# block 1

## config.mk

```make
export PLATFORM = sky130hd
export DESIGN_NAME = servo_sweep_pwm_flat
export DESIGN_NICKNAME = d
export VERILOG_FILES = /design/src/rtl/servo_pkg.sv /design/src/rtl/servo_sweep_pwm_if.sv /design/src/rtl/servo_sweep_pwm_frame_gen.sv /design/src/rtl/servo_sweep_pwm.sv /design/src/flat_wrapper.sv
export SDC_FILE = /design/constraint.sdc
export NUM_CORES = 1
export LEC_CHECK = 0
export ABC_CLOCK_PERIOD_IN_PS = 25500
export CORE_MARGIN = 8
export CORE_UTILIZATION = 47
export CTS_BUF_LIST = sky130_fd_sc_hd__clkbuf_8
export DETAILED_ROUTE_END_ITERATION = 8
export GPL_TIMING_DRIVEN = 0
export SYNTH_ARGS = -nofsm -noshare
export SYNTH_HDL_FRONTEND = slang
export SYNTH_SLANG_ARGS = --single-unit
```

## constraint.sdc

```tcl
create_clock -name clock -period 25.5 [get_ports clock]
set_input_delay 6.375 -clock clock [delete_from_list [all_inputs] [get_ports clock]]
set_output_delay 6.375 -clock clock [all_outputs]
set_load 0.01 [all_outputs]
```

## src/rtl/servo_pkg.sv

```systemverilog
// servo_pkg: shared sweep state encoding, speed-to-step lookup and counter width helper.
package servo_pkg;
    typedef enum logic [1:0] {UP, DOWN, PAUSE, DWELL} state_t;
    function automatic int cnt_w(input int period);
        return (period > 1) ? $clog2(period) : 1;
    endfunction
    function automatic logic [3:0] speed_step(input logic [1:0] code);
        return 4'd1 << code;
    endfunction
endpackage

```

## src/rtl/servo_sweep_pwm_if.sv

```systemverilog
// servo_sweep_pwm_if: control inputs and PWM/angle outputs of the sweeping servo driver.
interface servo_sweep_pwm_if #(
    parameter int ANGLE_W = 10
);
    logic               enable;
    logic [1:0]         speed;
    logic               servo;
    logic [ANGLE_W-1:0] angle;
    logic               dir;
    logic               frame_tick;
    modport master (output enable, speed, input servo, angle, dir, frame_tick);
    modport slave (input enable, speed, output servo, angle, dir, frame_tick);
endinterface

```

## src/rtl/servo_sweep_pwm_frame_gen.sv

```systemverilog
// pwm_frame_gen: free-running frame counter, end-of-frame tick and glitch-free registered PWM compare.
module pwm_frame_gen import servo_pkg::*; #(
    parameter int PERIOD_CYCLES = 1000000,
    parameter int MIN_PULSE     = 50000,
    parameter int CNT_W         = cnt_w(PERIOD_CYCLES)
) (
    input  logic             clock,
    input  logic             reset,
    input  logic             i_load,
    input  logic [CNT_W-1:0] i_pulse_next,
    output logic             o_servo,
    output logic             o_frame_tick
);
    logic [CNT_W-1:0] r_cnt;
    logic [CNT_W-1:0] r_pulse;
    logic             r_servo;
    logic             r_tick;
    logic             w_last;

    assign w_last       = (r_cnt == CNT_W'(PERIOD_CYCLES - 1));
    assign o_servo      = r_servo;
    assign o_frame_tick = r_tick;

    // Count the frame, flag its last cycle, and drive the pulse from a width that only changes at the frame edge.
    always_ff @(posedge clock) begin
        if (reset) begin
            r_cnt   <= '0;
            r_pulse <= CNT_W'(MIN_PULSE);
            r_servo <= 1'b0;
            r_tick  <= 1'b0;
        end else begin
            r_cnt   <= w_last ? '0 : r_cnt + 1'b1;
            r_tick  <= (r_cnt == CNT_W'(PERIOD_CYCLES - 2));
            r_servo <= (r_cnt < r_pulse);
            if (i_load) r_pulse <= i_pulse_next;
        end
    end
endmodule

```

## src/rtl/servo_sweep_pwm.sv

```systemverilog
// servo_sweep_pwm: servo PWM whose pulse tracks a back-and-forth angle sweep; define SERVO_DWELL_EN to hold each endpoint for DWELL_FRAMES frames.
module servo_sweep_pwm import servo_pkg::*; #(
    parameter int PERIOD_CYCLES  = 1000000,
    parameter int MIN_PULSE      = 50000,
    parameter int PULSE_PER_UNIT = 500,
    parameter int ANGLE_MAX      = 100,
    parameter int ANGLE_W        = 10,
    parameter int DWELL_FRAMES   = 4
) (
    input logic              clock,
    input logic              reset,
    servo_sweep_pwm_if.slave bus
);
    localparam int CNT_W = cnt_w(PERIOD_CYCLES);

    state_t             r_state;
    state_t             r_saved;
    state_t             w_run;
    logic [ANGLE_W-1:0] r_angle;
    logic               r_dir;
    logic               w_tick;
    logic [3:0]         w_step;
    logic [ANGLE_W:0]   w_step_x;
    logic [ANGLE_W:0]   w_cur;
    logic [ANGLE_W:0]   w_sum;
    logic [ANGLE_W-1:0] w_up;
    logic [ANGLE_W-1:0] w_dn;
    logic [ANGLE_W-1:0] w_mv;
    logic [ANGLE_W-1:0] w_next;
    logic               w_hit;
    logic               w_hold;
    logic [CNT_W-1:0]   w_pulse_next;

    assign w_step   = speed_step(bus.speed);
    assign w_step_x = (ANGLE_W + 1)'(w_step);
    assign w_cur    = {1'b0, r_angle};
    assign w_sum    = w_cur + w_step_x;
    assign w_up     = (w_sum >= (ANGLE_W + 1)'(ANGLE_MAX)) ? ANGLE_W'(ANGLE_MAX) : w_sum[ANGLE_W-1:0];
    assign w_dn     = (w_cur <= w_step_x) ? '0 : ANGLE_W'(w_cur - w_step_x);
    assign w_mv     = r_dir ? w_dn : w_up;
    assign w_hit    = r_dir ? (w_mv == '0) : (w_mv == ANGLE_W'(ANGLE_MAX));

`ifdef SERVO_DWELL_EN
    localparam int DW_W = $clog2(DWELL_FRAMES + 2);
    logic [DW_W-1:0] r_dwell;
    state_t          w_mode;

    assign w_mode = (r_state == PAUSE) ? r_saved : r_state;
    assign w_hold = (w_mode == DWELL) && (r_dwell != DW_W'(DWELL_FRAMES));
    assign w_run  = w_hit ? DWELL : (r_dir ? DOWN : UP);

    // Count held endpoint frames; the count freezes while paused and clears once the sweep moves again.
    always_ff @(posedge clock) begin
        if (reset) r_dwell <= '0;
        else if (w_tick && bus.enable) r_dwell <= w_hold ? r_dwell + 1'b1 : '0;
    end
`else
    localparam int unused_dwell_frames = DWELL_FRAMES;

    assign w_hold = 1'b0;
    assign w_run  = w_hit ? (r_dir ? UP : DOWN) : (r_dir ? DOWN : UP);
`endif

    assign w_next       = (!bus.enable || w_hold) ? r_angle : w_mv;
    assign w_pulse_next = CNT_W'(MIN_PULSE) + CNT_W'(w_next) * CNT_W'(PULSE_PER_UNIT);
    assign bus.angle    = r_angle;
    assign bus.dir      = r_dir;
    assign bus.frame_tick = w_tick;

    pwm_frame_gen #(
        .PERIOD_CYCLES (PERIOD_CYCLES),
        .MIN_PULSE     (MIN_PULSE),
        .CNT_W         (CNT_W)
    ) u_frame (
        .clock        (clock),
        .reset        (reset),
        .i_load       (w_tick),
        .i_pulse_next (w_pulse_next),
        .o_servo      (bus.servo),
        .o_frame_tick (w_tick)
    );

    // Sweep FSM: at each frame boundary pause, hold an endpoint, or step with clamping and same-update reversal.
    always_ff @(posedge clock) begin
        if (reset) begin
            r_state <= UP;
            r_saved <= UP;
            r_angle <= '0;
            r_dir   <= 1'b0;
        end else if (w_tick) begin
            if (!bus.enable) begin
                r_state <= PAUSE;
                if (r_state != PAUSE) r_saved <= r_state;
            end else if (w_hold) begin
                r_state <= DWELL;
            end else begin
                r_state <= w_run;
                r_angle <= w_mv;
                r_dir   <= r_dir ^ w_hit;
            end
        end
    end
endmodule

```

## src/flat_wrapper.sv

```systemverilog
// flat-port wrapper written by rule: the top's interface ports become plain ports
module servo_sweep_pwm_flat import servo_pkg::*;
#(
    parameter int PERIOD_CYCLES  = 1000000,
    parameter int MIN_PULSE      = 50000,
    parameter int PULSE_PER_UNIT = 500,
    parameter int ANGLE_MAX      = 100,
    parameter int ANGLE_W        = 10,
    parameter int DWELL_FRAMES   = 4
)
  (clock, reset, bus_enable, bus_speed, bus_servo, bus_angle, bus_dir, bus_frame_tick);
  servo_sweep_pwm_if #(.ANGLE_W(ANGLE_W)) bus_i ();
  input logic clock;
  input logic reset;
  input wire logic [$bits(bus_i.enable)-1:0] bus_enable;
  input wire logic [$bits(bus_i.speed)-1:0] bus_speed;
  output wire logic [$bits(bus_i.servo)-1:0] bus_servo;
  output wire logic [$bits(bus_i.angle)-1:0] bus_angle;
  output wire logic [$bits(bus_i.dir)-1:0] bus_dir;
  output wire logic [$bits(bus_i.frame_tick)-1:0] bus_frame_tick;
  assign bus_i.enable = bus_enable;
  assign bus_i.speed = bus_speed;
  assign bus_servo = bus_i.servo;
  assign bus_angle = bus_i.angle;
  assign bus_dir = bus_i.dir;
  assign bus_frame_tick = bus_i.frame_tick;
  servo_sweep_pwm #(.PERIOD_CYCLES(PERIOD_CYCLES), .MIN_PULSE(MIN_PULSE), .PULSE_PER_UNIT(PULSE_PER_UNIT), .ANGLE_MAX(ANGLE_MAX), .ANGLE_W(ANGLE_W), .DWELL_FRAMES(DWELL_FRAMES)) u_core (.clock(clock), .reset(reset), .bus(bus_i));
endmodule
```

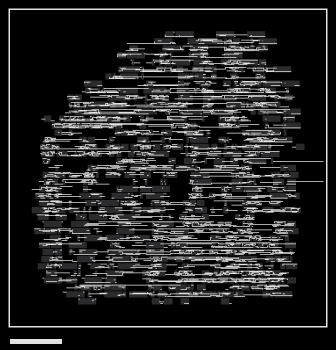
*Signal wires on met1, block 1*
The bar under the picture is 20 um long. Cells faint in the background.
The longest straight run is 39.1 um. The wires run mostly horizontal.
final WL: 12,000 um
met1 Use GR: 0.225
vias: 4,428

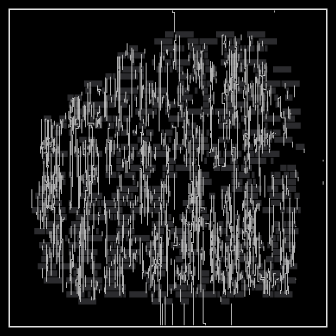
*The metal 2 layer, block 1*
Cells faint in the background.
646 nets have wire on it. The layer holds 47% of the routed length. The layer carries 5,660 um of wire. The longest straight run is 32.6 um. The wires run mostly vertical.
GR Layer Usage met2: 0.288

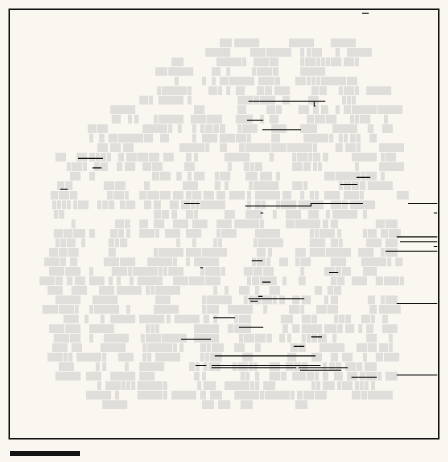
*Metal 3, block 1*
The bar under the picture is 20 um long. Cells faint in the background.
The longest straight run is 30.8 um. The layer carries 336 um of wire. The layer holds 2.8% of the routed length. 31 nets have wire on it.
GRT met3 Usage: 0.0129

==> impl_metrics.tcl <==
# place-and-route summary
set metrics [dict create \
    status "completed" \
    postCtsHoldBufs 0 \
    yosysCellCount 645 \
    seq_cell_count 49 \
    rr_worst_depth 25 \
    cap_violations 0 \
    drt_iter0_markers 313 \
    chipArea_mm2 0.0150 \
    n_all_inverters 91 \
    syn2layout_area_growth_pct 7.96 \
    fin_tns_setup_ps 0 \
    antenna_cells 0 \
    clk_path_buf_depth 2 \
    ys_async_sr_fraction 0 \
    place_congestion 0.843 \
    seq_area_um2 981 \
    avgSynthCellArea_um2 8.23 \
    ys_top_cells_by_count "inv_1, ha_1, nor2_1" \
    timing.fmax_ghz 0.0693 \
    cp-start-kind "input port" \
    crit_cells 27 \
    grt_start_max_net_pins 18 \
    reg2reg_to "u_core.u_frame.r_pulse[18]" \
    crit_slowest_cell "o311ai_0" \
    path_buffers 4 \
    lay_top_cells "inv_1, ha_1, nor2_1, dfxtp_1, nand2_1" \
    hold_violations 0 \
    grt_pass1_wl_um 20700 \
    worst_ep_arrival_time_ps 14660 \
    synth_cells 645 \
    edf_count 0 \
    ys_top_logic_family "adder cells" \
    crit_top_cell "fa_1" \
    comb_cells 482 \
    dp_hpwl_um 10000 \
    rsz0062_at_grt "false" \
    p_int_mw 0.117 \
    core_area_mm2 0.0112 \
    pwr-share-comb 0.274 \
    cts_sinks 49 \
    fin_area_mm2 0.00573 \
]
per-layer routing:
layer / vias up / wire (um) / global-route usage
li1: 2240 / - / -
met1: 2116 / 5860 / 0.225
met2: 63 / 5660 / 0.288
met3: 9 / 336 / 0.0129
met4: 0 / 133 / 0.0396
met5: - / 0 / 0
through the flow:
step | setup slack [ps] | power, mW | cells | hold slack, ps
detailed placement | 10760 | 0.128 | 803 | 456
global route | 10550 | 0.187 | 811 | 503
finish | 11080 | 0.175 | 811 | 467
CTS | 11060 | 0.177 | 811 | 471
global placement | 10870 | 0.127 | 803 | 455
floorplan | 12170 | 0.118 | 645 | 441

# block 2

**src/rtl/router_fsm_ctrl.sv**
```systemverilog
// Router input-path controller: decodes the header address, sequences the
// register/parity block through one-hot phase strobes and gates FIFO writes.
module router_fsm_ctrl #(
    parameter int ADDR_W    = 2,
    parameter int NUM_PORTS = 3
) (
    input  logic                 clock,
    input  logic                 resetn,
    input  logic                 pkt_valid,
    input  logic [ADDR_W-1:0]    data_in,
    input  logic                 fifo_full,
    input  logic [NUM_PORTS-1:0] fifo_empty,
    input  logic [NUM_PORTS-1:0] soft_reset,
    input  logic                 parity_done,
    input  logic                 low_pkt_valid,
    output logic                 detect_add,
    output logic                 lfd_state,
    output logic                 ld_state,
    output logic                 laf_state,
    output logic                 full_state,
    output logic                 rst_int_reg,
    output logic                 write_enb_reg,
    output logic                 busy,
    output logic [ADDR_W-1:0]    port_sel
);

    // Four bits leave spare encodings so a corrupted state has a defined exit.
    typedef enum logic [3:0] {
        DECODE_ADDRESS     = 4'd0,
        LOAD_FIRST_DATA    = 4'd1,
        LOAD_DATA          = 4'd2,
        LOAD_PARITY        = 4'd3,
        FIFO_FULL_STATE    = 4'd4,
        LOAD_AFTER_FULL    = 4'd5,
        WAIT_TILL_EMPTY    = 4'd6,
        CHECK_PARITY_ERROR = 4'd7
    } state_t;

    state_t state;
    state_t next_state;
    logic   addr_valid;
    logic   load_sel;

    // Loop-based select keeps the index in range for any port count.
    function automatic logic pick(input logic [NUM_PORTS-1:0] vec,
                                  input logic [ADDR_W-1:0]    idx);
        logic bit_val;
        bit_val = 1'b0;
        for (int i = 0; i < NUM_PORTS; i++) begin
            if (idx == ADDR_W'(i)) bit_val = vec[i];
        end
        return bit_val;
    endfunction

    assign addr_valid = (int'(data_in) < NUM_PORTS);
    assign load_sel   = (state == DECODE_ADDRESS) && pkt_valid && addr_valid;

    always_comb begin
        // NOTE: default first so every path assigns next_state; otherwise a latch is inferred.
        next_state = state;
        if (state != DECODE_ADDRESS && pick(soft_reset, port_sel)) begin
            next_state = DECODE_ADDRESS;
        end else begin
            case (state)
                DECODE_ADDRESS:
                    if (load_sel)
                        next_state = pick(fifo_empty, data_in) ? LOAD_FIRST_DATA : WAIT_TILL_EMPTY;
                LOAD_FIRST_DATA:
                    next_state = LOAD_DATA;
                LOAD_DATA:
                    if (fifo_full)       next_state = FIFO_FULL_STATE;
                    else if (!pkt_valid) next_state = LOAD_PARITY;
                FIFO_FULL_STATE:
                    if (!fifo_full) next_state = LOAD_AFTER_FULL;
                LOAD_AFTER_FULL:
                    if (parity_done)        next_state = DECODE_ADDRESS;
                    else if (low_pkt_valid) next_state = LOAD_PARITY;
                    else                    next_state = LOAD_DATA;
                LOAD_PARITY:
                    next_state = CHECK_PARITY_ERROR;
                CHECK_PARITY_ERROR:
                    next_state = fifo_full ? FIFO_FULL_STATE : DECODE_ADDRESS;
                WAIT_TILL_EMPTY:
                    if (pick(fifo_empty, port_sel)) next_state = LOAD_FIRST_DATA;
                default:
                    next_state = DECODE_ADDRESS;
            endcase
        end
    end

    // Outputs are registered from next_state, so each equals a decode of state.
    always_ff @(posedge clock or negedge resetn) begin
        if (!resetn) begin
            // NOTE: non-blocking for all sequential state so every register samples pre-edge values.
            state         <= DECODE_ADDRESS;
            port_sel      <= '0;
            detect_add    <= 1'b1;
            lfd_state     <= 1'b0;
            ld_state      <= 1'b0;
            laf_state     <= 1'b0;
            full_state    <= 1'b0;
            rst_int_reg   <= 1'b0;
            write_enb_reg <= 1'b0;
            busy          <= 1'b0;
        end else begin
            state         <= next_state;
            if (load_sel) port_sel <= data_in;
            detect_add    <= (next_state == DECODE_ADDRESS);
            lfd_state     <= (next_state == LOAD_FIRST_DATA);
            ld_state      <= (next_state == LOAD_DATA);
            laf_state     <= (next_state == LOAD_AFTER_FULL);
            full_state    <= (next_state == FIFO_FULL_STATE);
            rst_int_reg   <= (next_state == CHECK_PARITY_ERROR);
            write_enb_reg <= (next_state == LOAD_DATA) || (next_state == LOAD_PARITY) ||
                             (next_state == LOAD_AFTER_FULL);
            busy          <= !((next_state == DECODE_ADDRESS) || (next_state == LOAD_DATA));
        end
    end

endmodule

```
**config.mk**
```make
export PLATFORM = sky130hd
export DESIGN_NAME = router_fsm_ctrl
export DESIGN_NICKNAME = d
export VERILOG_FILES = /design/src/rtl/router_fsm_ctrl.sv
export SDC_FILE = /design/constraint.sdc
export NUM_CORES = 1
export LEC_CHECK = 0
export CORE_AREA = 2 2 51 53
export DETAILED_ROUTE_END_ITERATION = 8
export DIE_AREA = 0 0 53 55
export SYNTH_ARGS = -nofsm -noshare
export SYNTH_HDL_FRONTEND = slang
export SYNTH_SLANG_ARGS = --single-unit
```
**constraint.sdc**
```tcl
create_clock -name clock -period 1.9 [get_ports clock]
set_input_delay 0.57 -clock clock [delete_from_list [all_inputs] [get_ports clock]]
set_output_delay 0.57 -clock clock [all_outputs]
set_load 0.005 [all_outputs]
```
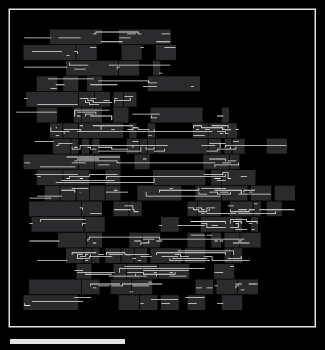
*Signal wires on met1, block 2*
The bar under the picture is 20 um long. Cells faint in the background.
The longest straight run is 23.5 um. The wires run mostly horizontal. The layer carries 803 um of wire. 118 nets have wire on it. The layer holds 44% of the routed length.
vias: 709
final WL: 1810 um
met1 Use GR: 0.189

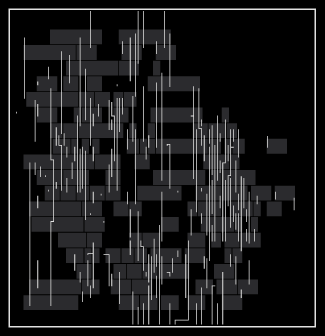
*The metal 2 layer, block 2*
Cells faint in the background.
The layer holds 49% of the routed length. 112 nets have wire on it.
GR Layer Usage met2: 0.225

==> impl_metrics.tcl <==
# place-and-route summary
set metrics [dict create \
    path_cells "buf_4, clkdlybuf4s50_1" \
    fin_util 0.527 \
    core_area_mm2 0.00236 \
    avgSynthCellArea_um2 10.2 \
    grt_pass1_wl_um 2980 \
    first_pass_iters 4 \
    status "completed" \
    ys.flops 14 \
    antenna_found_initial 0 \
    hp-class "input port to asynchronous set/reset pin" \
    finalMaxSlewViolations 0 \
    path_buffers 2 \
    cts-buffers-inserted 3 \
    portBuffers 23 \
    regToRegSetupSlack_ps 120 \
    cts-root-buf "clkbuf_4" \
]
[cell usage in the layout, fill, tap and decap left out, drive strengths merged, types with 2 or more instances in the layout]
cell type | synthesis | final
nor2 | 8 | 8
dlygate4sd2 | 0 | 6
mux2i | 3 | 3
clkbuf | 0 | 4
nor4 | 3 | 3
o21ai | 3 | 3
a21oi | 5 | 5
o22a | 2 | 2
buf | 2 | 15
o22ai | 2 | 2
clkdlybuf4s50 | 0 | 16
nand2b | 5 | 5
nand2 | 7 | 7
dfrtp | 13 | 13
nor2b | 3 | 3
nand3 | 2 | 2

# block 3

$ cat config.mk
export PLATFORM = sky130hd
export DESIGN_NAME = zint_ctrl_flat
export DESIGN_NICKNAME = d
export VERILOG_FILES = /design/src/rtl/zint_ctrl_if.sv /design/src/rtl/zint_ctrl.sv /design/src/flat_wrapper.sv
export SDC_FILE = /design/constraint.sdc
export NUM_CORES = 1
export LEC_CHECK = 0
export CORE_ASPECT_RATIO = 2
export CORE_MARGIN = 10
export CORE_UTILIZATION = 55
export CTS_CLUSTER_DIAMETER = 80
export DETAILED_ROUTE_END_ITERATION = 8
export PLACE_DENSITY_LB_ADDON = 0.12
export SYNTH_ARGS = -nofsm -noshare
export SYNTH_HDL_FRONTEND = slang
export SYNTH_SLANG_ARGS = --single-unit
$ cat constraint.sdc
create_clock -name clk -period 3.13 [get_ports clk]
set_input_delay 0.626 -clock clk [delete_from_list [all_inputs] [get_ports clk]]
set_output_delay 0.626 -clock clk [all_outputs]
set_load 0.02 [all_outputs]
$ cat src/rtl/zint_ctrl_if.sv
`timescale 1ns/1ps
`default_nettype none
// ============================================================================
// Module      : zint_ctrl_if
// Description : Bus bundle for the ZX INT controller. It carries the raw
//               interrupt inputs, the register write/read port and the two
//               request outputs.
//               master : drives src, wr_stb, addr, wrdata;
//                        observes rddata, int_oe, irq
//               slave  : the controller itself
// Revision    : 1.0 - initial release
// ============================================================================
interface zint_ctrl_if #(
    parameter int NSRC = 4
);
    logic [NSRC-1:0] src;      // raw interrupt inputs, active-high, async
    logic            wr_stb;   // single-cycle register write strobe
    logic [1:0]      addr;     // register address
    logic [7:0]      wrdata;   // write data
    logic [7:0]      rddata;   // read data, combinational from addr
    logic            int_oe;   // drive ZX INT low when 1
    logic            irq;      // registered internal request

    modport master (
        output src, wr_stb, addr, wrdata,
        input  rddata, int_oe, irq
    );

    modport slave (
        input  src, wr_stb, addr, wrdata,
        output rddata, int_oe, irq
    );
endinterface
`default_nettype wire

$ cat src/rtl/zint_ctrl.sv
`timescale 1ns/1ps
`default_nettype none
// ============================================================================
// Module      : zint_ctrl
// Description : NSRC-source interrupt controller for the ZX-bus card.
//               Each source is synchronised, latched as level or rising edge
//               into a pending register, masked by a per-source enable and a
//               global enable, and turned into a fixed-width open-drain INT
//               pulse with a guaranteed re-arm gap.
// Ports       : clk  - system clock
//               rst  - synchronous active-high reset
//               bus  - zint_ctrl_if.slave (src, wr_stb, addr, wrdata in;
//                      rddata, int_oe, irq out)
// Registers   : 0 ENA  1 MODE  2 PEND (W1C, edge bits only)
//               3 CTRL {irq, int_oe, GENA, 2'b0, vec[2:0]}
// Revision    : 1.0 - initial release
// ============================================================================
module zint_ctrl #(
    parameter int NSRC      = 4,
    parameter int PULSE_LEN = 32,
    parameter int GAP_LEN   = 8
) (
    input  wire logic      clk,
    input  wire logic      rst,
    zint_ctrl_if.slave     bus
);

    // Counter only ever holds load values (LEN-1), so log2(max) bits suffice.
    localparam int c_CNT_MAX = (PULSE_LEN > GAP_LEN) ? PULSE_LEN : GAP_LEN;
    localparam int c_CNT_W   = (c_CNT_MAX > 2) ? $clog2(c_CNT_MAX) : 1;
    localparam logic [c_CNT_W-1:0] c_PULSE_LOAD = c_CNT_W'(PULSE_LEN - 1);
    localparam logic [c_CNT_W-1:0] c_GAP_LOAD   = c_CNT_W'(GAP_LEN - 1);

    typedef enum logic [1:0] {
        ST_IDLE  = 2'd0,
        ST_PULSE = 2'd1,
        ST_GAP   = 2'd2
    } state_t;

    // ------------------------------------------------------------------------
    // Registered state
    // ------------------------------------------------------------------------
    logic [NSRC-1:0]    r_s1;
    logic [NSRC-1:0]    r_s2;
    logic [NSRC-1:0]    r_s3;
    logic [NSRC-1:0]    r_ena;
    logic [NSRC-1:0]    r_mode;
    logic [NSRC-1:0]    r_pend;
    logic               r_gena;
    logic               r_irq;
    logic               r_int_oe;
    logic [c_CNT_W-1:0] r_cnt;
    state_t             r_state;

    // ------------------------------------------------------------------------
    // Combinational decode
    // ------------------------------------------------------------------------
    logic [NSRC-1:0] w_edge;
    logic [NSRC-1:0] w_wdat;
    logic [NSRC-1:0] w_clr;
    logic [NSRC-1:0] w_mode_chg;
    logic [NSRC-1:0] w_pend_nxt;
    logic [NSRC-1:0] w_act;
    logic            w_wr_ena;
    logic            w_wr_mode;
    logic            w_wr_pend;
    logic            w_wr_ctrl;
    logic            w_req;
    logic [2:0]      w_vec;
    logic [7:0]      w_rd;
    logic            w_unused_wrdata;

    // Bits of wrdata above NSRC are architecturally ignored.
    assign w_unused_wrdata = ^bus.wrdata;

    assign w_edge    = r_s2 & ~r_s3;
    assign w_wdat    = bus.wrdata[NSRC-1:0];
    assign w_wr_ena  = bus.wr_stb && (bus.addr == 2'd0);
    assign w_wr_mode = bus.wr_stb && (bus.addr == 2'd1);
    assign w_wr_pend = bus.wr_stb && (bus.addr == 2'd2);
    assign w_wr_ctrl = bus.wr_stb && (bus.addr == 2'd3);

    assign w_clr      = w_wr_pend ? w_wdat : '0;
    // A mode flip discards whatever was latched under the old interpretation.
    assign w_mode_chg = w_wr_mode ? (w_wdat ^ r_mode) : '0;

    always_comb begin
        w_pend_nxt = '0;
        for (int i = 0; i < NSRC; i++) begin
            if (w_mode_chg[i]) begin
                w_pend_nxt[i] = 1'b0;
            end else if (r_mode[i]) begin
                // Set has priority over a same-cycle W1C.
                w_pend_nxt[i] = w_edge[i] | (r_pend[i] & ~w_clr[i]);
            end else begin
                w_pend_nxt[i] = r_s2[i];
            end
        end
    end

    assign w_act = r_pend & r_ena;
    assign w_req = r_gena & (|w_act);

    // Lowest active index wins; scan downward so the last hit is the lowest.
    always_comb begin
        w_vec = 3'd0;
        for (int i = NSRC - 1; i >= 0; i--) begin
            if (w_act[i]) begin
                w_vec = 3'(i);
            end
        end
    end

    always_comb begin
        w_rd = '0;
        case (bus.addr)
            2'd0: w_rd[NSRC-1:0] = r_ena;
            2'd1: w_rd[NSRC-1:0] = r_mode;
            2'd2: w_rd[NSRC-1:0] = r_pend;
            2'd3: w_rd = {r_irq, r_int_oe, r_gena, 2'b00, w_vec};
        endcase
    end

    assign bus.rddata = w_rd;
    assign bus.int_oe = r_int_oe;
    assign bus.irq    = r_irq;

    // ------------------------------------------------------------------------
    // Synchroniser, registers and pending latches
    // ------------------------------------------------------------------------
    always_ff @(posedge clk) begin
        if (rst) begin
            r_s1   <= '0;
            r_s2   <= '0;
            r_s3   <= '0;
            r_ena  <= '0;
            r_mode <= '0;
            r_pend <= '0;
            r_gena <= 1'b0;
            r_irq  <= 1'b0;
        end else begin
            r_s1   <= bus.src;
            r_s2   <= r_s1;
            r_s3   <= r_s2;
            r_pend <= w_pend_nxt;
            r_irq  <= w_req;
            if (w_wr_ena) begin
                r_ena <= w_wdat;
            end
            if (w_wr_mode) begin
                r_mode <= w_wdat;
            end
            if (w_wr_ctrl) begin
                r_gena <= bus.wrdata[0];
            end
        end
    end

    // ------------------------------------------------------------------------
    // INT pulse shaper: once started a pulse always runs its full length,
    // followed by a mandatory gap before the next one may begin.
    // ------------------------------------------------------------------------
    always_ff @(posedge clk) begin
        if (rst) begin
            r_state  <= ST_IDLE;
            r_cnt    <= '0;
            r_int_oe <= 1'b0;
        end else begin
            case (r_state)
                ST_IDLE: begin
                    if (w_req) begin
                        r_state  <= ST_PULSE;
                        r_int_oe <= 1'b1;
                        r_cnt    <= c_PULSE_LOAD;
                    end
                end
                ST_PULSE: begin
                    if (r_cnt == '0) begin
                        r_state  <= ST_GAP;
                        r_int_oe <= 1'b0;
                        r_cnt    <= c_GAP_LOAD;
                    end else begin
                        r_cnt <= r_cnt - 1'b1;
                    end
                end
                ST_GAP: begin
                    if (r_cnt == '0) begin
                        r_state <= ST_IDLE;
                    end else begin
                        r_cnt <= r_cnt - 1'b1;
                    end
                end
                default: begin
                    r_state  <= ST_IDLE;
                    r_int_oe <= 1'b0;
                    r_cnt    <= '0;
                end
            endcase
        end
    end

endmodule
`default_nettype wire

$ cat src/flat_wrapper.sv
// flat-port wrapper written by rule: the top's interface ports become plain ports
module zint_ctrl_flat 
#(
    parameter int NSRC      = 4,
    parameter int PULSE_LEN = 32,
    parameter int GAP_LEN   = 8
)
  (clk, rst, bus_src, bus_wr_stb, bus_addr, bus_wrdata, bus_rddata, bus_int_oe, bus_irq);
  zint_ctrl_if #(.NSRC(NSRC)) bus_i ();
  input  wire logic clk;
  input  wire logic rst;
  input wire logic [$bits(bus_i.src)-1:0] bus_src;
  input wire logic [$bits(bus_i.wr_stb)-1:0] bus_wr_stb;
  input wire logic [$bits(bus_i.addr)-1:0] bus_addr;
  input wire logic [$bits(bus_i.wrdata)-1:0] bus_wrdata;
  output wire logic [$bits(bus_i.rddata)-1:0] bus_rddata;
  output wire logic [$bits(bus_i.int_oe)-1:0] bus_int_oe;
  output wire logic [$bits(bus_i.irq)-1:0] bus_irq;
  assign bus_i.src = bus_src;
  assign bus_i.wr_stb = bus_wr_stb;
  assign bus_i.addr = bus_addr;
  assign bus_i.wrdata = bus_wrdata;
  assign bus_rddata = bus_i.rddata;
  assign bus_int_oe = bus_i.int_oe;
  assign bus_irq = bus_i.irq;
  zint_ctrl #(.NSRC(NSRC), .PULSE_LEN(PULSE_LEN), .GAP_LEN(GAP_LEN)) u_core (.clk(clk), .rst(rst), .bus(bus_i));
endmodule
==> impl_metrics.tcl <==
# place-and-route summary
set metrics [dict create \
    status "completed" \
    use_met3 0.0426 \
    fp-row-count 27 \
    pwr-share-comb 0.076 \
    power.group.top "registers" \
    skew_ps 4.73 \
    ys_warn_count 0 \
    cts_sinks 34 \
    fill_cells 232 \
    timing.fmax_ghz 0.335 \
    cp_max_fo 7 \
    area_leaders "dfxtp_1, nor2b_1, nand2_1, a21oi_1, mux2i_1" \
    edf_count 0 \
    wl_per_cell_um 15.9 \
    first_pass_iters 4 \
    cts.htree.levels 2 \
]
sequential cells by signal, summed over array words and instances (netlist names):
register / count
u_core.r_gena: 1
u_core.r_cnt: 5
u_core.r_s1: 4
u_core.r_s3: 4
u_core.r_pend: 4
u_core.r_state: 2
u_core.bus.int_oe: 1
u_core.bus.irq: 1
u_core.r_mode: 4
u_core.r_s2: 4
u_core.r_ena: 4
critical path, cell delays in order:
cell             delay, ps
clkdlybuf4s50_1        630
mux4_2                 540
clkdlybuf4s50_1        550
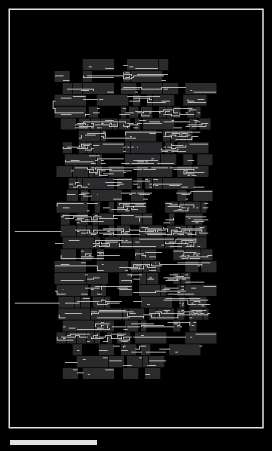
*Signal wires on met1, block 3*
The bar under the picture is 20 um long. Cells faint in the background.
The layer holds 35% of the routed length. The wires run mostly horizontal.
final WL: 3620 um
vias: 1,368
met1 Use GR: 0.120

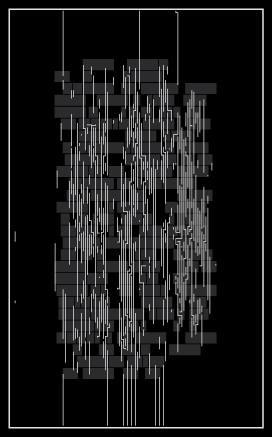
*The metal 2 layer, block 3*
Cells faint in the background.
The wires run mostly vertical. The longest straight run is 40.8 um. The layer carries 2,060 um of wire.
GR Layer Usage met2: 0.270


# block 4

### Metal 3, block 4

The bar under the picture is 20 um long. Cells faint in the background.
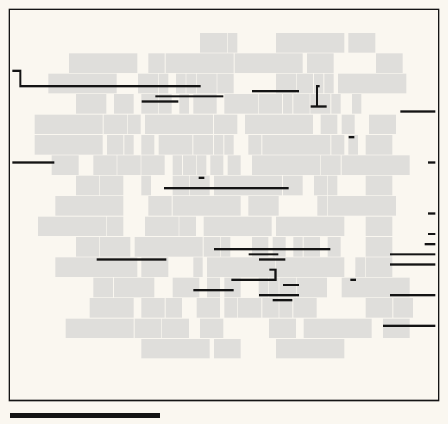
## src/rtl/crc_pkg.sv

```systemverilog
// rtl/crc_pkg.sv - shared constants and FSM state type for the serial CRC checker
package crc_pkg;

   localparam logic [4:0] GPE    = 5'b10111;
   localparam int         CW_LEN = 7;
   localparam int         DATA_W = 3;
   localparam int         CRC_W  = 4;

   typedef enum logic {
      IDLE = 1'b0,
      RECV = 1'b1
   } state_t;

endpackage

```

## src/rtl/crc_serial_div.sv

```systemverilog
// rtl/crc_serial_div.sv - bit-serial polynomial divider holding the 4-bit remainder
module crc_serial_div #(
   parameter logic [3:0] FB_MASK = 4'b0111
) (
   input  logic       i_clk,
   input  logic       i_reset_n,
   input  logic       i_load,
   input  logic       i_step,
   input  logic       i_bit,
   output logic [3:0] o_rem_next
);

   logic [3:0] rem;

   // Remainder after absorbing i_bit; the top samples this on the last bit so the
   // pass/fail result can be registered on the same edge as that bit.
   assign o_rem_next = {rem[2:0], i_bit} ^ (rem[3] ? FB_MASK : 4'b0000);

   // Load starts a new division with the first bit, step divides one more bit in.
   always_ff @(posedge i_clk or negedge i_reset_n) begin
      if (!i_reset_n) begin
         rem <= 4'b0000;
      end else if (i_load) begin
         rem <= {3'b000, i_bit};
      end else if (i_step) begin
         rem <= o_rem_next;
      end
   end

endmodule

```

## src/rtl/crc_check_serial.sv

```systemverilog
// rtl/crc_check_serial.sv - serial 7-bit codeword CRC checker with error counter
module crc_check_serial #(
   parameter logic [4:0] GPE    = 5'b10111,
   parameter int         CW_LEN = 7
) (
   input  logic       i_clk,
   input  logic       i_reset_n,
   input  logic       i_bit_valid,
   input  logic       i_bit,
   input  logic       i_sync,
   output logic [2:0] o_data,
   output logic       o_data_valid,
   output logic       o_crc_err,
   output logic [7:0] o_err_cnt,
   output logic       o_frame_abort
);

   import crc_pkg::*;

   localparam logic [2:0] LAST_CNT = 3'(CW_LEN - 1);

   state_t     state;
   state_t     state_next;
   logic [2:0] count;
   logic [6:0] shreg;
   logic       div_load;
   logic       div_step;
   logic       frame_done;
   logic       frame_abort;
   logic [3:0] rem_next;
   logic       rem_nonzero;

   crc_serial_div #(
      .FB_MASK (GPE[3:0])
   ) u_div (
      .i_clk      (i_clk),
      .i_reset_n  (i_reset_n),
      .i_load     (div_load),
      .i_step     (div_step),
      .i_bit      (i_bit),
      .o_rem_next (rem_next)
   );

   assign rem_nonzero = (rem_next != 4'b0000);

   // FSM state register.
   always_ff @(posedge i_clk or negedge i_reset_n) begin
      if (!i_reset_n) begin
         state <= IDLE;
      end else begin
         state <= state_next;
      end
   end

   // Next-state and per-bit control: a sync bit always (re)starts a frame; the
   // seventh plain bit completes it and drops back to IDLE.
   always_comb begin
      state_next  = state;
      div_load    = 1'b0;
      div_step    = 1'b0;
      frame_done  = 1'b0;
      frame_abort = 1'b0;
      case (state)
         IDLE: begin
            if (i_bit_valid && i_sync) begin
               div_load   = 1'b1;
               state_next = RECV;
            end
         end
         RECV: begin
            if (i_bit_valid) begin
               if (i_sync) begin
                  div_load    = 1'b1;
                  frame_abort = 1'b1;
               end else begin
                  div_step = 1'b1;
                  if (count == LAST_CNT) begin
                     frame_done = 1'b1;
                     state_next = IDLE;
                  end
               end
            end
         end
         default: state_next = IDLE;
      endcase
   end

   // Bit counter and capture shift register, tracking the divider.
   always_ff @(posedge i_clk or negedge i_reset_n) begin
      if (!i_reset_n) begin
         count <= 3'd0;
         shreg <= 7'd0;
      end else if (div_load) begin
         count <= 3'd1;
         shreg <= {6'd0, i_bit};
      end else if (div_step) begin
         count <= frame_done ? 3'd0 : count + 3'd1;
         shreg <= {shreg[5:0], i_bit};
      end
   end

   // Registered results; the data bits are the three oldest captured bits, which
   // sit at shreg[5:3] while the seventh bit is still on the input.
   always_ff @(posedge i_clk or negedge i_reset_n) begin
      if (!i_reset_n) begin
         o_data        <= 3'd0;
         o_data_valid  <= 1'b0;
         o_crc_err     <= 1'b0;
         o_err_cnt     <= 8'd0;
         o_frame_abort <= 1'b0;
      end else begin
         o_data_valid  <= frame_done;
         o_frame_abort <= frame_abort;
         if (frame_done) begin
            o_data    <= shreg[5:3];
            o_crc_err <= rem_nonzero;
            if (rem_nonzero && (o_err_cnt != 8'hFF)) begin
               o_err_cnt <= o_err_cnt + 8'd1;
            end
         end
      end
   end

endmodule

```

## config.mk

```make
export PLATFORM = sky130hd
export DESIGN_NAME = crc_check_serial
export DESIGN_NICKNAME = d
export VERILOG_FILES = /design/src/rtl/crc_pkg.sv /design/src/rtl/crc_serial_div.sv /design/src/rtl/crc_check_serial.sv
export SDC_FILE = /design/constraint.sdc
export NUM_CORES = 1
export LEC_CHECK = 0
export CORE_ASPECT_RATIO = 0.9
export CORE_MARGIN = 3
export CORE_UTILIZATION = 56
export CTS_CLUSTER_SIZE = 8
export DETAILED_ROUTE_END_ITERATION = 16
export PLACE_DENSITY = 0.84
export REMOVE_ABC_BUFFERS = 1
export SYNTH_ARGS = -nofsm -noshare
export SYNTH_HDL_FRONTEND = slang
export SYNTH_SLANG_ARGS = --single-unit
```

## constraint.sdc

```tcl
create_clock -name i_clk -period 5.3 [get_ports i_clk]
set_input_delay 1.06 -clock i_clk [delete_from_list [all_inputs] [get_ports i_clk]]
set_output_delay 1.06 -clock i_clk [all_outputs]
set_load 0.01 [all_outputs]
```

==> impl_metrics.tcl <==
# place-and-route summary
set metrics [dict create \
    status "completed" \
    dp_hpwl_um 1900 \
    ys_sh_adder 0.0285 \
    logic_area_um2 547 \
    synth_area_mm2 0.00132 \
    n_all_inverters 12 \
    drt-met1-wl_um 1150 \
    insertion_delay_ps 340 \
    final_common_cell "dfrtp_1" \
    seq_area_um2 701 \
    cpPeakStageDelay_ps 640 \
    cap_violations 0 \
    holdWs_ps 509 \
    cp_top_family "simple AND/OR/NAND/NOR gates" \
    drt_iter0_markers 25 \
    cp-start-kind "input port" \
    edf_count 0 \
    fp-utilization 0.597 \
    cts_sinks 28 \
    maxSlewHeadroom 0.590 \
    antenna_found_initial 0 \
    regToRegSetupSlack_ps 3130 \
    compound_area_frac 0.167 \
    fin_crit_sh 0.594 \
    dpl.cell_count 164 \
    cp_max_fo 17 \
    fp-row-count 16 \
    first_global_vias 983 \
]
Notes on 'Metal 3' of block 4 above:
The wires run mostly horizontal. The layer carries 158 um of wire. The longest straight run is 23.9 um.
vias: 1,028
GRT met3 Usage: 0.0546
final WL: 2630 um

[report_power, final]
group | leakage, nW | switching [mW] | internal (mW) | total [mW]
Combinational | 0.302 | 0.0332 | 0.0311 | 0.0643
Sequential | 0.372 | 0.0170 | 0.230 | 0.247
Clock | 0.0279 | 0.0635 | 0.0766 | 0.140
[Yosys cell counts (2+ instances only)]
library cell,n
dfrtp_1,28
nand2_1,12
inv_1,11
o21ai_0,7
xor2_1,7
a22oi_1,6
o22ai_1,6
nand3_1,5
nor4_1,5
a22o_1,3
clkbuf_1,3
ha_1,3
a21oi_1,2
and3_1,2
mux2_1,2
o2bb2ai_1,2

# block 5

[config.mk]
export PLATFORM = sky130hd
export DESIGN_NAME = reversible_mod_counter
export DESIGN_NICKNAME = d
export VERILOG_FILES = /design/src/rtl/reversible_mod_counter.sv
export SDC_FILE = /design/constraint.sdc
export NUM_CORES = 1
export LEC_CHECK = 0
export ABC_AREA = 0
export CORE_AREA = 2 2 39 41
export CTS_CLUSTER_SIZE = 14
export DETAILED_ROUTE_END_ITERATION = 6
export DIE_AREA = 0 0 41 43
export HOLD_SLACK_MARGIN = 0.05
export PLACE_DENSITY = 0.54
export SLEW_MARGIN = 20
export SYNTH_ARGS = -nofsm -noshare
export SYNTH_HDL_FRONTEND = slang
export SYNTH_SLANG_ARGS = --single-unit
[constraint.sdc]
create_clock -name CP -period 2.1 [get_ports CP]
set_input_delay 0.42 -clock CP [delete_from_list [all_inputs] [get_ports CP]]
set_output_delay 0.42 -clock CP [all_outputs]
set_load 0.01 [all_outputs]
[src/rtl/reversible_mod_counter.sv]
//------------------------------------------------------------------------------
// Module      : reversible_mod_counter
// Description : Up/down modulo-(MAX+1) counter with parallel load, optional
//               saturation, cascade terminal count and wrap/load-error pulses.
// Revision    : 1.0 - initial release
//------------------------------------------------------------------------------
`default_nettype none

module reversible_mod_counter #(
    parameter int WIDTH    = 4,
    parameter int MAX      = 2**WIDTH-1,
    parameter bit SATURATE = 1'b0
) (
    input  logic             CP,
    input  logic             RESET,
    input  logic             L,
    input  logic             C,
    input  logic             UP,
    input  logic [WIDTH-1:0] D,
    output logic [WIDTH-1:0] Q,
    output logic             TC,
    output logic             WRAP,
    output logic             LDERR
);

    localparam logic [WIDTH-1:0] c_MAX  = WIDTH'(MAX);
    localparam logic [WIDTH-1:0] c_ZERO = '0;
    localparam logic [WIDTH-1:0] c_ONE  = WIDTH'(1);

    logic [WIDTH-1:0] r_count_q;
    logic [WIDTH-1:0] w_count_d;
    logic             r_wrap_q;
    logic             w_wrap_d;
    logic             r_lderr_q;
    logic             w_lderr_d;
    logic             w_at_max;
    logic             w_at_zero;

    assign w_at_max  = (r_count_q == c_MAX);
    assign w_at_zero = (r_count_q == c_ZERO);

    // Pulses default low so they last exactly one cycle unless re-caused.
    always_comb begin
        w_count_d = r_count_q;
        w_wrap_d  = 1'b0;
        w_lderr_d = 1'b0;
        if (L) begin
            if (D > c_MAX) begin
                w_count_d = c_MAX;
                w_lderr_d = 1'b1;
            end else begin
                w_count_d = D;
            end
        end else if (C) begin
            if (UP) begin
                if (!w_at_max) begin
                    w_count_d = r_count_q + c_ONE;
                end else if (!SATURATE) begin
                    w_count_d = c_ZERO;
                    w_wrap_d  = 1'b1;
                end
            end else begin
                if (!w_at_zero) begin
                    w_count_d = r_count_q - c_ONE;
                end else if (!SATURATE) begin
                    w_count_d = c_MAX;
                    w_wrap_d  = 1'b1;
                end
            end
        end
    end

    always_ff @(posedge CP) begin
        if (RESET) begin
            r_count_q <= c_ZERO;
            r_wrap_q  <= 1'b0;
            r_lderr_q <= 1'b0;
        end else begin
            r_count_q <= w_count_d;
            r_wrap_q  <= w_wrap_d;
            r_lderr_q <= w_lderr_d;
        end
    end

    // Terminal count ignores SATURATE so a saturating stage still carries.
    assign TC    = C & ~L & ((UP & w_at_max) | (~UP & w_at_zero));
    assign Q     = r_count_q;
    assign WRAP  = r_wrap_q;
    assign LDERR = r_lderr_q;

endmodule

`default_nettype wire

==> impl_metrics.tcl <==
# place-and-route summary
set metrics [dict create \
    die_y_um 43 \
    n_all_inverters 4 \
    synth_nets 57 \
    via_per_inst 4.69 \
    timing.fmax_ghz 0.524 \
    first_global_vias 315 \
    flop_cell "dfxtp_1" \
    ys_async_sr_fraction 0 \
    worst_ep_arrival_time_ps 1490 \
    cp-end-kind "output pin" \
    whs_path_depth 3 \
    synth.distinct_cells 25 \
    sh_comb_area 0.406 \
    buf_share 0.305 \
    power_mw 0.313 \
    place_congestion 0.765 \
    drive_gt1_frac 0.194 \
    max-vdd-ir-drop_mv 0.337 \
    num_tap_cells 16 \
    top_area_frac 0.281 \
    ys.flops 5 \
    logic_area_um2 230 \
    p_switching_mw 0.0837 \
    die_w_um 41 \
    clock_area_frac 0.0464 \
    synthMuxAreaShare 0.0281 \
    status "completed" \
    dominant_cells "multi-input combinational cells" \
    highest_layer "met3" \
    powerClk_mw 0.108 \
]
[stage by stage]
step / util / TNS (ps) / hold slack [ps] / worst slack, ps
global route: 0.410 / 0 / 718 / 105
finish: 0.410 / 0 / 673 / 191
detailed placement: 0.392 / -205 / 662 / -205
floorplan: - / 0 / 492 / 558
CTS: 0.410 / 0 / 673 / 18.4
global placement: 0.392 / -180 / 677 / -180
[worst max-delay path: cells and delay by family]
family / cells / cell delay [ps]
simple gates: 3 / 240
buf+inv: 2 / 630
compound gates: 1 / 210
[flip-flops by register name, summed over array words and instances, names as in the netlist]
signal and flops:
Q 4, WRAP 1
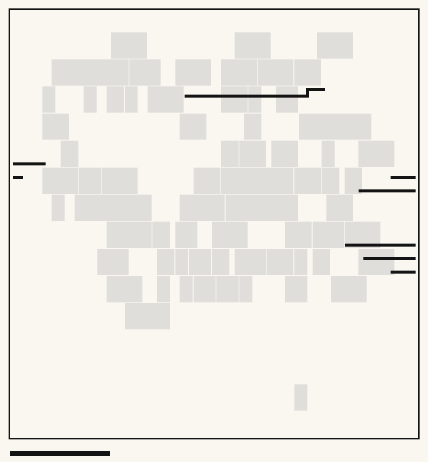
*Metal 3, block 5*
The bar under the picture is 10 um long. Cells faint in the background.
The layer carries 39.7 um of wire. The longest straight run is 12.2 um.
vias: 389
final WL: 819 um
GRT met3 Usage: 0.0785

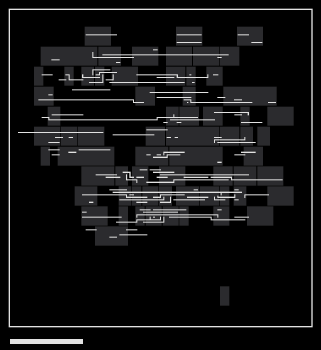
*Signal wires on met1, block 5*
The bar under the picture is 10 um long. Cells faint in the background.
The wires run mostly horizontal. 65 nets have wire on it. The longest straight run is 17.5 um. The layer carries 393 um of wire. The layer holds 48% of the routed length.
met1 Use GR: 0.138


# block 6

### The metal 2 layer, block 6

Cells faint in the background.
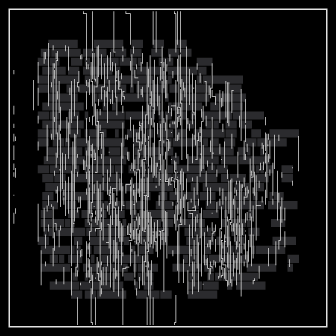
### Sequential cells grouped by signal name, block 6

Other sequential cells in the stronger grey, the rest of the logic in the fainter grey.
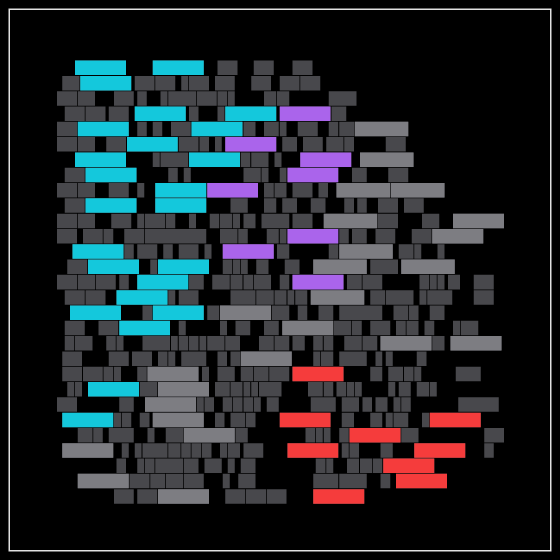
$ cat src/rtl/perf_cnt_uart_dump_pkg.sv
// Shared constants for the cache event-counter UART dump: FSM state codes,
// 8N1 framing constants and the default frame sync byte.
package perf_cnt_uart_dump_pkg;

    localparam int         UART_FRAME_BITS   = 10;
    localparam logic       UART_START_BIT    = 1'b0;
    localparam logic       UART_STOP_BIT     = 1'b1;
    localparam logic [7:0] SYNC_BYTE_DEFAULT = 8'hA5;

    typedef logic [2:0] state_t;

    localparam state_t S_IDLE    = 3'd0;
    localparam state_t S_SYNC    = 3'd1;
    localparam state_t S_FETCH   = 3'd2;
    localparam state_t S_CAPTURE = 3'd3;
    localparam state_t S_SEND    = 3'd4;
    localparam state_t S_CSUM    = 3'd5;
    localparam state_t S_DONE    = 3'd6;

    // Index width that never collapses to zero bits for single-entry ranges.
    function automatic int clog2_min1(input int value);
        return (value > 1) ? $clog2(value) : 1;
    endfunction

endpackage

$ cat src/rtl/perf_cnt_uart_dump_uart_tx_byte.sv
// 8N1 byte serializer. ready_o is also high in the last cycle of the stop
// bit, so a byte offered then starts its start bit on the very next cycle.
module uart_tx_byte
    import perf_cnt_uart_dump_pkg::*;
#(
    parameter int CLKS_PER_BIT = 434
) (
    input  logic       clk,
    input  logic       rstn,
    input  logic       valid_i,
    input  logic [7:0] data_i,
    output logic       ready_o,
    output logic       tx_o
);
    localparam int CW = $clog2(CLKS_PER_BIT);

    logic                 active_q, active_d;
    logic [CW-1:0]        clk_cnt_q, clk_cnt_d;
    logic [3:0]           bit_idx_q, bit_idx_d;
    logic [UART_FRAME_BITS-1:0] shift_q, shift_d;
    logic                 bit_end;
    logic                 last_bit;

    assign bit_end  = (clk_cnt_q == CW'(CLKS_PER_BIT - 1));
    assign last_bit = (bit_idx_q == 4'(UART_FRAME_BITS - 1));
    assign ready_o  = !active_q || (bit_end && last_bit);
    assign tx_o     = active_q ? shift_q[0] : UART_STOP_BIT;

    // Next-state: load a new frame on handshake, otherwise time and shift bits.
    always_comb begin
        active_d  = active_q;
        clk_cnt_d = clk_cnt_q;
        bit_idx_d = bit_idx_q;
        shift_d   = shift_q;
        if (valid_i && ready_o) begin
            active_d  = 1'b1;
            shift_d   = {UART_STOP_BIT, data_i, UART_START_BIT};
            clk_cnt_d = '0;
            bit_idx_d = '0;
        end else if (active_q) begin
            if (bit_end) begin
                clk_cnt_d = '0;
                if (last_bit) begin
                    active_d = 1'b0;
                end else begin
                    bit_idx_d = bit_idx_q + 4'd1;
                    shift_d   = {UART_STOP_BIT, shift_q[UART_FRAME_BITS-1:1]};
                end
            end else begin
                clk_cnt_d = clk_cnt_q + 1'b1;
            end
        end
    end

    // Serializer state registers; reset forces the line idle immediately.
    always_ff @(posedge clk or negedge rstn) begin
        if (!rstn) begin
            active_q  <= 1'b0;
            clk_cnt_q <= '0;
            bit_idx_q <= '0;
            shift_q   <= '1;
        end else begin
            active_q  <= active_d;
            clk_cnt_q <= clk_cnt_d;
            bit_idx_q <= bit_idx_d;
            shift_q   <= shift_d;
        end
    end

endmodule

$ cat src/rtl/perf_cnt_uart_dump.sv
// Counter-bank readback: snapshots each counter through the registered
// select/read port and streams SYNC, counter bytes (LSB first) and an XOR
// checksum out of a single UART TX pin.
//
// state   | meaning
// IDLE    | waiting for start_i; SYNC byte is handed to the serializer on start
// SYNC    | SYNC byte on the line
// FETCH   | cnt_sel_o/cnt_rd_o drive the bank read (line idle)
// CAPTURE | cnt_data_i snapshotted; its low byte goes straight to the serializer
// SEND    | remaining snapshot bytes, then next counter or checksum
// CSUM    | checksum byte on the line
// DONE    | done_o pulse, busy_o already low
module perf_cnt_uart_dump
    import perf_cnt_uart_dump_pkg::*;
#(
    parameter int         N_CNT        = 9,
    parameter int         CNT_W        = 32,
    parameter int         CLKS_PER_BIT = 434,
    parameter logic [7:0] SYNC_BYTE    = SYNC_BYTE_DEFAULT
) (
    input  logic                         clk,
    input  logic                         rstn,
    input  logic                         start_i,
    output logic [clog2_min1(N_CNT)-1:0] cnt_sel_o,
    output logic                         cnt_rd_o,
    input  logic [CNT_W-1:0]             cnt_data_i,
    output logic                         tx_o,
    output logic                         busy_o,
    output logic                         done_o
);
    localparam int SEL_W   = clog2_min1(N_CNT);
    localparam int N_BYTES = CNT_W / 8;
    localparam int BI_W    = clog2_min1(N_BYTES);

    if ((CNT_W % 8) != 0 || N_CNT < 1 || CLKS_PER_BIT < 2) begin : g_bad_params
        $error("perf_cnt_uart_dump: illegal parameters (CNT_W%%8, N_CNT, CLKS_PER_BIT)");
    end

    state_t            state_q, state_d;
    logic [SEL_W-1:0]  idx_q, idx_d;
    logic [BI_W-1:0]   byte_idx_q, byte_idx_d;
    logic              sent_q, sent_d;
    logic [CNT_W-1:0]  snap_q, snap_d;
    logic [7:0]        csum_q, csum_d;
    logic              tx_valid;
    logic [7:0]        tx_data;
    logic              tx_ready;

    assign cnt_sel_o = idx_q;
    assign cnt_rd_o  = (state_q == S_FETCH);
    assign done_o    = (state_q == S_DONE);
    assign busy_o    = (state_q != S_IDLE) && (state_q != S_DONE);

    uart_tx_byte #(
        .CLKS_PER_BIT(CLKS_PER_BIT)
    ) u_tx (
        .clk    (clk),
        .rstn   (rstn),
        .valid_i(tx_valid),
        .data_i (tx_data),
        .ready_o(tx_ready),
        .tx_o   (tx_o)
    );

    // Frame sequencing. Bytes are offered at the serializer's last stop-bit
    // cycle so the line has no gap, except the FETCH/CAPTURE pair per counter.
    always_comb begin
        state_d    = state_q;
        idx_d      = idx_q;
        byte_idx_d = byte_idx_q;
        sent_d     = sent_q;
        snap_d     = snap_q;
        csum_d     = csum_q;
        tx_valid   = 1'b0;
        tx_data    = SYNC_BYTE;
        case (state_q)
            S_IDLE: begin
                if (start_i && tx_ready) begin
                    tx_valid = 1'b1;
                    csum_d   = '0;
                    state_d  = S_SYNC;
                end
            end
            S_SYNC: begin
                if (tx_ready) begin
                    idx_d   = '0;
                    state_d = S_FETCH;
                end
            end
            S_FETCH: begin
                state_d = S_CAPTURE;
            end
            S_CAPTURE: begin
                tx_valid   = 1'b1;
                tx_data    = cnt_data_i[7:0];
                csum_d     = csum_q ^ cnt_data_i[7:0];
                snap_d     = cnt_data_i >> 8;
                byte_idx_d = BI_W'(1);
                sent_d     = (N_BYTES == 1);
                state_d    = S_SEND;
            end
            S_SEND: begin
                if (tx_ready) begin
                    if (!sent_q) begin
                        tx_valid   = 1'b1;
                        tx_data    = snap_q[7:0];
                        csum_d     = csum_q ^ snap_q[7:0];
                        snap_d     = snap_q >> 8;
                        byte_idx_d = byte_idx_q + 1'b1;
                        sent_d     = (byte_idx_q == BI_W'(N_BYTES - 1));
                    end else if (idx_q == SEL_W'(N_CNT - 1)) begin
                        tx_valid = 1'b1;
                        tx_data  = csum_q;
                        state_d  = S_CSUM;
                    end else begin
                        idx_d   = idx_q + 1'b1;
                        state_d = S_FETCH;
                    end
                end
            end
            S_CSUM: begin
                if (tx_ready) begin
                    state_d = S_DONE;
                end
            end
            S_DONE: begin
                state_d = S_IDLE;
            end
            default: begin
                state_d = S_IDLE;
            end
        endcase
    end

    // FSM, index, snapshot and checksum registers.
    always_ff @(posedge clk or negedge rstn) begin
        if (!rstn) begin
            state_q    <= S_IDLE;
            idx_q      <= '0;
            byte_idx_q <= '0;
            sent_q     <= 1'b0;
            snap_q     <= '0;
            csum_q     <= '0;
        end else begin
            state_q    <= state_d;
            idx_q      <= idx_d;
            byte_idx_q <= byte_idx_d;
            sent_q     <= sent_d;
            snap_q     <= snap_d;
            csum_q     <= csum_d;
        end
    end

endmodule

$ cat config.mk
export PLATFORM = sky130hd
export DESIGN_NAME = perf_cnt_uart_dump
export DESIGN_NICKNAME = d
export VERILOG_FILES = /design/src/rtl/perf_cnt_uart_dump_pkg.sv /design/src/rtl/perf_cnt_uart_dump_uart_tx_byte.sv /design/src/rtl/perf_cnt_uart_dump.sv
export SDC_FILE = /design/constraint.sdc
export NUM_CORES = 1
export LEC_CHECK = 0
export CORE_MARGIN = 8
export CORE_UTILIZATION = 52
export CTS_BUF_LIST = sky130_fd_sc_hd__clkbuf_2 sky130_fd_sc_hd__clkbuf_4 sky130_fd_sc_hd__clkbuf_8
export DETAILED_ROUTE_END_ITERATION = 10
export GPL_ROUTABILITY_DRIVEN = 0
export HOLD_SLACK_MARGIN = 0.12
export PLACE_DENSITY = 0.8
export SLEW_MARGIN = 10
export SYNTH_ARGS = -nofsm -noshare
export SYNTH_HDL_FRONTEND = slang
export SYNTH_SLANG_ARGS = --single-unit
$ cat constraint.sdc
create_clock -name clk -period 2.32 [get_ports clk]
set_input_delay 0.464 -clock clk [delete_from_list [all_inputs] [get_ports clk]]
set_output_delay 0.464 -clock clk [all_outputs]
set_load 0.005 [all_outputs]
==> impl_metrics.tcl <==
# place-and-route summary
set metrics [dict create \
    status "completed" \
    p_clk_frac 0.256 \
    insertion_delay_ps 350 \
    fin_tns_setup_ps 0 \
    clockBufferCount 9 \
    cts.htree.levels 3 \
    total_leakage_power_nw 1.92 \
    cts_tree "yes" \
    portBuffers 42 \
    fp-utilization 0.530 \
    grt_pass1_wl_um 13000 \
    comb_cells 246 \
    postCtsHoldBufs 1 \
    min_from "csum_q[0]" \
    path_cells "inv_1, and3_1, clkdlybuf4s50_1" \
    finalMaxSlewViolations 0 \
    pwr-share-comb 0.246 \
    seq_cell_count 65 \
    worst_ep_arrival_time_ps 1720 \
    synth_area_mm2 0.00332 \
    antenna_found_initial 0 \
    signal_buffers 57 \
    p_switching_mw 1.30 \
    max-vdd-ir-drop_mv 0.543 \
    postPlaceCellArea_mm2 0.00387 \
    top_area_frac 0.422 \
    logic_area_mm2 0.00158 \
    grt_overflow 0 \
    synthMuxAreaShare 0.0843 \
    ys_sh_adder 0.0263 \
    cp-end-kind "output pin" \
    dominant_cells "sequential cells" \
    hold_violations 0 \
    xor_share 0.0105 \
    fin_crit_sh 0.941 \
]
## Picture notes: 'The metal 2 layer' of block 6
The longest straight run is 42.5 um. The wires run mostly vertical. The layer carries 3,660 um of wire.
final WL: 7510 um
vias: 2,787
GR Layer Usage met2: 0.282

## Picture notes: 'Sequential cells grouped by signal name' of block 6
u_tx.clk_cnt_q: in red, sequential cells 9. csum_q: in purple, sequential cells 8. snap_q: in cyan, sequential cells 24.
Another 24 sequential cells are not coloured.
Register Area: 0.00164 mm^2
Flop+latch power: 1.92 mW
Util after Layout: 0.651
Seq area share: 0.401

-- how the worst max path moves through the flow --
stage,end,slack [ps],depth (start not counted)
global placement,csum_q[1],240,6
finish,cnt_rd_o,140,3
detailed placement,u_tx.shift_q[8],200,5
global route,cnt_sel_o[3],30,5
floorplan,u_tx.bit_idx_q[3],160,5
CTS,cnt_rd_o,130,3
-- power groups by stage --
stage          clock [mW]  combinational [mW]  sequential [mW]
2_1_floorplan           0               0.708             1.80
3_3_place_gp            0               0.890             1.90
3_5_place_dp            0               0.944             1.92
4_1_cts              1.01               0.954             1.91
5_1_grt              1.05                1.08             1.98
6_report            0.987               0.946             1.92

# block 7

--- config.mk ---
export PLATFORM = sky130hd
export DESIGN_NAME = bank_read_scheduler
export DESIGN_NICKNAME = d
export VERILOG_FILES = /design/src/rtl/bank_read_scheduler.sv
export SDC_FILE = /design/constraint.sdc
export NUM_CORES = 1
export LEC_CHECK = 0
export ABC_CLOCK_PERIOD_IN_PS = 7200
export CAP_MARGIN = 20
export CORE_MARGIN = 8
export CORE_UTILIZATION = 42
export CTS_CLUSTER_DIAMETER = 30
export DETAILED_ROUTE_END_ITERATION = 7
export PLACE_DENSITY = 0.94
export SLEW_MARGIN = 30
export SYNTH_ARGS = -nofsm -noshare
export SYNTH_HDL_FRONTEND = slang
export SYNTH_SLANG_ARGS = --single-unit
--- constraint.sdc ---
create_clock -name i_clk -period 7.2 [get_ports i_clk]
set_input_delay 1.44 -clock i_clk [delete_from_list [all_inputs] [get_ports i_clk]]
set_output_delay 1.44 -clock i_clk [all_outputs]
set_load 0.01 [all_outputs]
--- src/rtl/bank_read_scheduler.sv ---
// Read-side scheduler for one packet memory bank: round-robin descriptor grant,
// region-wrapping address walk, and latency-aligned framed TX output.
module bank_read_scheduler #(
  parameter int pDEPTH_RAM   = 4605,
  parameter int pREGION_SIZE = 1535,
  parameter int pRD_LAT      = 2,
  parameter int pADR_W       = $clog2(pDEPTH_RAM)
) (
  input  logic                      i_clk,
  input  logic                      i_reset,
  input  logic [2:0]                i_desc_empty,
  input  logic [3*(2*pADR_W+2)-1:0] i_desc_data,
  output logic [2:0]                o_desc_pop,
  input  logic                      i_tx_ready,
  output logic [pADR_W-1:0]         o_adr_out,
  output logic                      o_en_read,
  input  logic [31:0]               i_mem_data,
  output logic [31:0]               o_data,
  output logic                      o_valid,
  output logic                      o_sof,
  output logic                      o_eof,
  output logic [1:0]                o_extra_byte,
  output logic [2:0]                o_rel,
  output logic                      o_busy
);

  localparam int DESC_W = 2*pADR_W+2;
  localparam int CNT_W  = (pRD_LAT > 1) ? $clog2(pRD_LAT) : 1;
  localparam logic [pADR_W-1:0] BASE0   = '0;
  localparam logic [pADR_W-1:0] BASE1   = pADR_W'(pREGION_SIZE);
  localparam logic [pADR_W-1:0] BASE2   = pADR_W'(2*pREGION_SIZE);
  localparam logic [pADR_W-1:0] TOP_OFS = pADR_W'(pREGION_SIZE-1);

  typedef enum logic [1:0] {IDLE, READ, DRAIN} state_t;

  state_t             state;
  logic [1:0]         ptr;
  logic [1:0]         src;
  logic [pADR_W-1:0]  cur;
  logic [pADR_W-1:0]  end_adr;
  logic [1:0]         extra;
  logic               first;
  logic [CNT_W-1:0]   drain_cnt;
  logic [2:0]         tag_pipe [pRD_LAT];

  logic [2:0]         ready;
  logic [2:0]         rot;
  logic [1:0]         offset;
  logic [1:0]         grant;
  logic               start_go;
  logic [DESC_W-1:0]  sel_desc;
  logic [pADR_W-1:0]  base_adr;
  logic [pADR_W-1:0]  top_adr;
  logic               reading;
  logic               at_end;
  logic [2:0]         tag_now;

  function automatic logic [1:0] mod3_add(input logic [1:0] a, input logic [1:0] b);
    logic [2:0] s;
    s = {1'b0, a} + {1'b0, b};
    return (s >= 3'd3) ? 2'(s - 3'd3) : s[1:0];
  endfunction

  assign ready = ~i_desc_empty;

  // Rotate the ready vector so bit 0 is the pointer's source, then take the first set bit.
  always_comb begin
    rot = ready;
    case (ptr)
      2'd1:    rot = {ready[0], ready[2], ready[1]};
      2'd2:    rot = {ready[1], ready[0], ready[2]};
      default: rot = ready;
    endcase
    if (rot[0])      offset = 2'd0;
    else if (rot[1]) offset = 2'd1;
    else             offset = 2'd2;
    grant = mod3_add(ptr, offset);
  end

  always_comb begin
    case (grant)
      2'd1:    sel_desc = i_desc_data[DESC_W +: DESC_W];
      2'd2:    sel_desc = i_desc_data[2*DESC_W +: DESC_W];
      default: sel_desc = i_desc_data[0 +: DESC_W];
    endcase
  end

  always_comb begin
    case (src)
      2'd1:    base_adr = BASE1;
      2'd2:    base_adr = BASE2;
      default: base_adr = BASE0;
    endcase
    top_adr = base_adr + TOP_OFS;
  end

  // The pop is combinational so the show-ahead descriptor is latched in the same cycle.
  assign start_go   = i_reset && (state == IDLE) && i_tx_ready && (|ready);
  assign o_desc_pop = start_go ? (3'b001 << grant) : 3'b000;

  assign reading = (state == READ);
  assign at_end  = reading && (cur == end_adr);
  assign tag_now = {reading, reading && first, at_end};

  always_ff @(posedge i_clk or negedge i_reset) begin
    if (!i_reset) begin
      state     <= IDLE;
      ptr       <= 2'd0;
      src       <= 2'd0;
      cur       <= '0;
      end_adr   <= '0;
      extra     <= 2'd0;
      first     <= 1'b0;
      drain_cnt <= '0;
    end else begin
      case (state)
        IDLE: begin
          if (start_go) begin
            src     <= grant;
            cur     <= sel_desc[pADR_W-1:0];
            end_adr <= sel_desc[2*pADR_W-1:pADR_W];
            extra   <= sel_desc[DESC_W-1:2*pADR_W];
            ptr     <= mod3_add(grant, 2'd1);
            first   <= 1'b1;
            state   <= READ;
          end
        end
        READ: begin
          first <= 1'b0;
          cur   <= (cur == top_adr) ? base_adr : cur + 1'b1;
          if (cur == end_adr) begin
            drain_cnt <= '0;
            state     <= DRAIN;
          end
        end
        DRAIN: begin
          if (drain_cnt == CNT_W'(pRD_LAT-1)) state <= IDLE;
          else drain_cnt <= drain_cnt + 1'b1;
        end
        default: state <= IDLE;
      endcase
    end
  end

  // Tags travel alongside the SRAM read so they emerge with the returned word.
  always_ff @(posedge i_clk or negedge i_reset) begin
    if (!i_reset) begin
      for (int i = 0; i < pRD_LAT; i++) tag_pipe[i] <= 3'b000;
    end else begin
      tag_pipe[0] <= tag_now;
      for (int i = 1; i < pRD_LAT; i++) tag_pipe[i] <= tag_pipe[i-1];
    end
  end

  assign o_en_read    = reading;
  assign o_adr_out    = reading ? cur : '0;
  assign o_rel        = at_end ? (3'b001 << src) : 3'b000;
  assign o_busy       = (state != IDLE);
  assign o_valid      = tag_pipe[pRD_LAT-1][2];
  assign o_sof        = tag_pipe[pRD_LAT-1][1];
  assign o_eof        = tag_pipe[pRD_LAT-1][0];
  assign o_extra_byte = o_eof ? extra : 2'b00;
  assign o_data       = o_valid ? i_mem_data : 32'd0;

endmodule

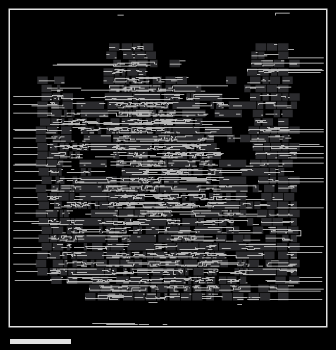
*Signal wires on met1, block 7*
The bar under the picture is 20 um long. Cells faint in the background.
The longest straight run is 36.3 um. The layer carries 4,550 um of wire. The layer holds 37% of the routed length. 607 nets have wire on it. The wires run mostly horizontal.
final WL: 12,200 um
vias: 3,692
met1 Use GR: 0.253

==> impl_metrics.tcl <==
# place-and-route summary
set metrics [dict create \
    cts.htree.levels 2 \
    path_cells "clkdlybuf4s50_1, o31ai_1, o21ai_0, o22ai_1, ha_1, inv_1, fa_1, inv_1, ha_1, nor2b_1, nor2b_1, o21ai_0, inv_1, ha_1, and2_1, clkdlybuf4s50_1" \
    clkTransAtPathRegs_ps 70 \
    holdWs_ps 348 \
    critPathKind "input port to output pin" \
    max-vdd-ir-drop_mv 0.0870 \
    postCtsHoldBufs 0 \
    hp-class "flip-flop to flip-flop" \
    ys_async_sr_fraction 1.00 \
    area_leaders "dfrtp_1, and2_1, a22oi_1, nand2_1, o21ai_0" \
    sh_comb_area 0.386 \
    insertion_delay_ps 300 \
    final_common_cell "clkdlybuf4s50_1" \
    ys_seq_share 0.329 \
    place_congestion 0.901 \
    syn2layout_area_growth_pct 60.0 \
    chipArea_mm2 0.0106 \
    cp-start-kind "input port" \
    grt_start_max_net_pins 45 \
    clock_area_frac 0.0149 \
    timing.fmax_ghz 0.152 \
    status "completed" \
    finalMaxSlewViolations 0 \
    top_area_frac 0.329 \
    dp_hpwl_um 9950 \
    rr_worst_depth 19 \
    num_tap_cells 99 \
    die_w_um 103 \
    wl_per_cell_um 18.5 \
    signal_buffers 184 \
    ys_sh_adder 0.0533 \
    core_area_mm2 0.00729 \
    clk_path_buf_depth 2 \
    warnings 32 \
    edf_count 0 \
    flop_cell "dfrtp_1" \
    startpoint "i_desc_empty[2]" \
    clockBufferCount 7 \
    grtUsageTotal 0.228 \
]
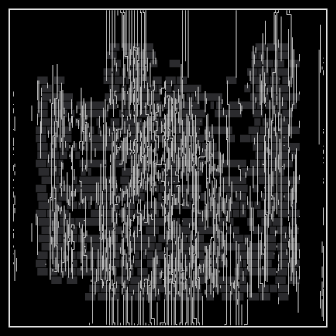
*The metal 2 layer, block 7*
Cells faint in the background.
The wires run mostly vertical. 586 nets have wire on it.
GR Layer Usage met2: 0.402

state kept, by name, indices dropped and copies added, names as in the netlist, 2 cells and up:
signal	count
ptr	2
tag_pipe	3
state	2
src	2
end_adr	13
cur	13
extra	2
per-layer routing:
| layer | GRT usage | wire length, um | up-vias |
|---|---|---|---|
| li1 | - | - | 1730 |
| met1 | 0.253 | 4550 | 1694 |
| met2 | 0.402 | 5960 | 234 |
| met3 | 0.0689 | 1390 | 34 |
| met4 | 0.0845 | 344 | 0 |
| met5 | 0 | 0 | - |

# block 8

### Signal wires on met1, block 8

The bar under the picture is 50 um long. Cells faint in the background.
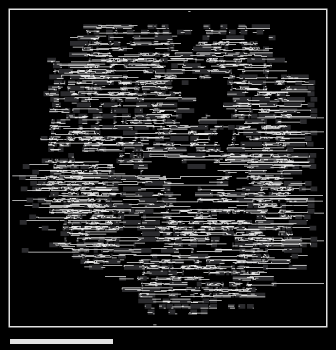
[config.mk]
export PLATFORM = sky130hd
export DESIGN_NAME = madd_err_eval
export DESIGN_NICKNAME = d
export VERILOG_FILES = /design/src/rtl/madd_eval_pkg.sv /design/src/rtl/madd_exact.sv /design/src/rtl/madd_err_eval.sv
export SDC_FILE = /design/constraint.sdc
export NUM_CORES = 1
export LEC_CHECK = 0
export CORE_MARGIN = 4
export CORE_UTILIZATION = 37
export DETAILED_ROUTE_END_ITERATION = 7
export GPL_ROUTABILITY_DRIVEN = 1
export SYNTH_ARGS = -nofsm -noshare
export SYNTH_HDL_FRONTEND = slang
export SYNTH_SLANG_ARGS = --single-unit
[constraint.sdc]
create_clock -name clk -period 7.1 [get_ports clk]
set_input_delay 1.065 -clock clk [delete_from_list [all_inputs] [get_ports clk]]
set_output_delay 1.065 -clock clk [all_outputs]
set_load 0.03 [all_outputs]
[src/rtl/madd_eval_pkg.sv]
// rtl/madd_eval_pkg.sv - shared widths, vector count and FSM state type for the multiply-add error evaluator
package madd_eval_pkg;

    localparam int A_W_DEF = 6;
    localparam int B_W_DEF = 6;
    localparam int C_W_DEF = 6;
    localparam int O_W_DEF = 12;

    // Default sweep covers every {a, b, c} combination.
    localparam int VEC_W   = A_W_DEF + B_W_DEF + C_W_DEF;
    localparam int N_VEC   = 1 << VEC_W;

    typedef enum logic [1:0] {
        ST_IDLE  = 2'd0,
        ST_SWEEP = 2'd1,
        ST_DRAIN = 2'd2
    } state_t;

endpackage

[src/rtl/madd_exact.sv]
// rtl/madd_exact.sv - combinational exact reference y = a*b + c
//
// Ports:
//   a [A_W-1:0]  multiplicand
//   b [B_W-1:0]  multiplier
//   c [C_W-1:0]  addend
//   y [O_W-1:0]  exact result, zero-extended to O_W bits
module madd_exact
    import madd_eval_pkg::*;
#(
    parameter int A_W = A_W_DEF,
    parameter int B_W = B_W_DEF,
    parameter int C_W = C_W_DEF,
    parameter int O_W = O_W_DEF
) (
    input  logic [A_W-1:0] a,
    input  logic [B_W-1:0] b,
    input  logic [C_W-1:0] c,
    output logic [O_W-1:0] y
);

    // Operands widened to the full product width so no bits are lost.
    logic [A_W+B_W-1:0] prod;

    assign prod = {{B_W{1'b0}}, a} * {{A_W{1'b0}}, b};
    assign y    = O_W'(prod) + O_W'(c);

endmodule

[src/rtl/madd_err_eval.sv]
// rtl/madd_err_eval.sv - exhaustive-sweep error evaluator for an approximate multiply-add
//
// Ports:
//   clk      rising-edge clock
//   rst_n    asynchronous active-low reset
//   start    one-cycle request to begin a sweep (accepted only when idle)
//   abort    terminates a sweep in progress
//   dut_in   registered stimulus {a, b, c} to the circuit under test
//   dut_out  combinational result from the circuit under test
//   busy     high while a sweep or its drain is in progress
//   done     one-cycle pulse when the metrics are final
//   aborted  set with done when the sweep was aborted, held until next start
//   err_cnt  number of vectors with dut_out != exact
//   max_err  largest |dut_out - exact|
//   sum_err  sum of |dut_out - exact|
module madd_err_eval
    import madd_eval_pkg::*;
#(
    parameter int A_W = A_W_DEF,
    parameter int B_W = B_W_DEF,
    parameter int C_W = C_W_DEF,
    parameter int O_W = O_W_DEF
) (
    input  logic                       clk,
    input  logic                       rst_n,
    input  logic                       start,
    input  logic                       abort,
    output logic [A_W+B_W+C_W-1:0]     dut_in,
    input  logic [O_W-1:0]             dut_out,
    output logic                       busy,
    output logic                       done,
    output logic                       aborted,
    output logic [A_W+B_W+C_W:0]       err_cnt,
    output logic [O_W-1:0]             max_err,
    output logic [O_W+A_W+B_W+C_W-1:0] sum_err
);

    localparam int N_W = A_W + B_W + C_W;
    localparam int S_W = O_W + N_W;

    state_t         state;
    state_t         state_nxt;
    logic           drain_cnt;
    logic           abort_pend;

    logic           accept;
    logic           present;
    logic           last_vec;

    logic [O_W-1:0] exact;
    logic [O_W-1:0] abs_err;

    logic           s1_valid;
    logic [O_W-1:0] s1_err;

    assign last_vec = (dut_in == {N_W{1'b1}});

    // ---------------------------------------------------------------
    // FSM: state register
    // ---------------------------------------------------------------
    always_ff @(posedge clk or negedge rst_n) begin
        if (!rst_n) begin
            state <= ST_IDLE;
        end else begin
            state <= state_nxt;
        end
    end

    // ---------------------------------------------------------------
    // FSM: next state
    // ---------------------------------------------------------------
    always_comb begin
        state_nxt = state;
        case (state)
            ST_IDLE:  if (start)              state_nxt = ST_SWEEP;
            ST_SWEEP: if (last_vec || abort)  state_nxt = ST_DRAIN;
            ST_DRAIN: if (drain_cnt)          state_nxt = ST_IDLE;
            default:                          state_nxt = ST_IDLE;
        endcase
    end

    // ---------------------------------------------------------------
    // FSM: outputs
    // ---------------------------------------------------------------
    always_comb begin
        accept  = 1'b0;
        present = 1'b0;
        busy    = 1'b0;
        done    = 1'b0;
        case (state)
            ST_IDLE:  accept = start;
            ST_SWEEP: begin
                present = 1'b1;
                busy    = 1'b1;
            end
            ST_DRAIN: begin
                busy    = 1'b1;
                done    = drain_cnt;
            end
            default: ;
        endcase
    end

    // ---------------------------------------------------------------
    // Vector counter and sweep bookkeeping
    // ---------------------------------------------------------------
    always_ff @(posedge clk or negedge rst_n) begin
        if (!rst_n) begin
            dut_in     <= '0;
            drain_cnt  <= 1'b0;
            abort_pend <= 1'b0;
            aborted    <= 1'b0;
        end else begin
            // The counter parks on the last presented vector, so an abort
            // leaves dut_in frozen on whatever was being evaluated.
            if (accept) begin
                dut_in <= '0;
            end else if (present && !last_vec && !abort) begin
                dut_in <= dut_in + 1'b1;
            end

            drain_cnt <= (state == ST_DRAIN) ? ~drain_cnt : 1'b0;

            // An abort landing on the final vector is a completed sweep.
            if (accept) begin
                abort_pend <= 1'b0;
            end else if (present && abort && !last_vec) begin
                abort_pend <= 1'b1;
            end

            // aborted rises in the same cycle done pulses.
            if (accept) begin
                aborted <= 1'b0;
            end else if (state == ST_DRAIN && !drain_cnt) begin
                aborted <= abort_pend;
            end
        end
    end

    // ---------------------------------------------------------------
    // Stage 1: exact result and absolute error of the current vector
    // ---------------------------------------------------------------
    madd_exact #(
        .A_W (A_W),
        .B_W (B_W),
        .C_W (C_W),
        .O_W (O_W)
    ) u_exact (
        .a (dut_in[C_W+B_W +: A_W]),
        .b (dut_in[C_W +: B_W]),
        .c (dut_in[C_W-1:0]),
        .y (exact)
    );

    assign abs_err = (dut_out >= exact) ? (dut_out - exact) : (exact - dut_out);

    always_ff @(posedge clk or negedge rst_n) begin
        if (!rst_n) begin
            s1_valid <= 1'b0;
            s1_err   <= '0;
        end else begin
            s1_valid <= present;
            s1_err   <= abs_err;
        end
    end

    // ---------------------------------------------------------------
    // Stage 2: accumulators, wide enough that none can wrap
    // ---------------------------------------------------------------
    always_ff @(posedge clk or negedge rst_n) begin
        if (!rst_n) begin
            err_cnt <= '0;
            max_err <= '0;
            sum_err <= '0;
        end else if (accept) begin
            err_cnt <= '0;
            max_err <= '0;
            sum_err <= '0;
        end else if (s1_valid) begin
            sum_err <= sum_err + S_W'(s1_err);
            if (s1_err != '0) begin
                err_cnt <= err_cnt + 1'b1;
            end
            if (s1_err > max_err) begin
                max_err <= s1_err;
            end
        end
    end

endmodule

==> impl_metrics.tcl <==
# place-and-route summary
set metrics [dict create \
    critPathKind "flip-flop to flip-flop" \
    fin_crit_sh 0.840 \
    p_per_area_mw_per_mm2 268 \
    total_leakage_power_nw 4.26 \
    drive_gt1_frac 0.0483 \
    rr_startpoint "dut_in[15]" \
    post_cts_buffers 0 \
    endpoint "s1_err[4]" \
    dp_hpwl_um 14400 \
    whs_path_depth 2 \
    max-vdd-ir-drop_mv 0.119 \
    cts_tree "yes" \
    fill_cells 2076 \
    cap_violations 0 \
    regToRegSetupSlack_ps 1140 \
    lay_top_cells "dfrtp_1, clkdlybuf4s50_1, ha_1, inv_1, nand2_1" \
    cp.required_ps 7350 \
    status "completed" \
    synth_area_mm2 0.00784 \
    ys_async_sr_fraction 1.00 \
    synth_cells 871 \
    antenna_cells 0 \
    highest_layer "met4" \
    yosysTopAreaCell "dfrtp_1" \
    clock_area_frac 0.0329 \
    io_pins 98 \
    insertion_delay_ps 350 \
    use_met3 0.0275 \
    synth_simple_gate_area_share 0.198 \
    cp_top_family "adder cells" \
    logic_area_mm2 0.00494 \
    synth_nets 993 \
    maxSlewHeadroom 0.306 \
    seq_area_frac 0.260 \
    seq_area_mm2 0.00243 \
    num_tap_cells 270 \
    rsz0062_at_grt "false" \
    fin_tns_setup_ps 0 \
]
Notes on 'Signal wires on met1' of block 8 above:
957 nets have wire on it. The longest straight run is 35.0 um. The layer carries 9,110 um of wire.
vias: 6,284
met1 Use GR: 0.222

registers in the layout, indices dropped and copies added, names as in the netlist:
| name | flops |
|---|---|
| abort_pend | 1 |
| aborted | 1 |
| drain_cnt | 1 |
| dut_in | 18 |
| err_cnt | 19 |
| max_err | 12 |
| s1_err | 12 |
| s1_valid | 1 |
| state | 2 |
| sum_err | 30 |
report_power, final:
group / switching, mW / leakage (nW) / internal, mW
registers: 0.122 / 1.30 / 0.661
logic: 0.714 / 2.82 / 0.493
clock network: 0.222 / 0.145 / 0.284

# block 9

### The metal 2 layer, block 9

Cells faint in the background.
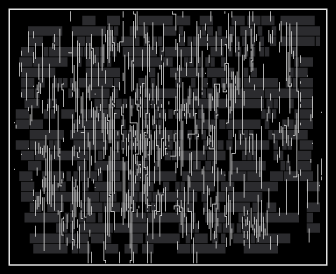
`config.mk`:
```
export PLATFORM = sky130hd
export DESIGN_NAME = truth_table_scanner
export DESIGN_NICKNAME = d
export VERILOG_FILES = /design/src/rtl/truth_table_scanner.sv
export SDC_FILE = /design/constraint.sdc
export NUM_CORES = 1
export LEC_CHECK = 0
export ABC_AREA = 1
export CORE_ASPECT_RATIO = 0.8
export CORE_UTILIZATION = 52
export DETAILED_ROUTE_END_ITERATION = 12
export PLACE_DENSITY_LB_ADDON = 0.08
export SETUP_SLACK_MARGIN = 0.05
export SYNTH_ARGS = -nofsm -noshare
export SYNTH_HDL_FRONTEND = slang
export SYNTH_SLANG_ARGS = --single-unit
```
`constraint.sdc`:
```
create_clock -name clk -period 1.77 [get_ports clk]
set_input_delay 0.177 -clock clk [delete_from_list [all_inputs] [get_ports clk]]
set_output_delay 0.177 -clock clk [all_outputs]
set_load 0.03 [all_outputs]
```
`src/rtl/truth_table_scanner.sv`:
```
// truth_table_scanner: clocked sweep of a 4-input function under test.
// Steps the function inputs through minterms 0..15, holds each for SETTLE
// cycles, samples s at the end of each hold, and builds a truth-table word,
// a ones count and a comparison against a latched expected mask.
// The captured word is presented on truth_tbl because "table" is a
// reserved SystemVerilog keyword and cannot be used as a port name.
module truth_table_scanner #(
  parameter int SETTLE = 1
) (
  input  logic        clk,
  input  logic        rst_n,
  input  logic        start,
  input  logic [15:0] expected,
  input  logic        s,
  output logic        x,
  output logic        y,
  output logic        w,
  output logic        z,
  output logic [3:0]  m,
  output logic        busy,
  output logic        done,
  output logic [15:0] truth_tbl,
  output logic [4:0]  ones,
  output logic        match
);

  typedef enum logic [1:0] {
    IDLE = 2'd0,
    SCAN = 2'd1,
    DONE = 2'd2
  } state_t;

  // Settle counter terminal value; SETTLE is legal in 1..15 so it fits 4 bits.
  localparam logic [3:0] SETTLE_LAST = 4'(SETTLE - 1);

  state_t      state_q, state_d;
  logic [3:0]  m_q, m_d;
  logic [3:0]  cnt_q, cnt_d;
  logic [15:0] exp_q, exp_d;
  logic [15:0] tbl_q, tbl_d;
  logic [4:0]  ones_q, ones_d;
  logic        match_q, match_d;
  logic        busy_q, busy_d;
  logic        done_q, done_d;

  // Next-state and next-output computation for the sweep sequencer.
  always_comb begin
    state_d = state_q;
    m_d     = m_q;
    cnt_d   = cnt_q;
    exp_d   = exp_q;
    tbl_d   = tbl_q;
    ones_d  = ones_q;
    match_d = match_q;
    case (state_q)
      IDLE: begin
        m_d = 4'd0;
        if (start) begin
          state_d = SCAN;
          exp_d   = expected;
          tbl_d   = 16'd0;
          ones_d  = 5'd0;
          match_d = 1'b0;
          cnt_d   = 4'd0;
        end
      end
      SCAN: begin
        if (cnt_q == SETTLE_LAST) begin
          tbl_d[m_q] = s;
          ones_d     = ones_q + 5'(s);
          cnt_d      = 4'd0;
          if (m_q == 4'd15) begin
            state_d = DONE;
            m_d     = 4'd0;
            // The final bit is being written this same edge, so splice it in.
            match_d = ({s, tbl_q[14:0]} == exp_q);
          end else begin
            m_d = m_q + 4'd1;
          end
        end else begin
          cnt_d = cnt_q + 4'd1;
        end
      end
      DONE: begin
        state_d = IDLE;
      end
      default: begin
        state_d = IDLE;
        m_d     = 4'd0;
        cnt_d   = 4'd0;
      end
    endcase
    // Status outputs are registered from the next state so they align with it.
    busy_d = (state_d != IDLE);
    done_d = (state_d == DONE);
  end

  // State and registered outputs; asynchronous active-low reset clears all.
  always_ff @(posedge clk or negedge rst_n) begin
    if (!rst_n) begin
      state_q <= IDLE;
      m_q     <= 4'd0;
      cnt_q   <= 4'd0;
      exp_q   <= 16'd0;
      tbl_q   <= 16'd0;
      ones_q  <= 5'd0;
      match_q <= 1'b0;
      busy_q  <= 1'b0;
      done_q  <= 1'b0;
    end else begin
      state_q <= state_d;
      m_q     <= m_d;
      cnt_q   <= cnt_d;
      exp_q   <= exp_d;
      tbl_q   <= tbl_d;
      ones_q  <= ones_d;
      match_q <= match_d;
      busy_q  <= busy_d;
      done_q  <= done_d;
    end
  end

  assign x         = m_q[3];
  assign y         = m_q[2];
  assign w         = m_q[1];
  assign z         = m_q[0];
  assign m         = m_q;
  assign busy      = busy_q;
  assign done      = done_q;
  assign truth_tbl = tbl_q;
  assign ones      = ones_q;
  assign match     = match_q;

endmodule

```
==> impl_metrics.tcl <==
# place-and-route summary
set metrics [dict create \
    wl_per_cell_um 13.1 \
    cts-root-buf "clkbuf_8" \
    p_seq_frac 0.349 \
    p_seq_mw 1.94 \
    drive_gt1_frac 0.0925 \
    grt_pass1_wl_um 10000 \
    ys_sh_adder 0.0368 \
    swShare 0.456 \
    rr_startpoint "cnt_q[0]" \
    grt_overflow 0 \
    io_pins 52 \
    power.group.top "combinational cells" \
    fp-row-count 23 \
    rr_worst_depth 8 \
    grt_start_max_net_pins 31 \
    ys_top_logic_family "simple AND/OR/NAND/NOR gates" \
    insertion_delay_ps 300 \
    yosysTopAreaCell "dfrtp_1" \
    pwr-share-comb 0.533 \
    status "completed" \
    crit_cells 1 \
    fin_util 0.672 \
    critPathKind "flip-flop to output pin" \
    clkTransAtPathRegs_ps 80 \
    grtUsageTotal 0.232 \
    p_switching_mw 2.54 \
    cp-end-kind "output pin" \
    crit_slowest_cell "clkdlybuf4s50_1" \
    worstMarginPinSlew_ps 417 \
    xor_share 0.00644 \
    flop_cell "dfrtp_1" \
    place_congestion 0.886 \
    area_leaders "dfrtp_1, nand2_1, inv_1, nor2_1, a21oi_1" \
    ys_warn_count 0 \
    timing.fmax_ghz 0.607 \
    post_cts_resized 4 \
    cts-buffers-inserted 5 \
    yosysCellCount 348 \
    top_area_frac 0.460 \
    startpoint "m[0]" \
    lay_top_cells "nand2_1, inv_1, dfrtp_1, clkdlybuf4s50_1, nor2_1" \
]
## Picture notes: 'The metal 2 layer' of block 9
339 nets have wire on it. The layer carries 2,670 um of wire.
GR Layer Usage met2: 0.370
vias: 2,399
final WL: 6060 um

area by class of cell:
class / count / area [um^2]
fillers: 454 / 1640
flip-flops and latches: 50 / 1250
multi-input cells: 230 / 1160
repair buffers: 62 / 598
inverters: 52 / 198
clock buffers: 6 / 82.6
well taps: 62 / 77.6
layer usage:
layer  track usage  wire length [um]
met4        0.0776                75
met2         0.370              2670
met3        0.0397               350
met1         0.323              2960
met5             0                 0
worst register-to-register path, delay by kind of cell (launching register included):
family | cells | cell delay, ps
simple gates | 3 | 380
flops | 1 | 400
compound gates | 2 | 180
buf+inv | 2 | 260
fa+ha+maj | 1 | 220

# block 10

$ cat src/rtl/tx_frame_fetch_if.sv
// Bundle of RAM-read, serializer and control signals for tx_frame_fetch.
// master = fetch engine side, slave = RAM/serializer/controller side.
interface tx_frame_fetch_if #(
   parameter int A_WIDTH = 6
);
   logic               unread;
   logic [7:0]         rd_byte;
   logic [A_WIDTH+1:0] rd_addr;
   logic               rd_en;
   logic               rd_done;
   logic [7:0]         tx_data;
   logic               tx_valid;
   logic               tx_ready;
   logic               tx_last;
   logic               abort;
   logic               len_err;
   logic               busy;

   modport master (
      input  unread, rd_byte, tx_ready, abort,
      output rd_addr, rd_en, rd_done, tx_data, tx_valid, tx_last, len_err, busy
   );

   modport slave (
      output unread, rd_byte, tx_ready, abort,
      input  rd_addr, rd_en, rd_done, tx_data, tx_valid, tx_last, len_err, busy
   );
endinterface

$ cat src/rtl/tx_frame_fetch.sv
// Streams one frame at a time out of a ping-pong RAM buffer to a byte serializer.
// Define TX_CRC_APPEND_EN to append a CRC-16/MODBUS trailer (low byte first).
module tx_frame_fetch #(
   parameter int A_WIDTH = 6
) (
   input  logic             clk,
   input  logic             reset,
   tx_frame_fetch_if.master bus
);
   localparam int          AW        = A_WIDTH + 2;
   localparam int unsigned BUF_BYTES = 2 ** AW;

   typedef enum logic [3:0] {
      IDLE,
      PEEK,
      PLEN,
      FETCH,
      LATCH,
      SEND,
`ifdef TX_CRC_APPEND_EN
      CRC_LO,
      CRC_HI,
`endif
      DONE
   } state_t;

   state_t        state_q, state_d;
   logic [AW-1:0] rd_addr_q, rd_addr_d;
   logic [7:0]    len_q, len_d;
   logic [8:0]    idx_q, idx_d;
   logic [7:0]    tx_data_q, tx_data_d;
   logic          tx_valid_q, tx_valid_d;
   logic          tx_last_q, tx_last_d;
`ifdef TX_CRC_APPEND_EN
   logic [15:0]   crc_q, crc_d;
`endif

   logic       rd_strobe;
   logic       done_pulse;
   logic       len_err_pulse;
   logic       handshake;
   logic       len_bad;
   logic [8:0] last_idx;

   // A frame is 3 header bytes plus len payload bytes and must fit in one buffer.
   assign len_bad   = (32'd3 + 32'(bus.rd_byte)) > BUF_BYTES;
   assign last_idx  = {1'b0, len_q} + 9'd2;
   assign handshake = tx_valid_q && bus.tx_ready;

`ifdef TX_CRC_APPEND_EN
   function automatic logic [15:0] crc16_byte(input logic [15:0] crc, input logic [7:0] data);
      logic [15:0] c;
      c = crc ^ {8'h00, data};
      for (int i = 0; i < 8; i++) begin
         c = c[0] ? ((c >> 1) ^ 16'hA001) : (c >> 1);
      end
      return c;
   endfunction
`endif

   always_comb begin
      state_d       = state_q;
      rd_addr_d     = rd_addr_q;
      len_d         = len_q;
      idx_d         = idx_q;
      tx_data_d     = tx_data_q;
      tx_valid_d    = tx_valid_q;
      tx_last_d     = tx_last_q;
`ifdef TX_CRC_APPEND_EN
      crc_d         = crc_q;
`endif
      rd_strobe     = 1'b0;
      done_pulse    = 1'b0;
      len_err_pulse = 1'b0;

      case (state_q)
         IDLE: begin
`ifdef TX_CRC_APPEND_EN
            crc_d = 16'hFFFF;
`endif
            if (bus.unread) begin
               state_d   = PEEK;
               rd_addr_d = AW'(2);
            end
         end

         PEEK: begin
            rd_strobe = 1'b1;
            state_d   = PLEN;
         end

         PLEN: begin
            len_d = bus.rd_byte;
            if (len_bad) begin
               len_err_pulse = 1'b1;
               done_pulse    = 1'b1;
               state_d       = IDLE;
            end else begin
               idx_d     = 9'd0;
               rd_addr_d = '0;
               state_d   = FETCH;
            end
         end

         FETCH: begin
            rd_strobe = 1'b1;
            state_d   = LATCH;
         end

         LATCH: begin
            tx_data_d  = bus.rd_byte;
            tx_valid_d = 1'b1;
`ifdef TX_CRC_APPEND_EN
            tx_last_d  = 1'b0;
`else
            tx_last_d  = (idx_q == last_idx);
`endif
            state_d    = SEND;
         end

         SEND: begin
            if (handshake) begin
`ifdef TX_CRC_APPEND_EN
               crc_d = crc16_byte(crc_q, tx_data_q);
`endif
               idx_d      = idx_q + 9'd1;
               tx_valid_d = 1'b0;
               tx_last_d  = 1'b0;
               if (idx_q < last_idx) begin
                  state_d   = FETCH;
                  rd_addr_d = AW'(idx_q + 9'd1);
               end else begin
`ifdef TX_CRC_APPEND_EN
                  state_d = CRC_LO;
`else
                  state_d = DONE;
`endif
               end
            end
         end

`ifdef TX_CRC_APPEND_EN
         // Each trailer byte spends one cycle loading, then waits for its handshake.
         CRC_LO: begin
            if (!tx_valid_q) begin
               tx_data_d  = crc_q[7:0];
               tx_valid_d = 1'b1;
               tx_last_d  = 1'b0;
            end else if (bus.tx_ready) begin
               tx_valid_d = 1'b0;
               state_d    = CRC_HI;
            end
         end

         CRC_HI: begin
            if (!tx_valid_q) begin
               tx_data_d  = crc_q[15:8];
               tx_valid_d = 1'b1;
               tx_last_d  = 1'b1;
            end else if (bus.tx_ready) begin
               tx_valid_d = 1'b0;
               tx_last_d  = 1'b0;
               state_d    = DONE;
            end
         end
`endif

         DONE: begin
            done_pulse = 1'b1;
            state_d    = IDLE;
         end

         default: state_d = IDLE;
      endcase

      // Abort keeps the buffer for a retry, so it must also suppress the release pulse.
      if (bus.abort && (state_q != IDLE)) begin
         state_d       = IDLE;
         tx_valid_d    = 1'b0;
         tx_last_d     = 1'b0;
         done_pulse    = 1'b0;
         len_err_pulse = 1'b0;
`ifdef TX_CRC_APPEND_EN
         crc_d         = 16'hFFFF;
`endif
      end
   end

   always_ff @(posedge clk or posedge reset) begin
      if (reset) begin
         state_q    <= IDLE;
         rd_addr_q  <= '0;
         len_q      <= 8'd0;
         idx_q      <= 9'd0;
         tx_data_q  <= 8'd0;
         tx_valid_q <= 1'b0;
         tx_last_q  <= 1'b0;
`ifdef TX_CRC_APPEND_EN
         crc_q      <= 16'hFFFF;
`endif
      end else begin
         state_q    <= state_d;
         rd_addr_q  <= rd_addr_d;
         len_q      <= len_d;
         idx_q      <= idx_d;
         tx_data_q  <= tx_data_d;
         tx_valid_q <= tx_valid_d;
         tx_last_q  <= tx_last_d;
`ifdef TX_CRC_APPEND_EN
         crc_q      <= crc_d;
`endif
      end
   end

   assign bus.rd_addr  = rd_addr_q;
   assign bus.rd_en    = rd_strobe;
   assign bus.rd_done  = done_pulse;
   assign bus.tx_data  = tx_data_q;
   assign bus.tx_valid = tx_valid_q;
   assign bus.tx_last  = tx_last_q;
   assign bus.len_err  = len_err_pulse;
   assign bus.busy     = (state_q != IDLE);
endmodule

$ cat src/flat_wrapper.sv
// flat-port wrapper written by rule: the top's interface ports become plain ports
module tx_frame_fetch_flat 
#(
   parameter int A_WIDTH = 6
)
  (clk, reset, bus_unread, bus_rd_byte, bus_tx_ready, bus_abort, bus_rd_addr, bus_rd_en, bus_rd_done, bus_tx_data, bus_tx_valid, bus_tx_last, bus_len_err, bus_busy);
  tx_frame_fetch_if #(.A_WIDTH(A_WIDTH)) bus_i ();
  input  logic clk;
  input  logic reset;
  input wire logic [$bits(bus_i.unread)-1:0] bus_unread;
  input wire logic [$bits(bus_i.rd_byte)-1:0] bus_rd_byte;
  input wire logic [$bits(bus_i.tx_ready)-1:0] bus_tx_ready;
  input wire logic [$bits(bus_i.abort)-1:0] bus_abort;
  output wire logic [$bits(bus_i.rd_addr)-1:0] bus_rd_addr;
  output wire logic [$bits(bus_i.rd_en)-1:0] bus_rd_en;
  output wire logic [$bits(bus_i.rd_done)-1:0] bus_rd_done;
  output wire logic [$bits(bus_i.tx_data)-1:0] bus_tx_data;
  output wire logic [$bits(bus_i.tx_valid)-1:0] bus_tx_valid;
  output wire logic [$bits(bus_i.tx_last)-1:0] bus_tx_last;
  output wire logic [$bits(bus_i.len_err)-1:0] bus_len_err;
  output wire logic [$bits(bus_i.busy)-1:0] bus_busy;
  assign bus_i.unread = bus_unread;
  assign bus_i.rd_byte = bus_rd_byte;
  assign bus_i.tx_ready = bus_tx_ready;
  assign bus_i.abort = bus_abort;
  assign bus_rd_addr = bus_i.rd_addr;
  assign bus_rd_en = bus_i.rd_en;
  assign bus_rd_done = bus_i.rd_done;
  assign bus_tx_data = bus_i.tx_data;
  assign bus_tx_valid = bus_i.tx_valid;
  assign bus_tx_last = bus_i.tx_last;
  assign bus_len_err = bus_i.len_err;
  assign bus_busy = bus_i.busy;
  tx_frame_fetch #(.A_WIDTH(A_WIDTH)) u_core (.clk(clk), .reset(reset), .bus(bus_i));
endmodule
$ cat config.mk
export PLATFORM = sky130hd
export DESIGN_NAME = tx_frame_fetch_flat
export DESIGN_NICKNAME = d
export VERILOG_FILES = /design/src/rtl/tx_frame_fetch_if.sv /design/src/rtl/tx_frame_fetch.sv /design/src/flat_wrapper.sv
export SDC_FILE = /design/constraint.sdc
export NUM_CORES = 1
export LEC_CHECK = 0
export ABC_AREA = 1
export CORE_MARGIN = 10
export CORE_UTILIZATION = 30
export CTS_BUF_LIST = sky130_fd_sc_hd__clkbuf_16
export DETAILED_ROUTE_END_ITERATION = 7
export GPL_ROUTABILITY_DRIVEN = 0
export PLACE_DENSITY = 0.57
export SLEW_MARGIN = 20
export SYNTH_ARGS = -nofsm -noshare
export SYNTH_HDL_FRONTEND = slang
export SYNTH_SLANG_ARGS = --single-unit
export TNS_END_PERCENT = 20
$ cat constraint.sdc
create_clock -name clk -period 3.45 [get_ports clk]
set_clock_uncertainty 0.2 [all_clocks]
set_input_delay 0.69 -clock clk [delete_from_list [all_inputs] [get_ports clk]]
set_output_delay 0.69 -clock clk [all_outputs]
set_load 0.1 [all_outputs]
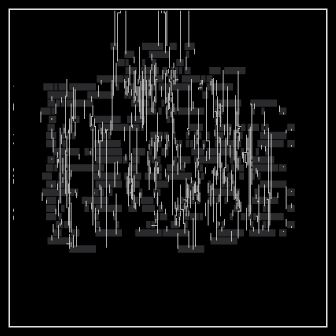
*The metal 2 layer, block 10*
Cells faint in the background.
The layer holds 42% of the routed length. The layer carries 2,080 um of wire. The longest straight run is 41.1 um.
final WL: 4910 um
GR Layer Usage met2: 0.136
vias: 1,814

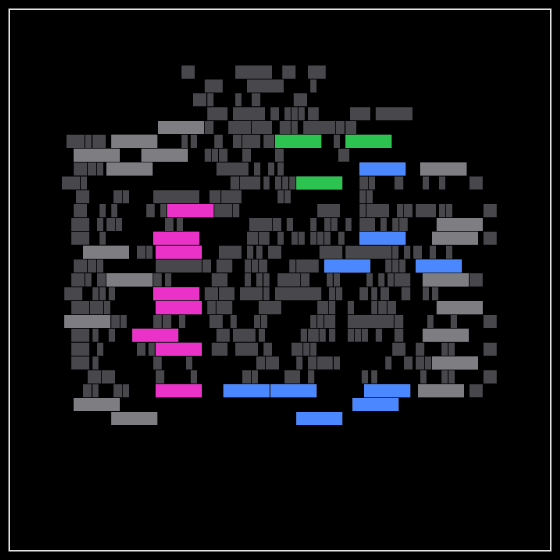
*Sequential cells grouped by signal name, block 10*
Other sequential cells in the stronger grey, the rest of the logic in the fainter grey.
u_core.idx_q: in blue, sequential cells 9. u_core.len_q: in magenta, sequential cells 8. u_core.state_q: in green, sequential cells 3.
Util after Layout: 0.385
Flop+latch power: 0.699 mW

==> impl_metrics.tcl <==
# place-and-route summary
set metrics [dict create \
    timing.fmax_ghz 0.332 \
    final_cells 412 \
    die_w_um 106 \
    sh_comb_area 0.404 \
    status "completed" \
    drt_iter0_markers 72 \
    insertion_delay_ps 280 \
    portBuffers 34 \
    synth_nets 299 \
    core_area_mm2 0.00721 \
    cts_tree "yes" \
    buf_share 0.115 \
    signal_buffers 35 \
    holdWs_ps 269 \
    cp.required_ps 2560 \
    regMostFlops "u_core.idx_q" \
    rr_startpoint "u_core.len_q[1]" \
    seq_area_um2 951 \
    finalMaxSlewViolations 0 \
    use_met3 0.0374 \
    most_common_cell "nand2_1" \
    drc 0 \
    total_leakage_power_nw 1.39 \
    finalSetupViolCount 0 \
]
## per-stage QoR
stage / power, mW / utilization
finish: 2.53 / 0.385
global route: 2.71 / 0.385
CTS: 2.56 / 0.385
detailed placement: 2.13 / 0.366
global placement: 2.11 / 0.366
floorplan: 1.84 / -
## kinds of logic (layout without fill, tap and decap cells)
kind of cell               count (synthesis)  in the layout  share of synthesized area
and+or+nand+nor                          146            146                      0.323
AOI/OAI and AO/OA                         38             38                     0.0975
DFF                                       38             38                      0.428
buffers and inverters                     37             75                     0.0699
adders and majority gates                 11             11                     0.0620
xor gates and xnor gates                   5              5                     0.0197

# block 11

<file path="src/rtl/spi_pkg.sv">
// ---------------------------------------------------------------------------
// spi_pkg -- shared definitions for the multi-slave SPI master.
//
// Contents:
//   spi_state_e     transfer FSM states (IDLE, SETUP, XFER, HOLD, DONE)
//   MODE_CPOL_BIT   bit position of CPOL inside the 2-bit mode field
//   MODE_CPHA_BIT   bit position of CPHA inside the 2-bit mode field
//   sel_w()         width of the slave-select index for a given slave count
// ---------------------------------------------------------------------------
package spi_pkg;

    typedef enum logic [2:0] {
        IDLE  = 3'd0,
        SETUP = 3'd1,
        XFER  = 3'd2,
        HOLD  = 3'd3,
        DONE  = 3'd4
    } spi_state_e;

    localparam int MODE_CPOL_BIT = 1;
    localparam int MODE_CPHA_BIT = 0;

    // A single slave still needs a 1-bit select port.
    function automatic int sel_w(input int n);
        return (n > 1) ? $clog2(n) : 1;
    endfunction

endpackage

</file>
<file path="src/rtl/spi_clk_gen.sv">
// ---------------------------------------------------------------------------
// spi_clk_gen -- half-period divider and sclk level generator.
//
// Ports:
//   clk       system clock (rising edge)
//   reset     synchronous active-high reset; forces sclk low
//   load      transfer accepted: preload counter with div, park sclk at cpol
//   run       count while a transfer is active (SETUP/XFER/HOLD)
//   toggle    sclk toggles on each strobe while high (XFER only)
//   div       half-period reload value (half-period = div+1 clk cycles)
//   cpol      idle level of sclk, taken on load
//   edge_stb  one-cycle strobe marking the end of each half-period
//   sclk      serial clock level
// ---------------------------------------------------------------------------
module spi_clk_gen
    import spi_pkg::*;
#(
    parameter int DIV_W = 8
) (
    input  logic             clk,
    input  logic             reset,
    input  logic             load,
    input  logic             run,
    input  logic             toggle,
    input  logic [DIV_W-1:0] div,
    input  logic             cpol,
    output logic             edge_stb,
    output logic             sclk
);

    logic [DIV_W-1:0] cnt;

    assign edge_stb = run && (cnt == '0);

    always_ff @(posedge clk) begin
        if (reset) begin
            cnt  <= '0;
            sclk <= 1'b0;
        end else begin
            // Reload at every half-period boundary so clk_div=0 strobes every cycle.
            if (load || edge_stb) begin
                cnt <= div;
            end else if (run) begin
                cnt <= cnt - 1'b1;
            end

            if (load) begin
                sclk <= cpol;
            end else if (edge_stb && toggle) begin
                sclk <= ~sclk;
            end
        end
    end

endmodule

</file>
<file path="src/rtl/spi_master_nslv.sv">
// ---------------------------------------------------------------------------
// spi_master_nslv -- SPI master with NUM_SLV one-hot chip-selects, runtime
// mode {CPOL,CPHA} and runtime sclk divider.
//
// Optional feature: define SPI_LSB_FIRST_EN to add the lsb_first input,
// latched at start, selecting LSB-first shifting for tx and rx. Without it
// frames are MSB-first only and the port is absent.
//
// Ports:
//   clk, reset        system clock, synchronous active-high reset
//   start             one-cycle transfer request (honoured only in IDLE)
//   slv_sel           target slave index; out-of-range pulses err
//   mode              {CPOL, CPHA}
//   clk_div           sclk half-period = clk_div+1 clk cycles
//   tx_data           frame to send
//   lsb_first         (SPI_LSB_FIRST_EN only) LSB-first frame order
//   rx_data           last received frame, updated on entry to DONE
//   busy              high in SETUP, XFER, HOLD
//   done              one-cycle completion pulse (DONE state)
//   err               one-cycle pulse for a rejected start
//   sclk, mosi, miso  serial bus
//   cs_n              active-low one-hot chip-selects
// ---------------------------------------------------------------------------
module spi_master_nslv
    import spi_pkg::*;
#(
    parameter  int DATA_W  = 8,
    parameter  int NUM_SLV = 3,
    parameter  int DIV_W   = 8,
    localparam int SEL_W   = spi_pkg::sel_w(NUM_SLV)
) (
    input  logic              clk,
    input  logic              reset,
    input  logic              start,
    input  logic [SEL_W-1:0]  slv_sel,
    input  logic [1:0]        mode,
    input  logic [DIV_W-1:0]  clk_div,
    input  logic [DATA_W-1:0] tx_data,
`ifdef SPI_LSB_FIRST_EN
    input  logic              lsb_first,
`endif
    output logic [DATA_W-1:0] rx_data,
    output logic              busy,
    output logic              done,
    output logic              err,
    output logic              sclk,
    output logic              mosi,
    input  logic              miso,
    output logic [NUM_SLV-1:0] cs_n
);

    localparam int                EC_W      = $clog2(2 * DATA_W);
    localparam logic [EC_W-1:0]   LAST_EDGE = EC_W'(2 * DATA_W - 1);
    localparam logic [31:0]       NUM_SLV_U = 32'(NUM_SLV);

    function automatic logic first_bit(input logic [DATA_W-1:0] v, input logic lsb);
        return lsb ? v[0] : v[DATA_W-1];
    endfunction

    function automatic logic [DATA_W-1:0] shift_out(input logic [DATA_W-1:0] v, input logic lsb);
        return lsb ? (v >> 1) : (v << 1);
    endfunction

    function automatic logic [DATA_W-1:0] shift_in(input logic [DATA_W-1:0] v, input logic b,
                                                   input logic lsb);
        return lsb ? {b, v[DATA_W-1:1]} : {v[DATA_W-2:0], b};
    endfunction

    spi_state_e        state, state_nxt;
    logic [SEL_W-1:0]  sel_q;
    logic              cpha_q;
    logic [DIV_W-1:0]  div_q;
    logic              lsb_q;
    logic              lsb_in;
    logic [EC_W-1:0]   edge_cnt;
    logic [DATA_W-1:0] tx_sh;
    logic [DATA_W-1:0] rx_sh;

    logic              sel_ok;
    logic              accept;
    logic              reject;
    logic              active;
    logic              sclk_edge;
    logic              xfer_edge;
    logic              launch;
    logic              sample;
    logic              last_edge;
    logic [DIV_W-1:0]  div_src;

`ifdef SPI_LSB_FIRST_EN
    assign lsb_in = lsb_first;
`else
    assign lsb_in = 1'b0;
`endif

    assign sel_ok    = (32'(slv_sel) < NUM_SLV_U);
    assign accept    = (state == IDLE) && start && sel_ok;
    assign reject    = (state == IDLE) && start && !sel_ok;
    assign active    = (state == SETUP) || (state == XFER) || (state == HOLD);
    assign xfer_edge = (state == XFER) && sclk_edge;
    // Edges are numbered from 1: edge_cnt even means an odd edge.
    // CPHA=0 launches on even edges, CPHA=1 on odd edges; the rest sample.
    assign launch    = xfer_edge && (edge_cnt[0] ^ cpha_q);
    assign sample    = xfer_edge && !launch;
    assign last_edge = (edge_cnt == LAST_EDGE);
    // The divider must see the new clk_div in the same cycle it is latched.
    assign div_src   = accept ? clk_div : div_q;

    spi_clk_gen #(
        .DIV_W(DIV_W)
    ) u_clk_gen (
        .clk      (clk),
        .reset    (reset),
        .load     (accept),
        .run      (active),
        .toggle   (state == XFER),
        .div      (div_src),
        .cpol     (mode[MODE_CPOL_BIT]),
        .edge_stb (sclk_edge),
        .sclk     (sclk)
    );

    always_ff @(posedge clk) begin
        if (reset) begin
            state <= IDLE;
        end else begin
            state <= state_nxt;
        end
    end

    always_comb begin
        state_nxt = state;
        busy      = active;
        done      = (state == DONE);
        cs_n      = '1;

        case (state)
            IDLE:    if (accept) state_nxt = SETUP;
            SETUP:   if (sclk_edge) state_nxt = XFER;
            XFER:    if (sclk_edge && last_edge) state_nxt = HOLD;
            HOLD:    if (sclk_edge) state_nxt = DONE;
            DONE:    state_nxt = IDLE;
            default: state_nxt = IDLE;
        endcase

        if (active) begin
            for (int i = 0; i < NUM_SLV; i++) begin
                if (sel_q == SEL_W'(i)) cs_n[i] = 1'b0;
            end
        end
    end

    always_ff @(posedge clk) begin
        if (reset) begin
            sel_q    <= '0;
            cpha_q   <= 1'b0;
            div_q    <= '0;
            lsb_q    <= 1'b0;
            edge_cnt <= '0;
            err      <= 1'b0;
            mosi     <= 1'b0;
            rx_data  <= '0;
        end else begin
            err <= reject;

            if (accept) begin
                sel_q    <= slv_sel;
                cpha_q   <= mode[MODE_CPHA_BIT];
                div_q    <= clk_div;
                lsb_q    <= lsb_in;
                edge_cnt <= '0;
                // CPHA=0 presents the first bit before any sclk edge.
                if (!mode[MODE_CPHA_BIT]) mosi <= first_bit(tx_data, lsb_in);
            end

            if (xfer_edge) edge_cnt <= edge_cnt + 1'b1;
            if (launch)    mosi     <= first_bit(tx_sh, lsb_q);

            if ((state == HOLD) && sclk_edge) rx_data <= rx_sh;
        end
    end

    always_ff @(posedge clk) begin
        if (accept) begin
            tx_sh <= mode[MODE_CPHA_BIT] ? tx_data : shift_out(tx_data, lsb_in);
        end else if (launch) begin
            tx_sh <= shift_out(tx_sh, lsb_q);
        end

        if (sample) rx_sh <= shift_in(rx_sh, miso, lsb_q);
    end

endmodule

</file>
<file path="config.mk">
export PLATFORM = sky130hd
export DESIGN_NAME = spi_master_nslv
export DESIGN_NICKNAME = d
export VERILOG_FILES = /design/src/rtl/spi_pkg.sv /design/src/rtl/spi_clk_gen.sv /design/src/rtl/spi_master_nslv.sv
export SDC_FILE = /design/constraint.sdc
export NUM_CORES = 1
export LEC_CHECK = 0
export ABC_AREA = 1
export CELL_PAD_IN_SITES_DETAIL_PLACEMENT = 1
export CELL_PAD_IN_SITES_GLOBAL_PLACEMENT = 2
export CORE_UTILIZATION = 33
export DETAILED_ROUTE_END_ITERATION = 10
export GPL_ROUTABILITY_DRIVEN = 0
export PLACE_DENSITY = 0.87
export SYNTH_ARGS = -nofsm -noshare
export SYNTH_HDL_FRONTEND = slang
export SYNTH_SLANG_ARGS = --single-unit
</file>
<file path="constraint.sdc">
create_clock -name clk -period 3.2 [get_ports clk]
set_clock_uncertainty 0.15 [all_clocks]
set_input_delay 0.64 -clock clk [delete_from_list [all_inputs] [get_ports clk]]
set_output_delay 0.64 -clock clk [all_outputs]
set_load 0.005 [all_outputs]
</file>
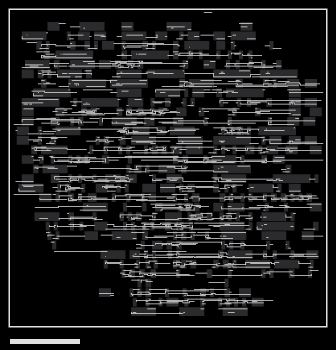
*Signal wires on met1, block 11*
The bar under the picture is 20 um long. Cells faint in the background.
The layer carries 3,230 um of wire. 369 nets have wire on it.
met1 Use GR: 0.229
vias: 2,223
final WL: 6350 um

==> kinds of logic (layout without fill, tap and decap cells) <==
family	Yosys count	after routing	synth area share
XOR/XNOR	5	5	0.0170
multiplexers	5	5	0.0194
AND/OR/NAND/NOR	157	157	0.275
flip-flops	53	53	0.474
buffers and inverters	62	101	0.100
adder cells (fa/ha/maj)	3	3	0.0146
AND-OR/OR-AND	50	50	0.0996
==> power breakdown <==
group | switching [mW] | internal (mW) | leakage (nW)
clock | 0.255 | 0.164 | 0.0506
combinational | 0.582 | 0.332 | 0.829
sequential | 0.0775 | 0.823 | 0.449
total | 0.914 | 1.32 | 1.33
==> impl_metrics.tcl <==
# place-and-route summary
set metrics [dict create \
    cts-root-buf "clkbuf_8" \
    endpoint "cs_n[1]" \
    post_cts_resized 0 \
    post_cts_buffers 0 \
    edf_count 16 \
    avgSynthCellArea_um2 7.69 \
    insertion_delay_ps 320 \
    grt_overflow 0 \
    dp_hpwl_um 4570 \
    clockBufferCount 5 \
    postCtsHoldBufs 0 \
    cpPeakStageDelay_ps 500 \
    seq_cell_count 53 \
    fin_nets 400 \
    total_leakage_power_nw 1.33 \
    grt_start_max_net_pins 22 \
    status "completed" \
    num_tap_cells 99 \
    seq_area_mm2 0.00122 \
    signal_buffers 42 \
    yosysCellCount 335 \
    final_cells 473 \
    comb_cells 220 \
    p_per_area_mw_per_mm2 711 \
    ys_async_sr_fraction 0 \
    cp_max_fo 14 \
]

# block 12

## src/rtl/ann_pkg.sv

```systemverilog
// Shared ANN layer definitions: weight BRAM geometry and the
// weight sequencer FSM encoding.
package ann_pkg;

  localparam int WEIGHT_DEPTH  = 28;
  localparam int WEIGHT_ADDR_W = 5;
  localparam int WEIGHT_DATA_W = 16;

  typedef enum logic [1:0] {
    ST_IDLE  = 2'd0,
    ST_WRITE = 2'd1,
    ST_READ  = 2'd2
  } wseq_state_e;

endpackage

```

## src/rtl/weight_bram_sequencer.sv

```systemverilog
// Single-port weight BRAM arbiter: host writes vs. MAC read stream.
// Define WSEQ_STALL_EN to add W_READY backpressure on the stream.
module weight_bram_sequencer
  import ann_pkg::*;
#(
  parameter int DEPTH  = WEIGHT_DEPTH,
  parameter int ADDR_W = WEIGHT_ADDR_W,
  parameter int DATA_W = WEIGHT_DATA_W
) (
  input  logic              CLK,
  input  logic              RST,
  input  logic              LD_REQ,
  input  logic [ADDR_W-1:0] LD_ADDR,
  input  logic [DATA_W-1:0] LD_DATA,
  output logic              LD_GNT,
  input  logic              RD_START,
  output logic              RD_BUSY,
`ifdef WSEQ_STALL_EN
  input  logic              W_READY,
`endif
  output logic              W_VALID,
  output logic [DATA_W-1:0] W_DATA,
  output logic [ADDR_W-1:0] W_INDEX,
  output logic              W_LAST,
  output logic [ADDR_W-1:0] BR_ADDR,
  output logic [DATA_W-1:0] BR_DI,
  output logic              BR_EN,
  output logic              BR_WE,
  input  logic [DATA_W-1:0] BR_DO
);

  localparam int CNT_W = ADDR_W + 1;
  localparam logic [CNT_W-1:0] DEPTH_C = CNT_W'(DEPTH);
  localparam logic [CNT_W-1:0] ONE_C = CNT_W'(1);
  localparam logic [ADDR_W-1:0] LAST_IDX = ADDR_W'(DEPTH - 1);

  wseq_state_e state_q, state_d;
  logic pend_q, pend_d;
  logic [CNT_W-1:0] iss_q, iss_d;
  logic vld_q, vld_d;
  logic [ADDR_W-1:0] idx_q, idx_d;

  logic w_ready;
  logic more;
  logic adv;
  logic issue;
  logic wr_ok;

`ifdef WSEQ_STALL_EN
  assign w_ready = W_READY;
`else
  assign w_ready = 1'b1;
`endif

  // adv: the output slot is free or being consumed this cycle
  assign more  = iss_q < DEPTH_C;
  assign adv   = !vld_q || w_ready;
  assign issue = (state_q == ST_READ) && more && adv;
  assign wr_ok = (state_q == ST_WRITE)
              && ({1'b0, LD_ADDR} < DEPTH_C);

  always_comb begin
    state_d = state_q;
    pend_d  = pend_q;
    iss_d   = iss_q;
    vld_d   = vld_q;
    idx_d   = idx_q;
    unique case (state_q)
      ST_IDLE: begin
        if (LD_REQ) begin
          state_d = ST_WRITE;
          if (RD_START) pend_d = 1'b1;
        end else if (RD_START || pend_q) begin
          state_d = ST_READ;
          pend_d  = 1'b0;
          iss_d   = '0;
          vld_d   = 1'b0;
        end
      end
      ST_WRITE: begin
        state_d = ST_IDLE;
        if (RD_START) pend_d = 1'b1;
      end
      ST_READ: begin
        if (RD_START) pend_d = 1'b1;
        if (issue) begin
          vld_d = 1'b1;
          idx_d = iss_q[ADDR_W-1:0];
          iss_d = iss_q + ONE_C;
        end else if (adv) begin
          vld_d = 1'b0;
          if (!more) begin
            state_d = ST_IDLE;
            iss_d   = '0;
          end
        end
      end
      default: begin
        state_d = ST_IDLE;
      end
    endcase
  end

  always_ff @(posedge CLK or posedge RST) begin
    if (RST) begin
      state_q <= ST_IDLE;
      pend_q  <= 1'b0;
      iss_q   <= '0;
      vld_q   <= 1'b0;
      idx_q   <= '0;
    end else begin
      state_q <= state_d;
      pend_q  <= pend_d;
      iss_q   <= iss_d;
      vld_q   <= vld_d;
      idx_q   <= idx_d;
    end
  end

  assign LD_GNT  = (state_q == ST_WRITE);
  assign RD_BUSY = (state_q == ST_READ);

  // Idle port is driven to all-zero so the BRAM sees no stray address
  assign BR_EN   = wr_ok || issue;
  assign BR_WE   = wr_ok;
  assign BR_ADDR = wr_ok ? LD_ADDR
                 : issue ? iss_q[ADDR_W-1:0]
                 : '0;
  assign BR_DI   = wr_ok ? LD_DATA : '0;

  assign W_VALID = vld_q;
  assign W_INDEX = idx_q;
  assign W_DATA  = vld_q ? BR_DO : '0;
  assign W_LAST  = vld_q && (idx_q == LAST_IDX);

endmodule

```

## config.mk

```make
export PLATFORM = sky130hd
export DESIGN_NAME = weight_bram_sequencer
export DESIGN_NICKNAME = d
export VERILOG_FILES = /design/src/rtl/ann_pkg.sv /design/src/rtl/weight_bram_sequencer.sv
export SDC_FILE = /design/constraint.sdc
export NUM_CORES = 1
export LEC_CHECK = 0
export CAP_MARGIN = 20
export CORE_ASPECT_RATIO = 1.1
export CORE_MARGIN = 3
export CORE_UTILIZATION = 29
export CTS_CLUSTER_DIAMETER = 80
export DETAILED_ROUTE_END_ITERATION = 16
export PLACE_DENSITY_LB_ADDON = 0.15
export SYNTH_ARGS = -nofsm -noshare
export SYNTH_HDL_FRONTEND = slang
export SYNTH_SLANG_ARGS = --single-unit
```

## constraint.sdc

```tcl
create_clock -name CLK -period 1.5 [get_ports CLK]
set_clock_uncertainty 0.1 [all_clocks]
set_input_delay 0.3 -clock CLK [delete_from_list [all_inputs] [get_ports CLK]]
set_output_delay 0.3 -clock CLK [all_outputs]
set_load 0.01 [all_outputs]
```

==> impl_metrics.tcl <==
# place-and-route summary
set metrics [dict create \
    drt_iter0_markers 35 \
    ys_top_cells_by_count "and2_1, nand2_1, dfrtp_1" \
    finalWorstSetupSlack_ps -581 \
    path_buffers 3 \
    cts_tree "yes" \
    dp_hpwl_um 3210 \
    postCtsHoldBufs 0 \
    cp.required_ps 1100 \
    cp_top_family "flip-flops" \
    clk_path_buf_depth 2 \
    synth_nets 168 \
    violations "setup timing" \
    fin_nets 305 \
    ys_area_mm2 0.00106 \
    warnings 31 \
    fin_util 0.763 \
    status "finished with violations" \
    rsz0062_at_grt "true" \
    xor_share 0 \
    total_leakage_power_nw 1.29 \
    cts_sinks 15 \
    finalSetupViolCount 48 \
    io_pins 89 \
    ys_async_sr_fraction 1.00 \
    ant_nets 0 \
    area_leaders "dfrtp_1, and2_1, nand2_1, ha_1, a2bb2oi_4" \
    rr_startpoint "state_q[1]" \
    dpl.cell_count 276 \
]
-- layout make-up --
class                           count  area, um^2
Clock inverter                      1        7.51
Inverter                            6        22.5
Timing Repair Buffer              134        1230
Tap cell                           48        60.1
Multi-Input combinational cell    100         883
Sequential cell                    15         375
Clock buffer                        3        22.5
Fill cell                         265         810
-- per-stage QoR --
step	hold slack, ps	TNS, ps
2_1_floorplan	101	-1890
3_3_place_gp	386	-22240
3_5_place_dp	393	-23150
4_1_cts	217	-12290
5_1_grt	258	-15760
6_report	203	-13700
-- power by group --
group	internal, mW	switching [mW]
logic	1.65	1.19
clock network	0.102	0.152
registers	0.488	0.0641
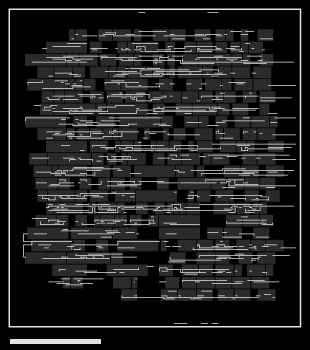
*Signal wires on met1, block 12*
The bar under the picture is 20 um long. Cells faint in the background.
269 nets have wire on it. The layer holds 37% of the routed length.
met1 Use GR: 0.230
final WL: 4900 um
vias: 1,428

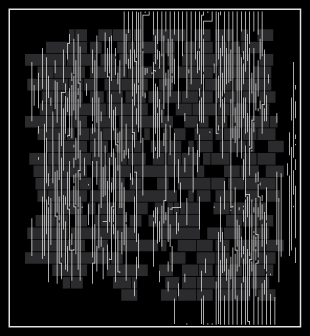
*The metal 2 layer, block 12*
Cells faint in the background.
The layer holds 57% of the routed length. The longest straight run is 31.8 um. The wires run mostly vertical. The layer carries 2,790 um of wire.
GR Layer Usage met2: 0.416

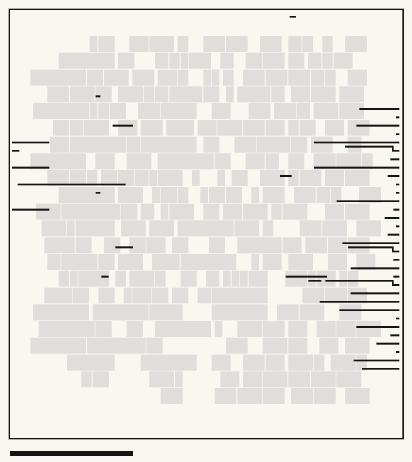
*Metal 3, block 12*
The bar under the picture is 20 um long. Cells faint in the background.
The longest straight run is 17.2 um. 41 nets have wire on it.
GRT met3 Usage: 0.0276



==> gallery <==
Placed standard cells.
picture 1
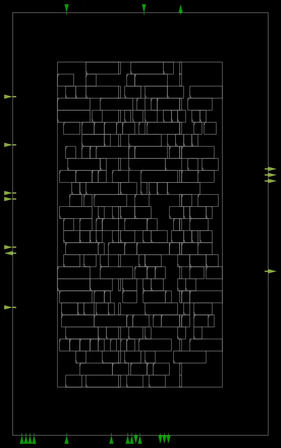
picture 2
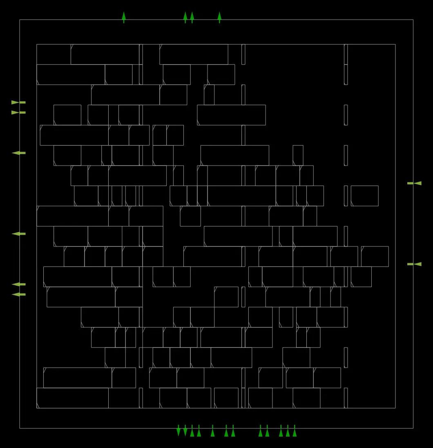
picture 3
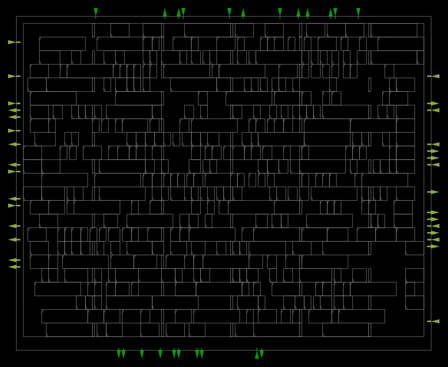
picture 4
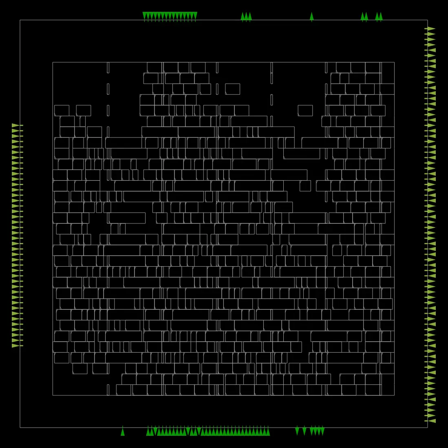
picture 5
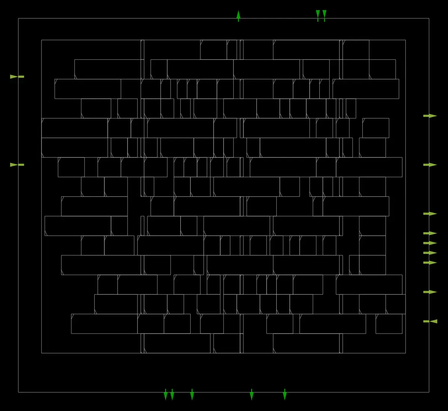
picture 6
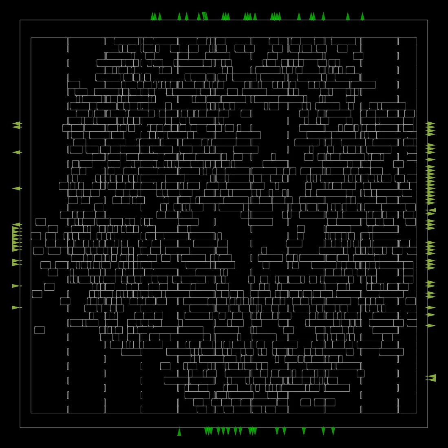
- block 7 = picture 4
- block 8 = picture 6
- block 2 = picture 2
- block 9 = picture 3
- block 4 = picture 5
- block 3 = picture 1
Of these, most sequential cells: picture 6


==> layout pictures side by side <==
Sequential cells grouped by signal name.
Other sequential cells in the stronger grey, the rest of the logic in the fainter grey.
(a)
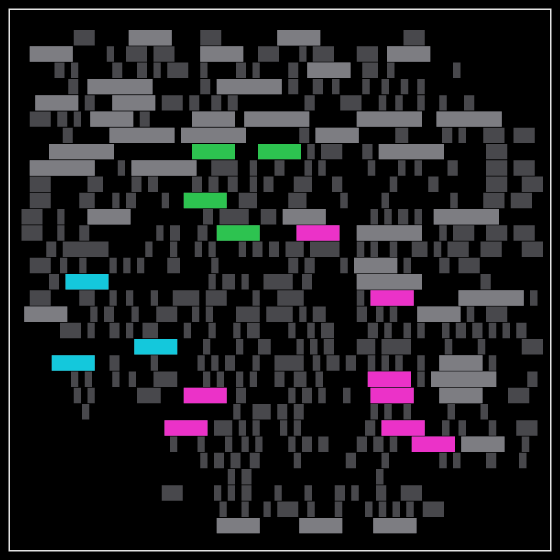
(b)
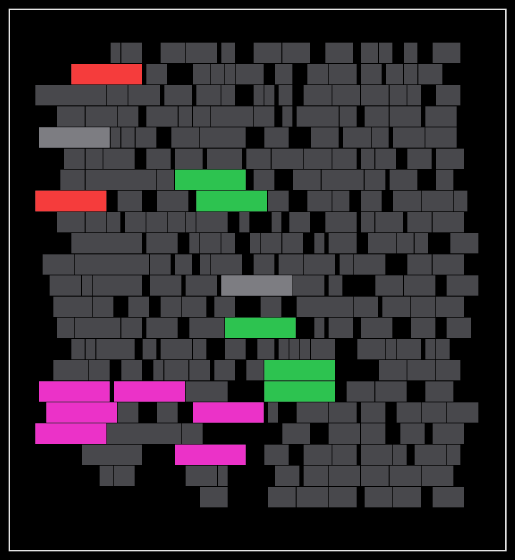
(c)
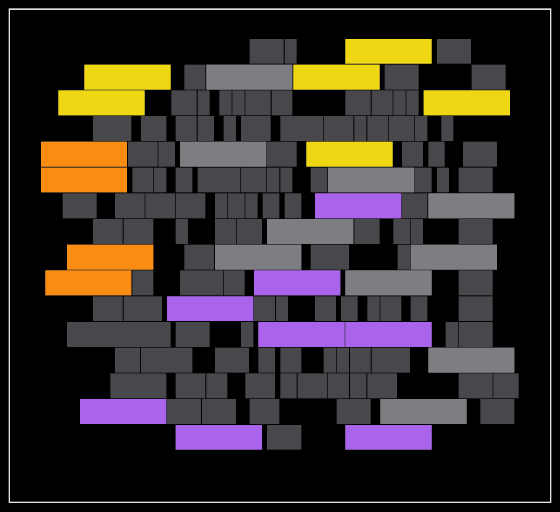
(d)
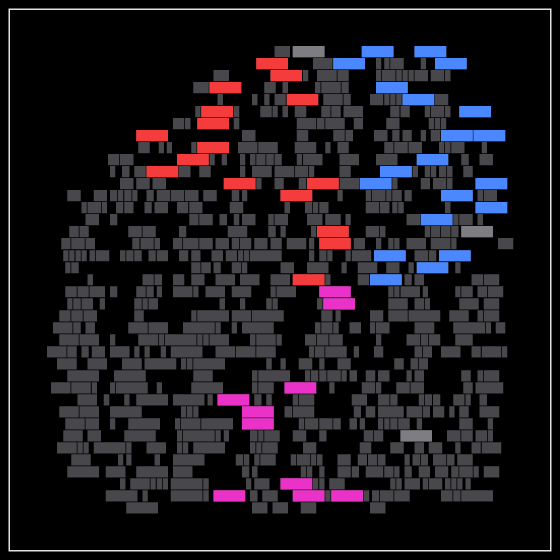
(e)
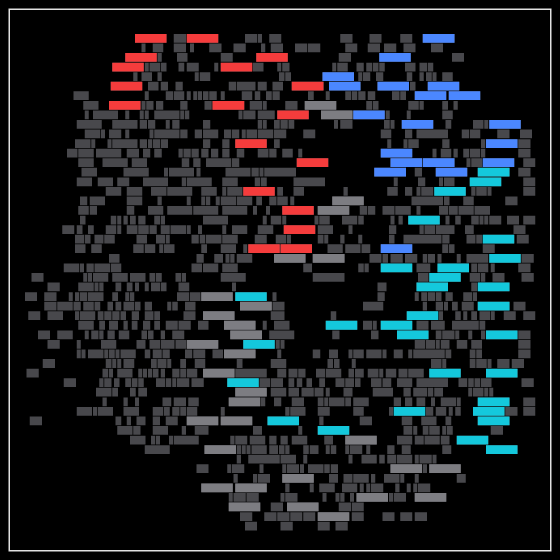
(f)
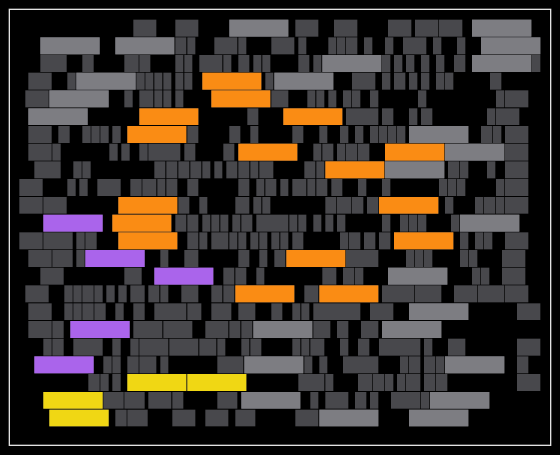
The one with the fewest cells is (c).
The one with the most sequential cells is (e).
- block 1 = (d)
- block 11 = (a)
- block 12 = (b)
- block 4 = (c)
- block 8 = (e)
- block 9 = (f)

Key to (d):
u_core.u_frame.r_cnt: in blue, sequential cells 20. u_core.bus.angle: in magenta, sequential cells 10. u_core.u_frame.r_pulse: in red, sequential cells 16.

Power figures rest on the tool's default switching activity, not on a simulated workload.
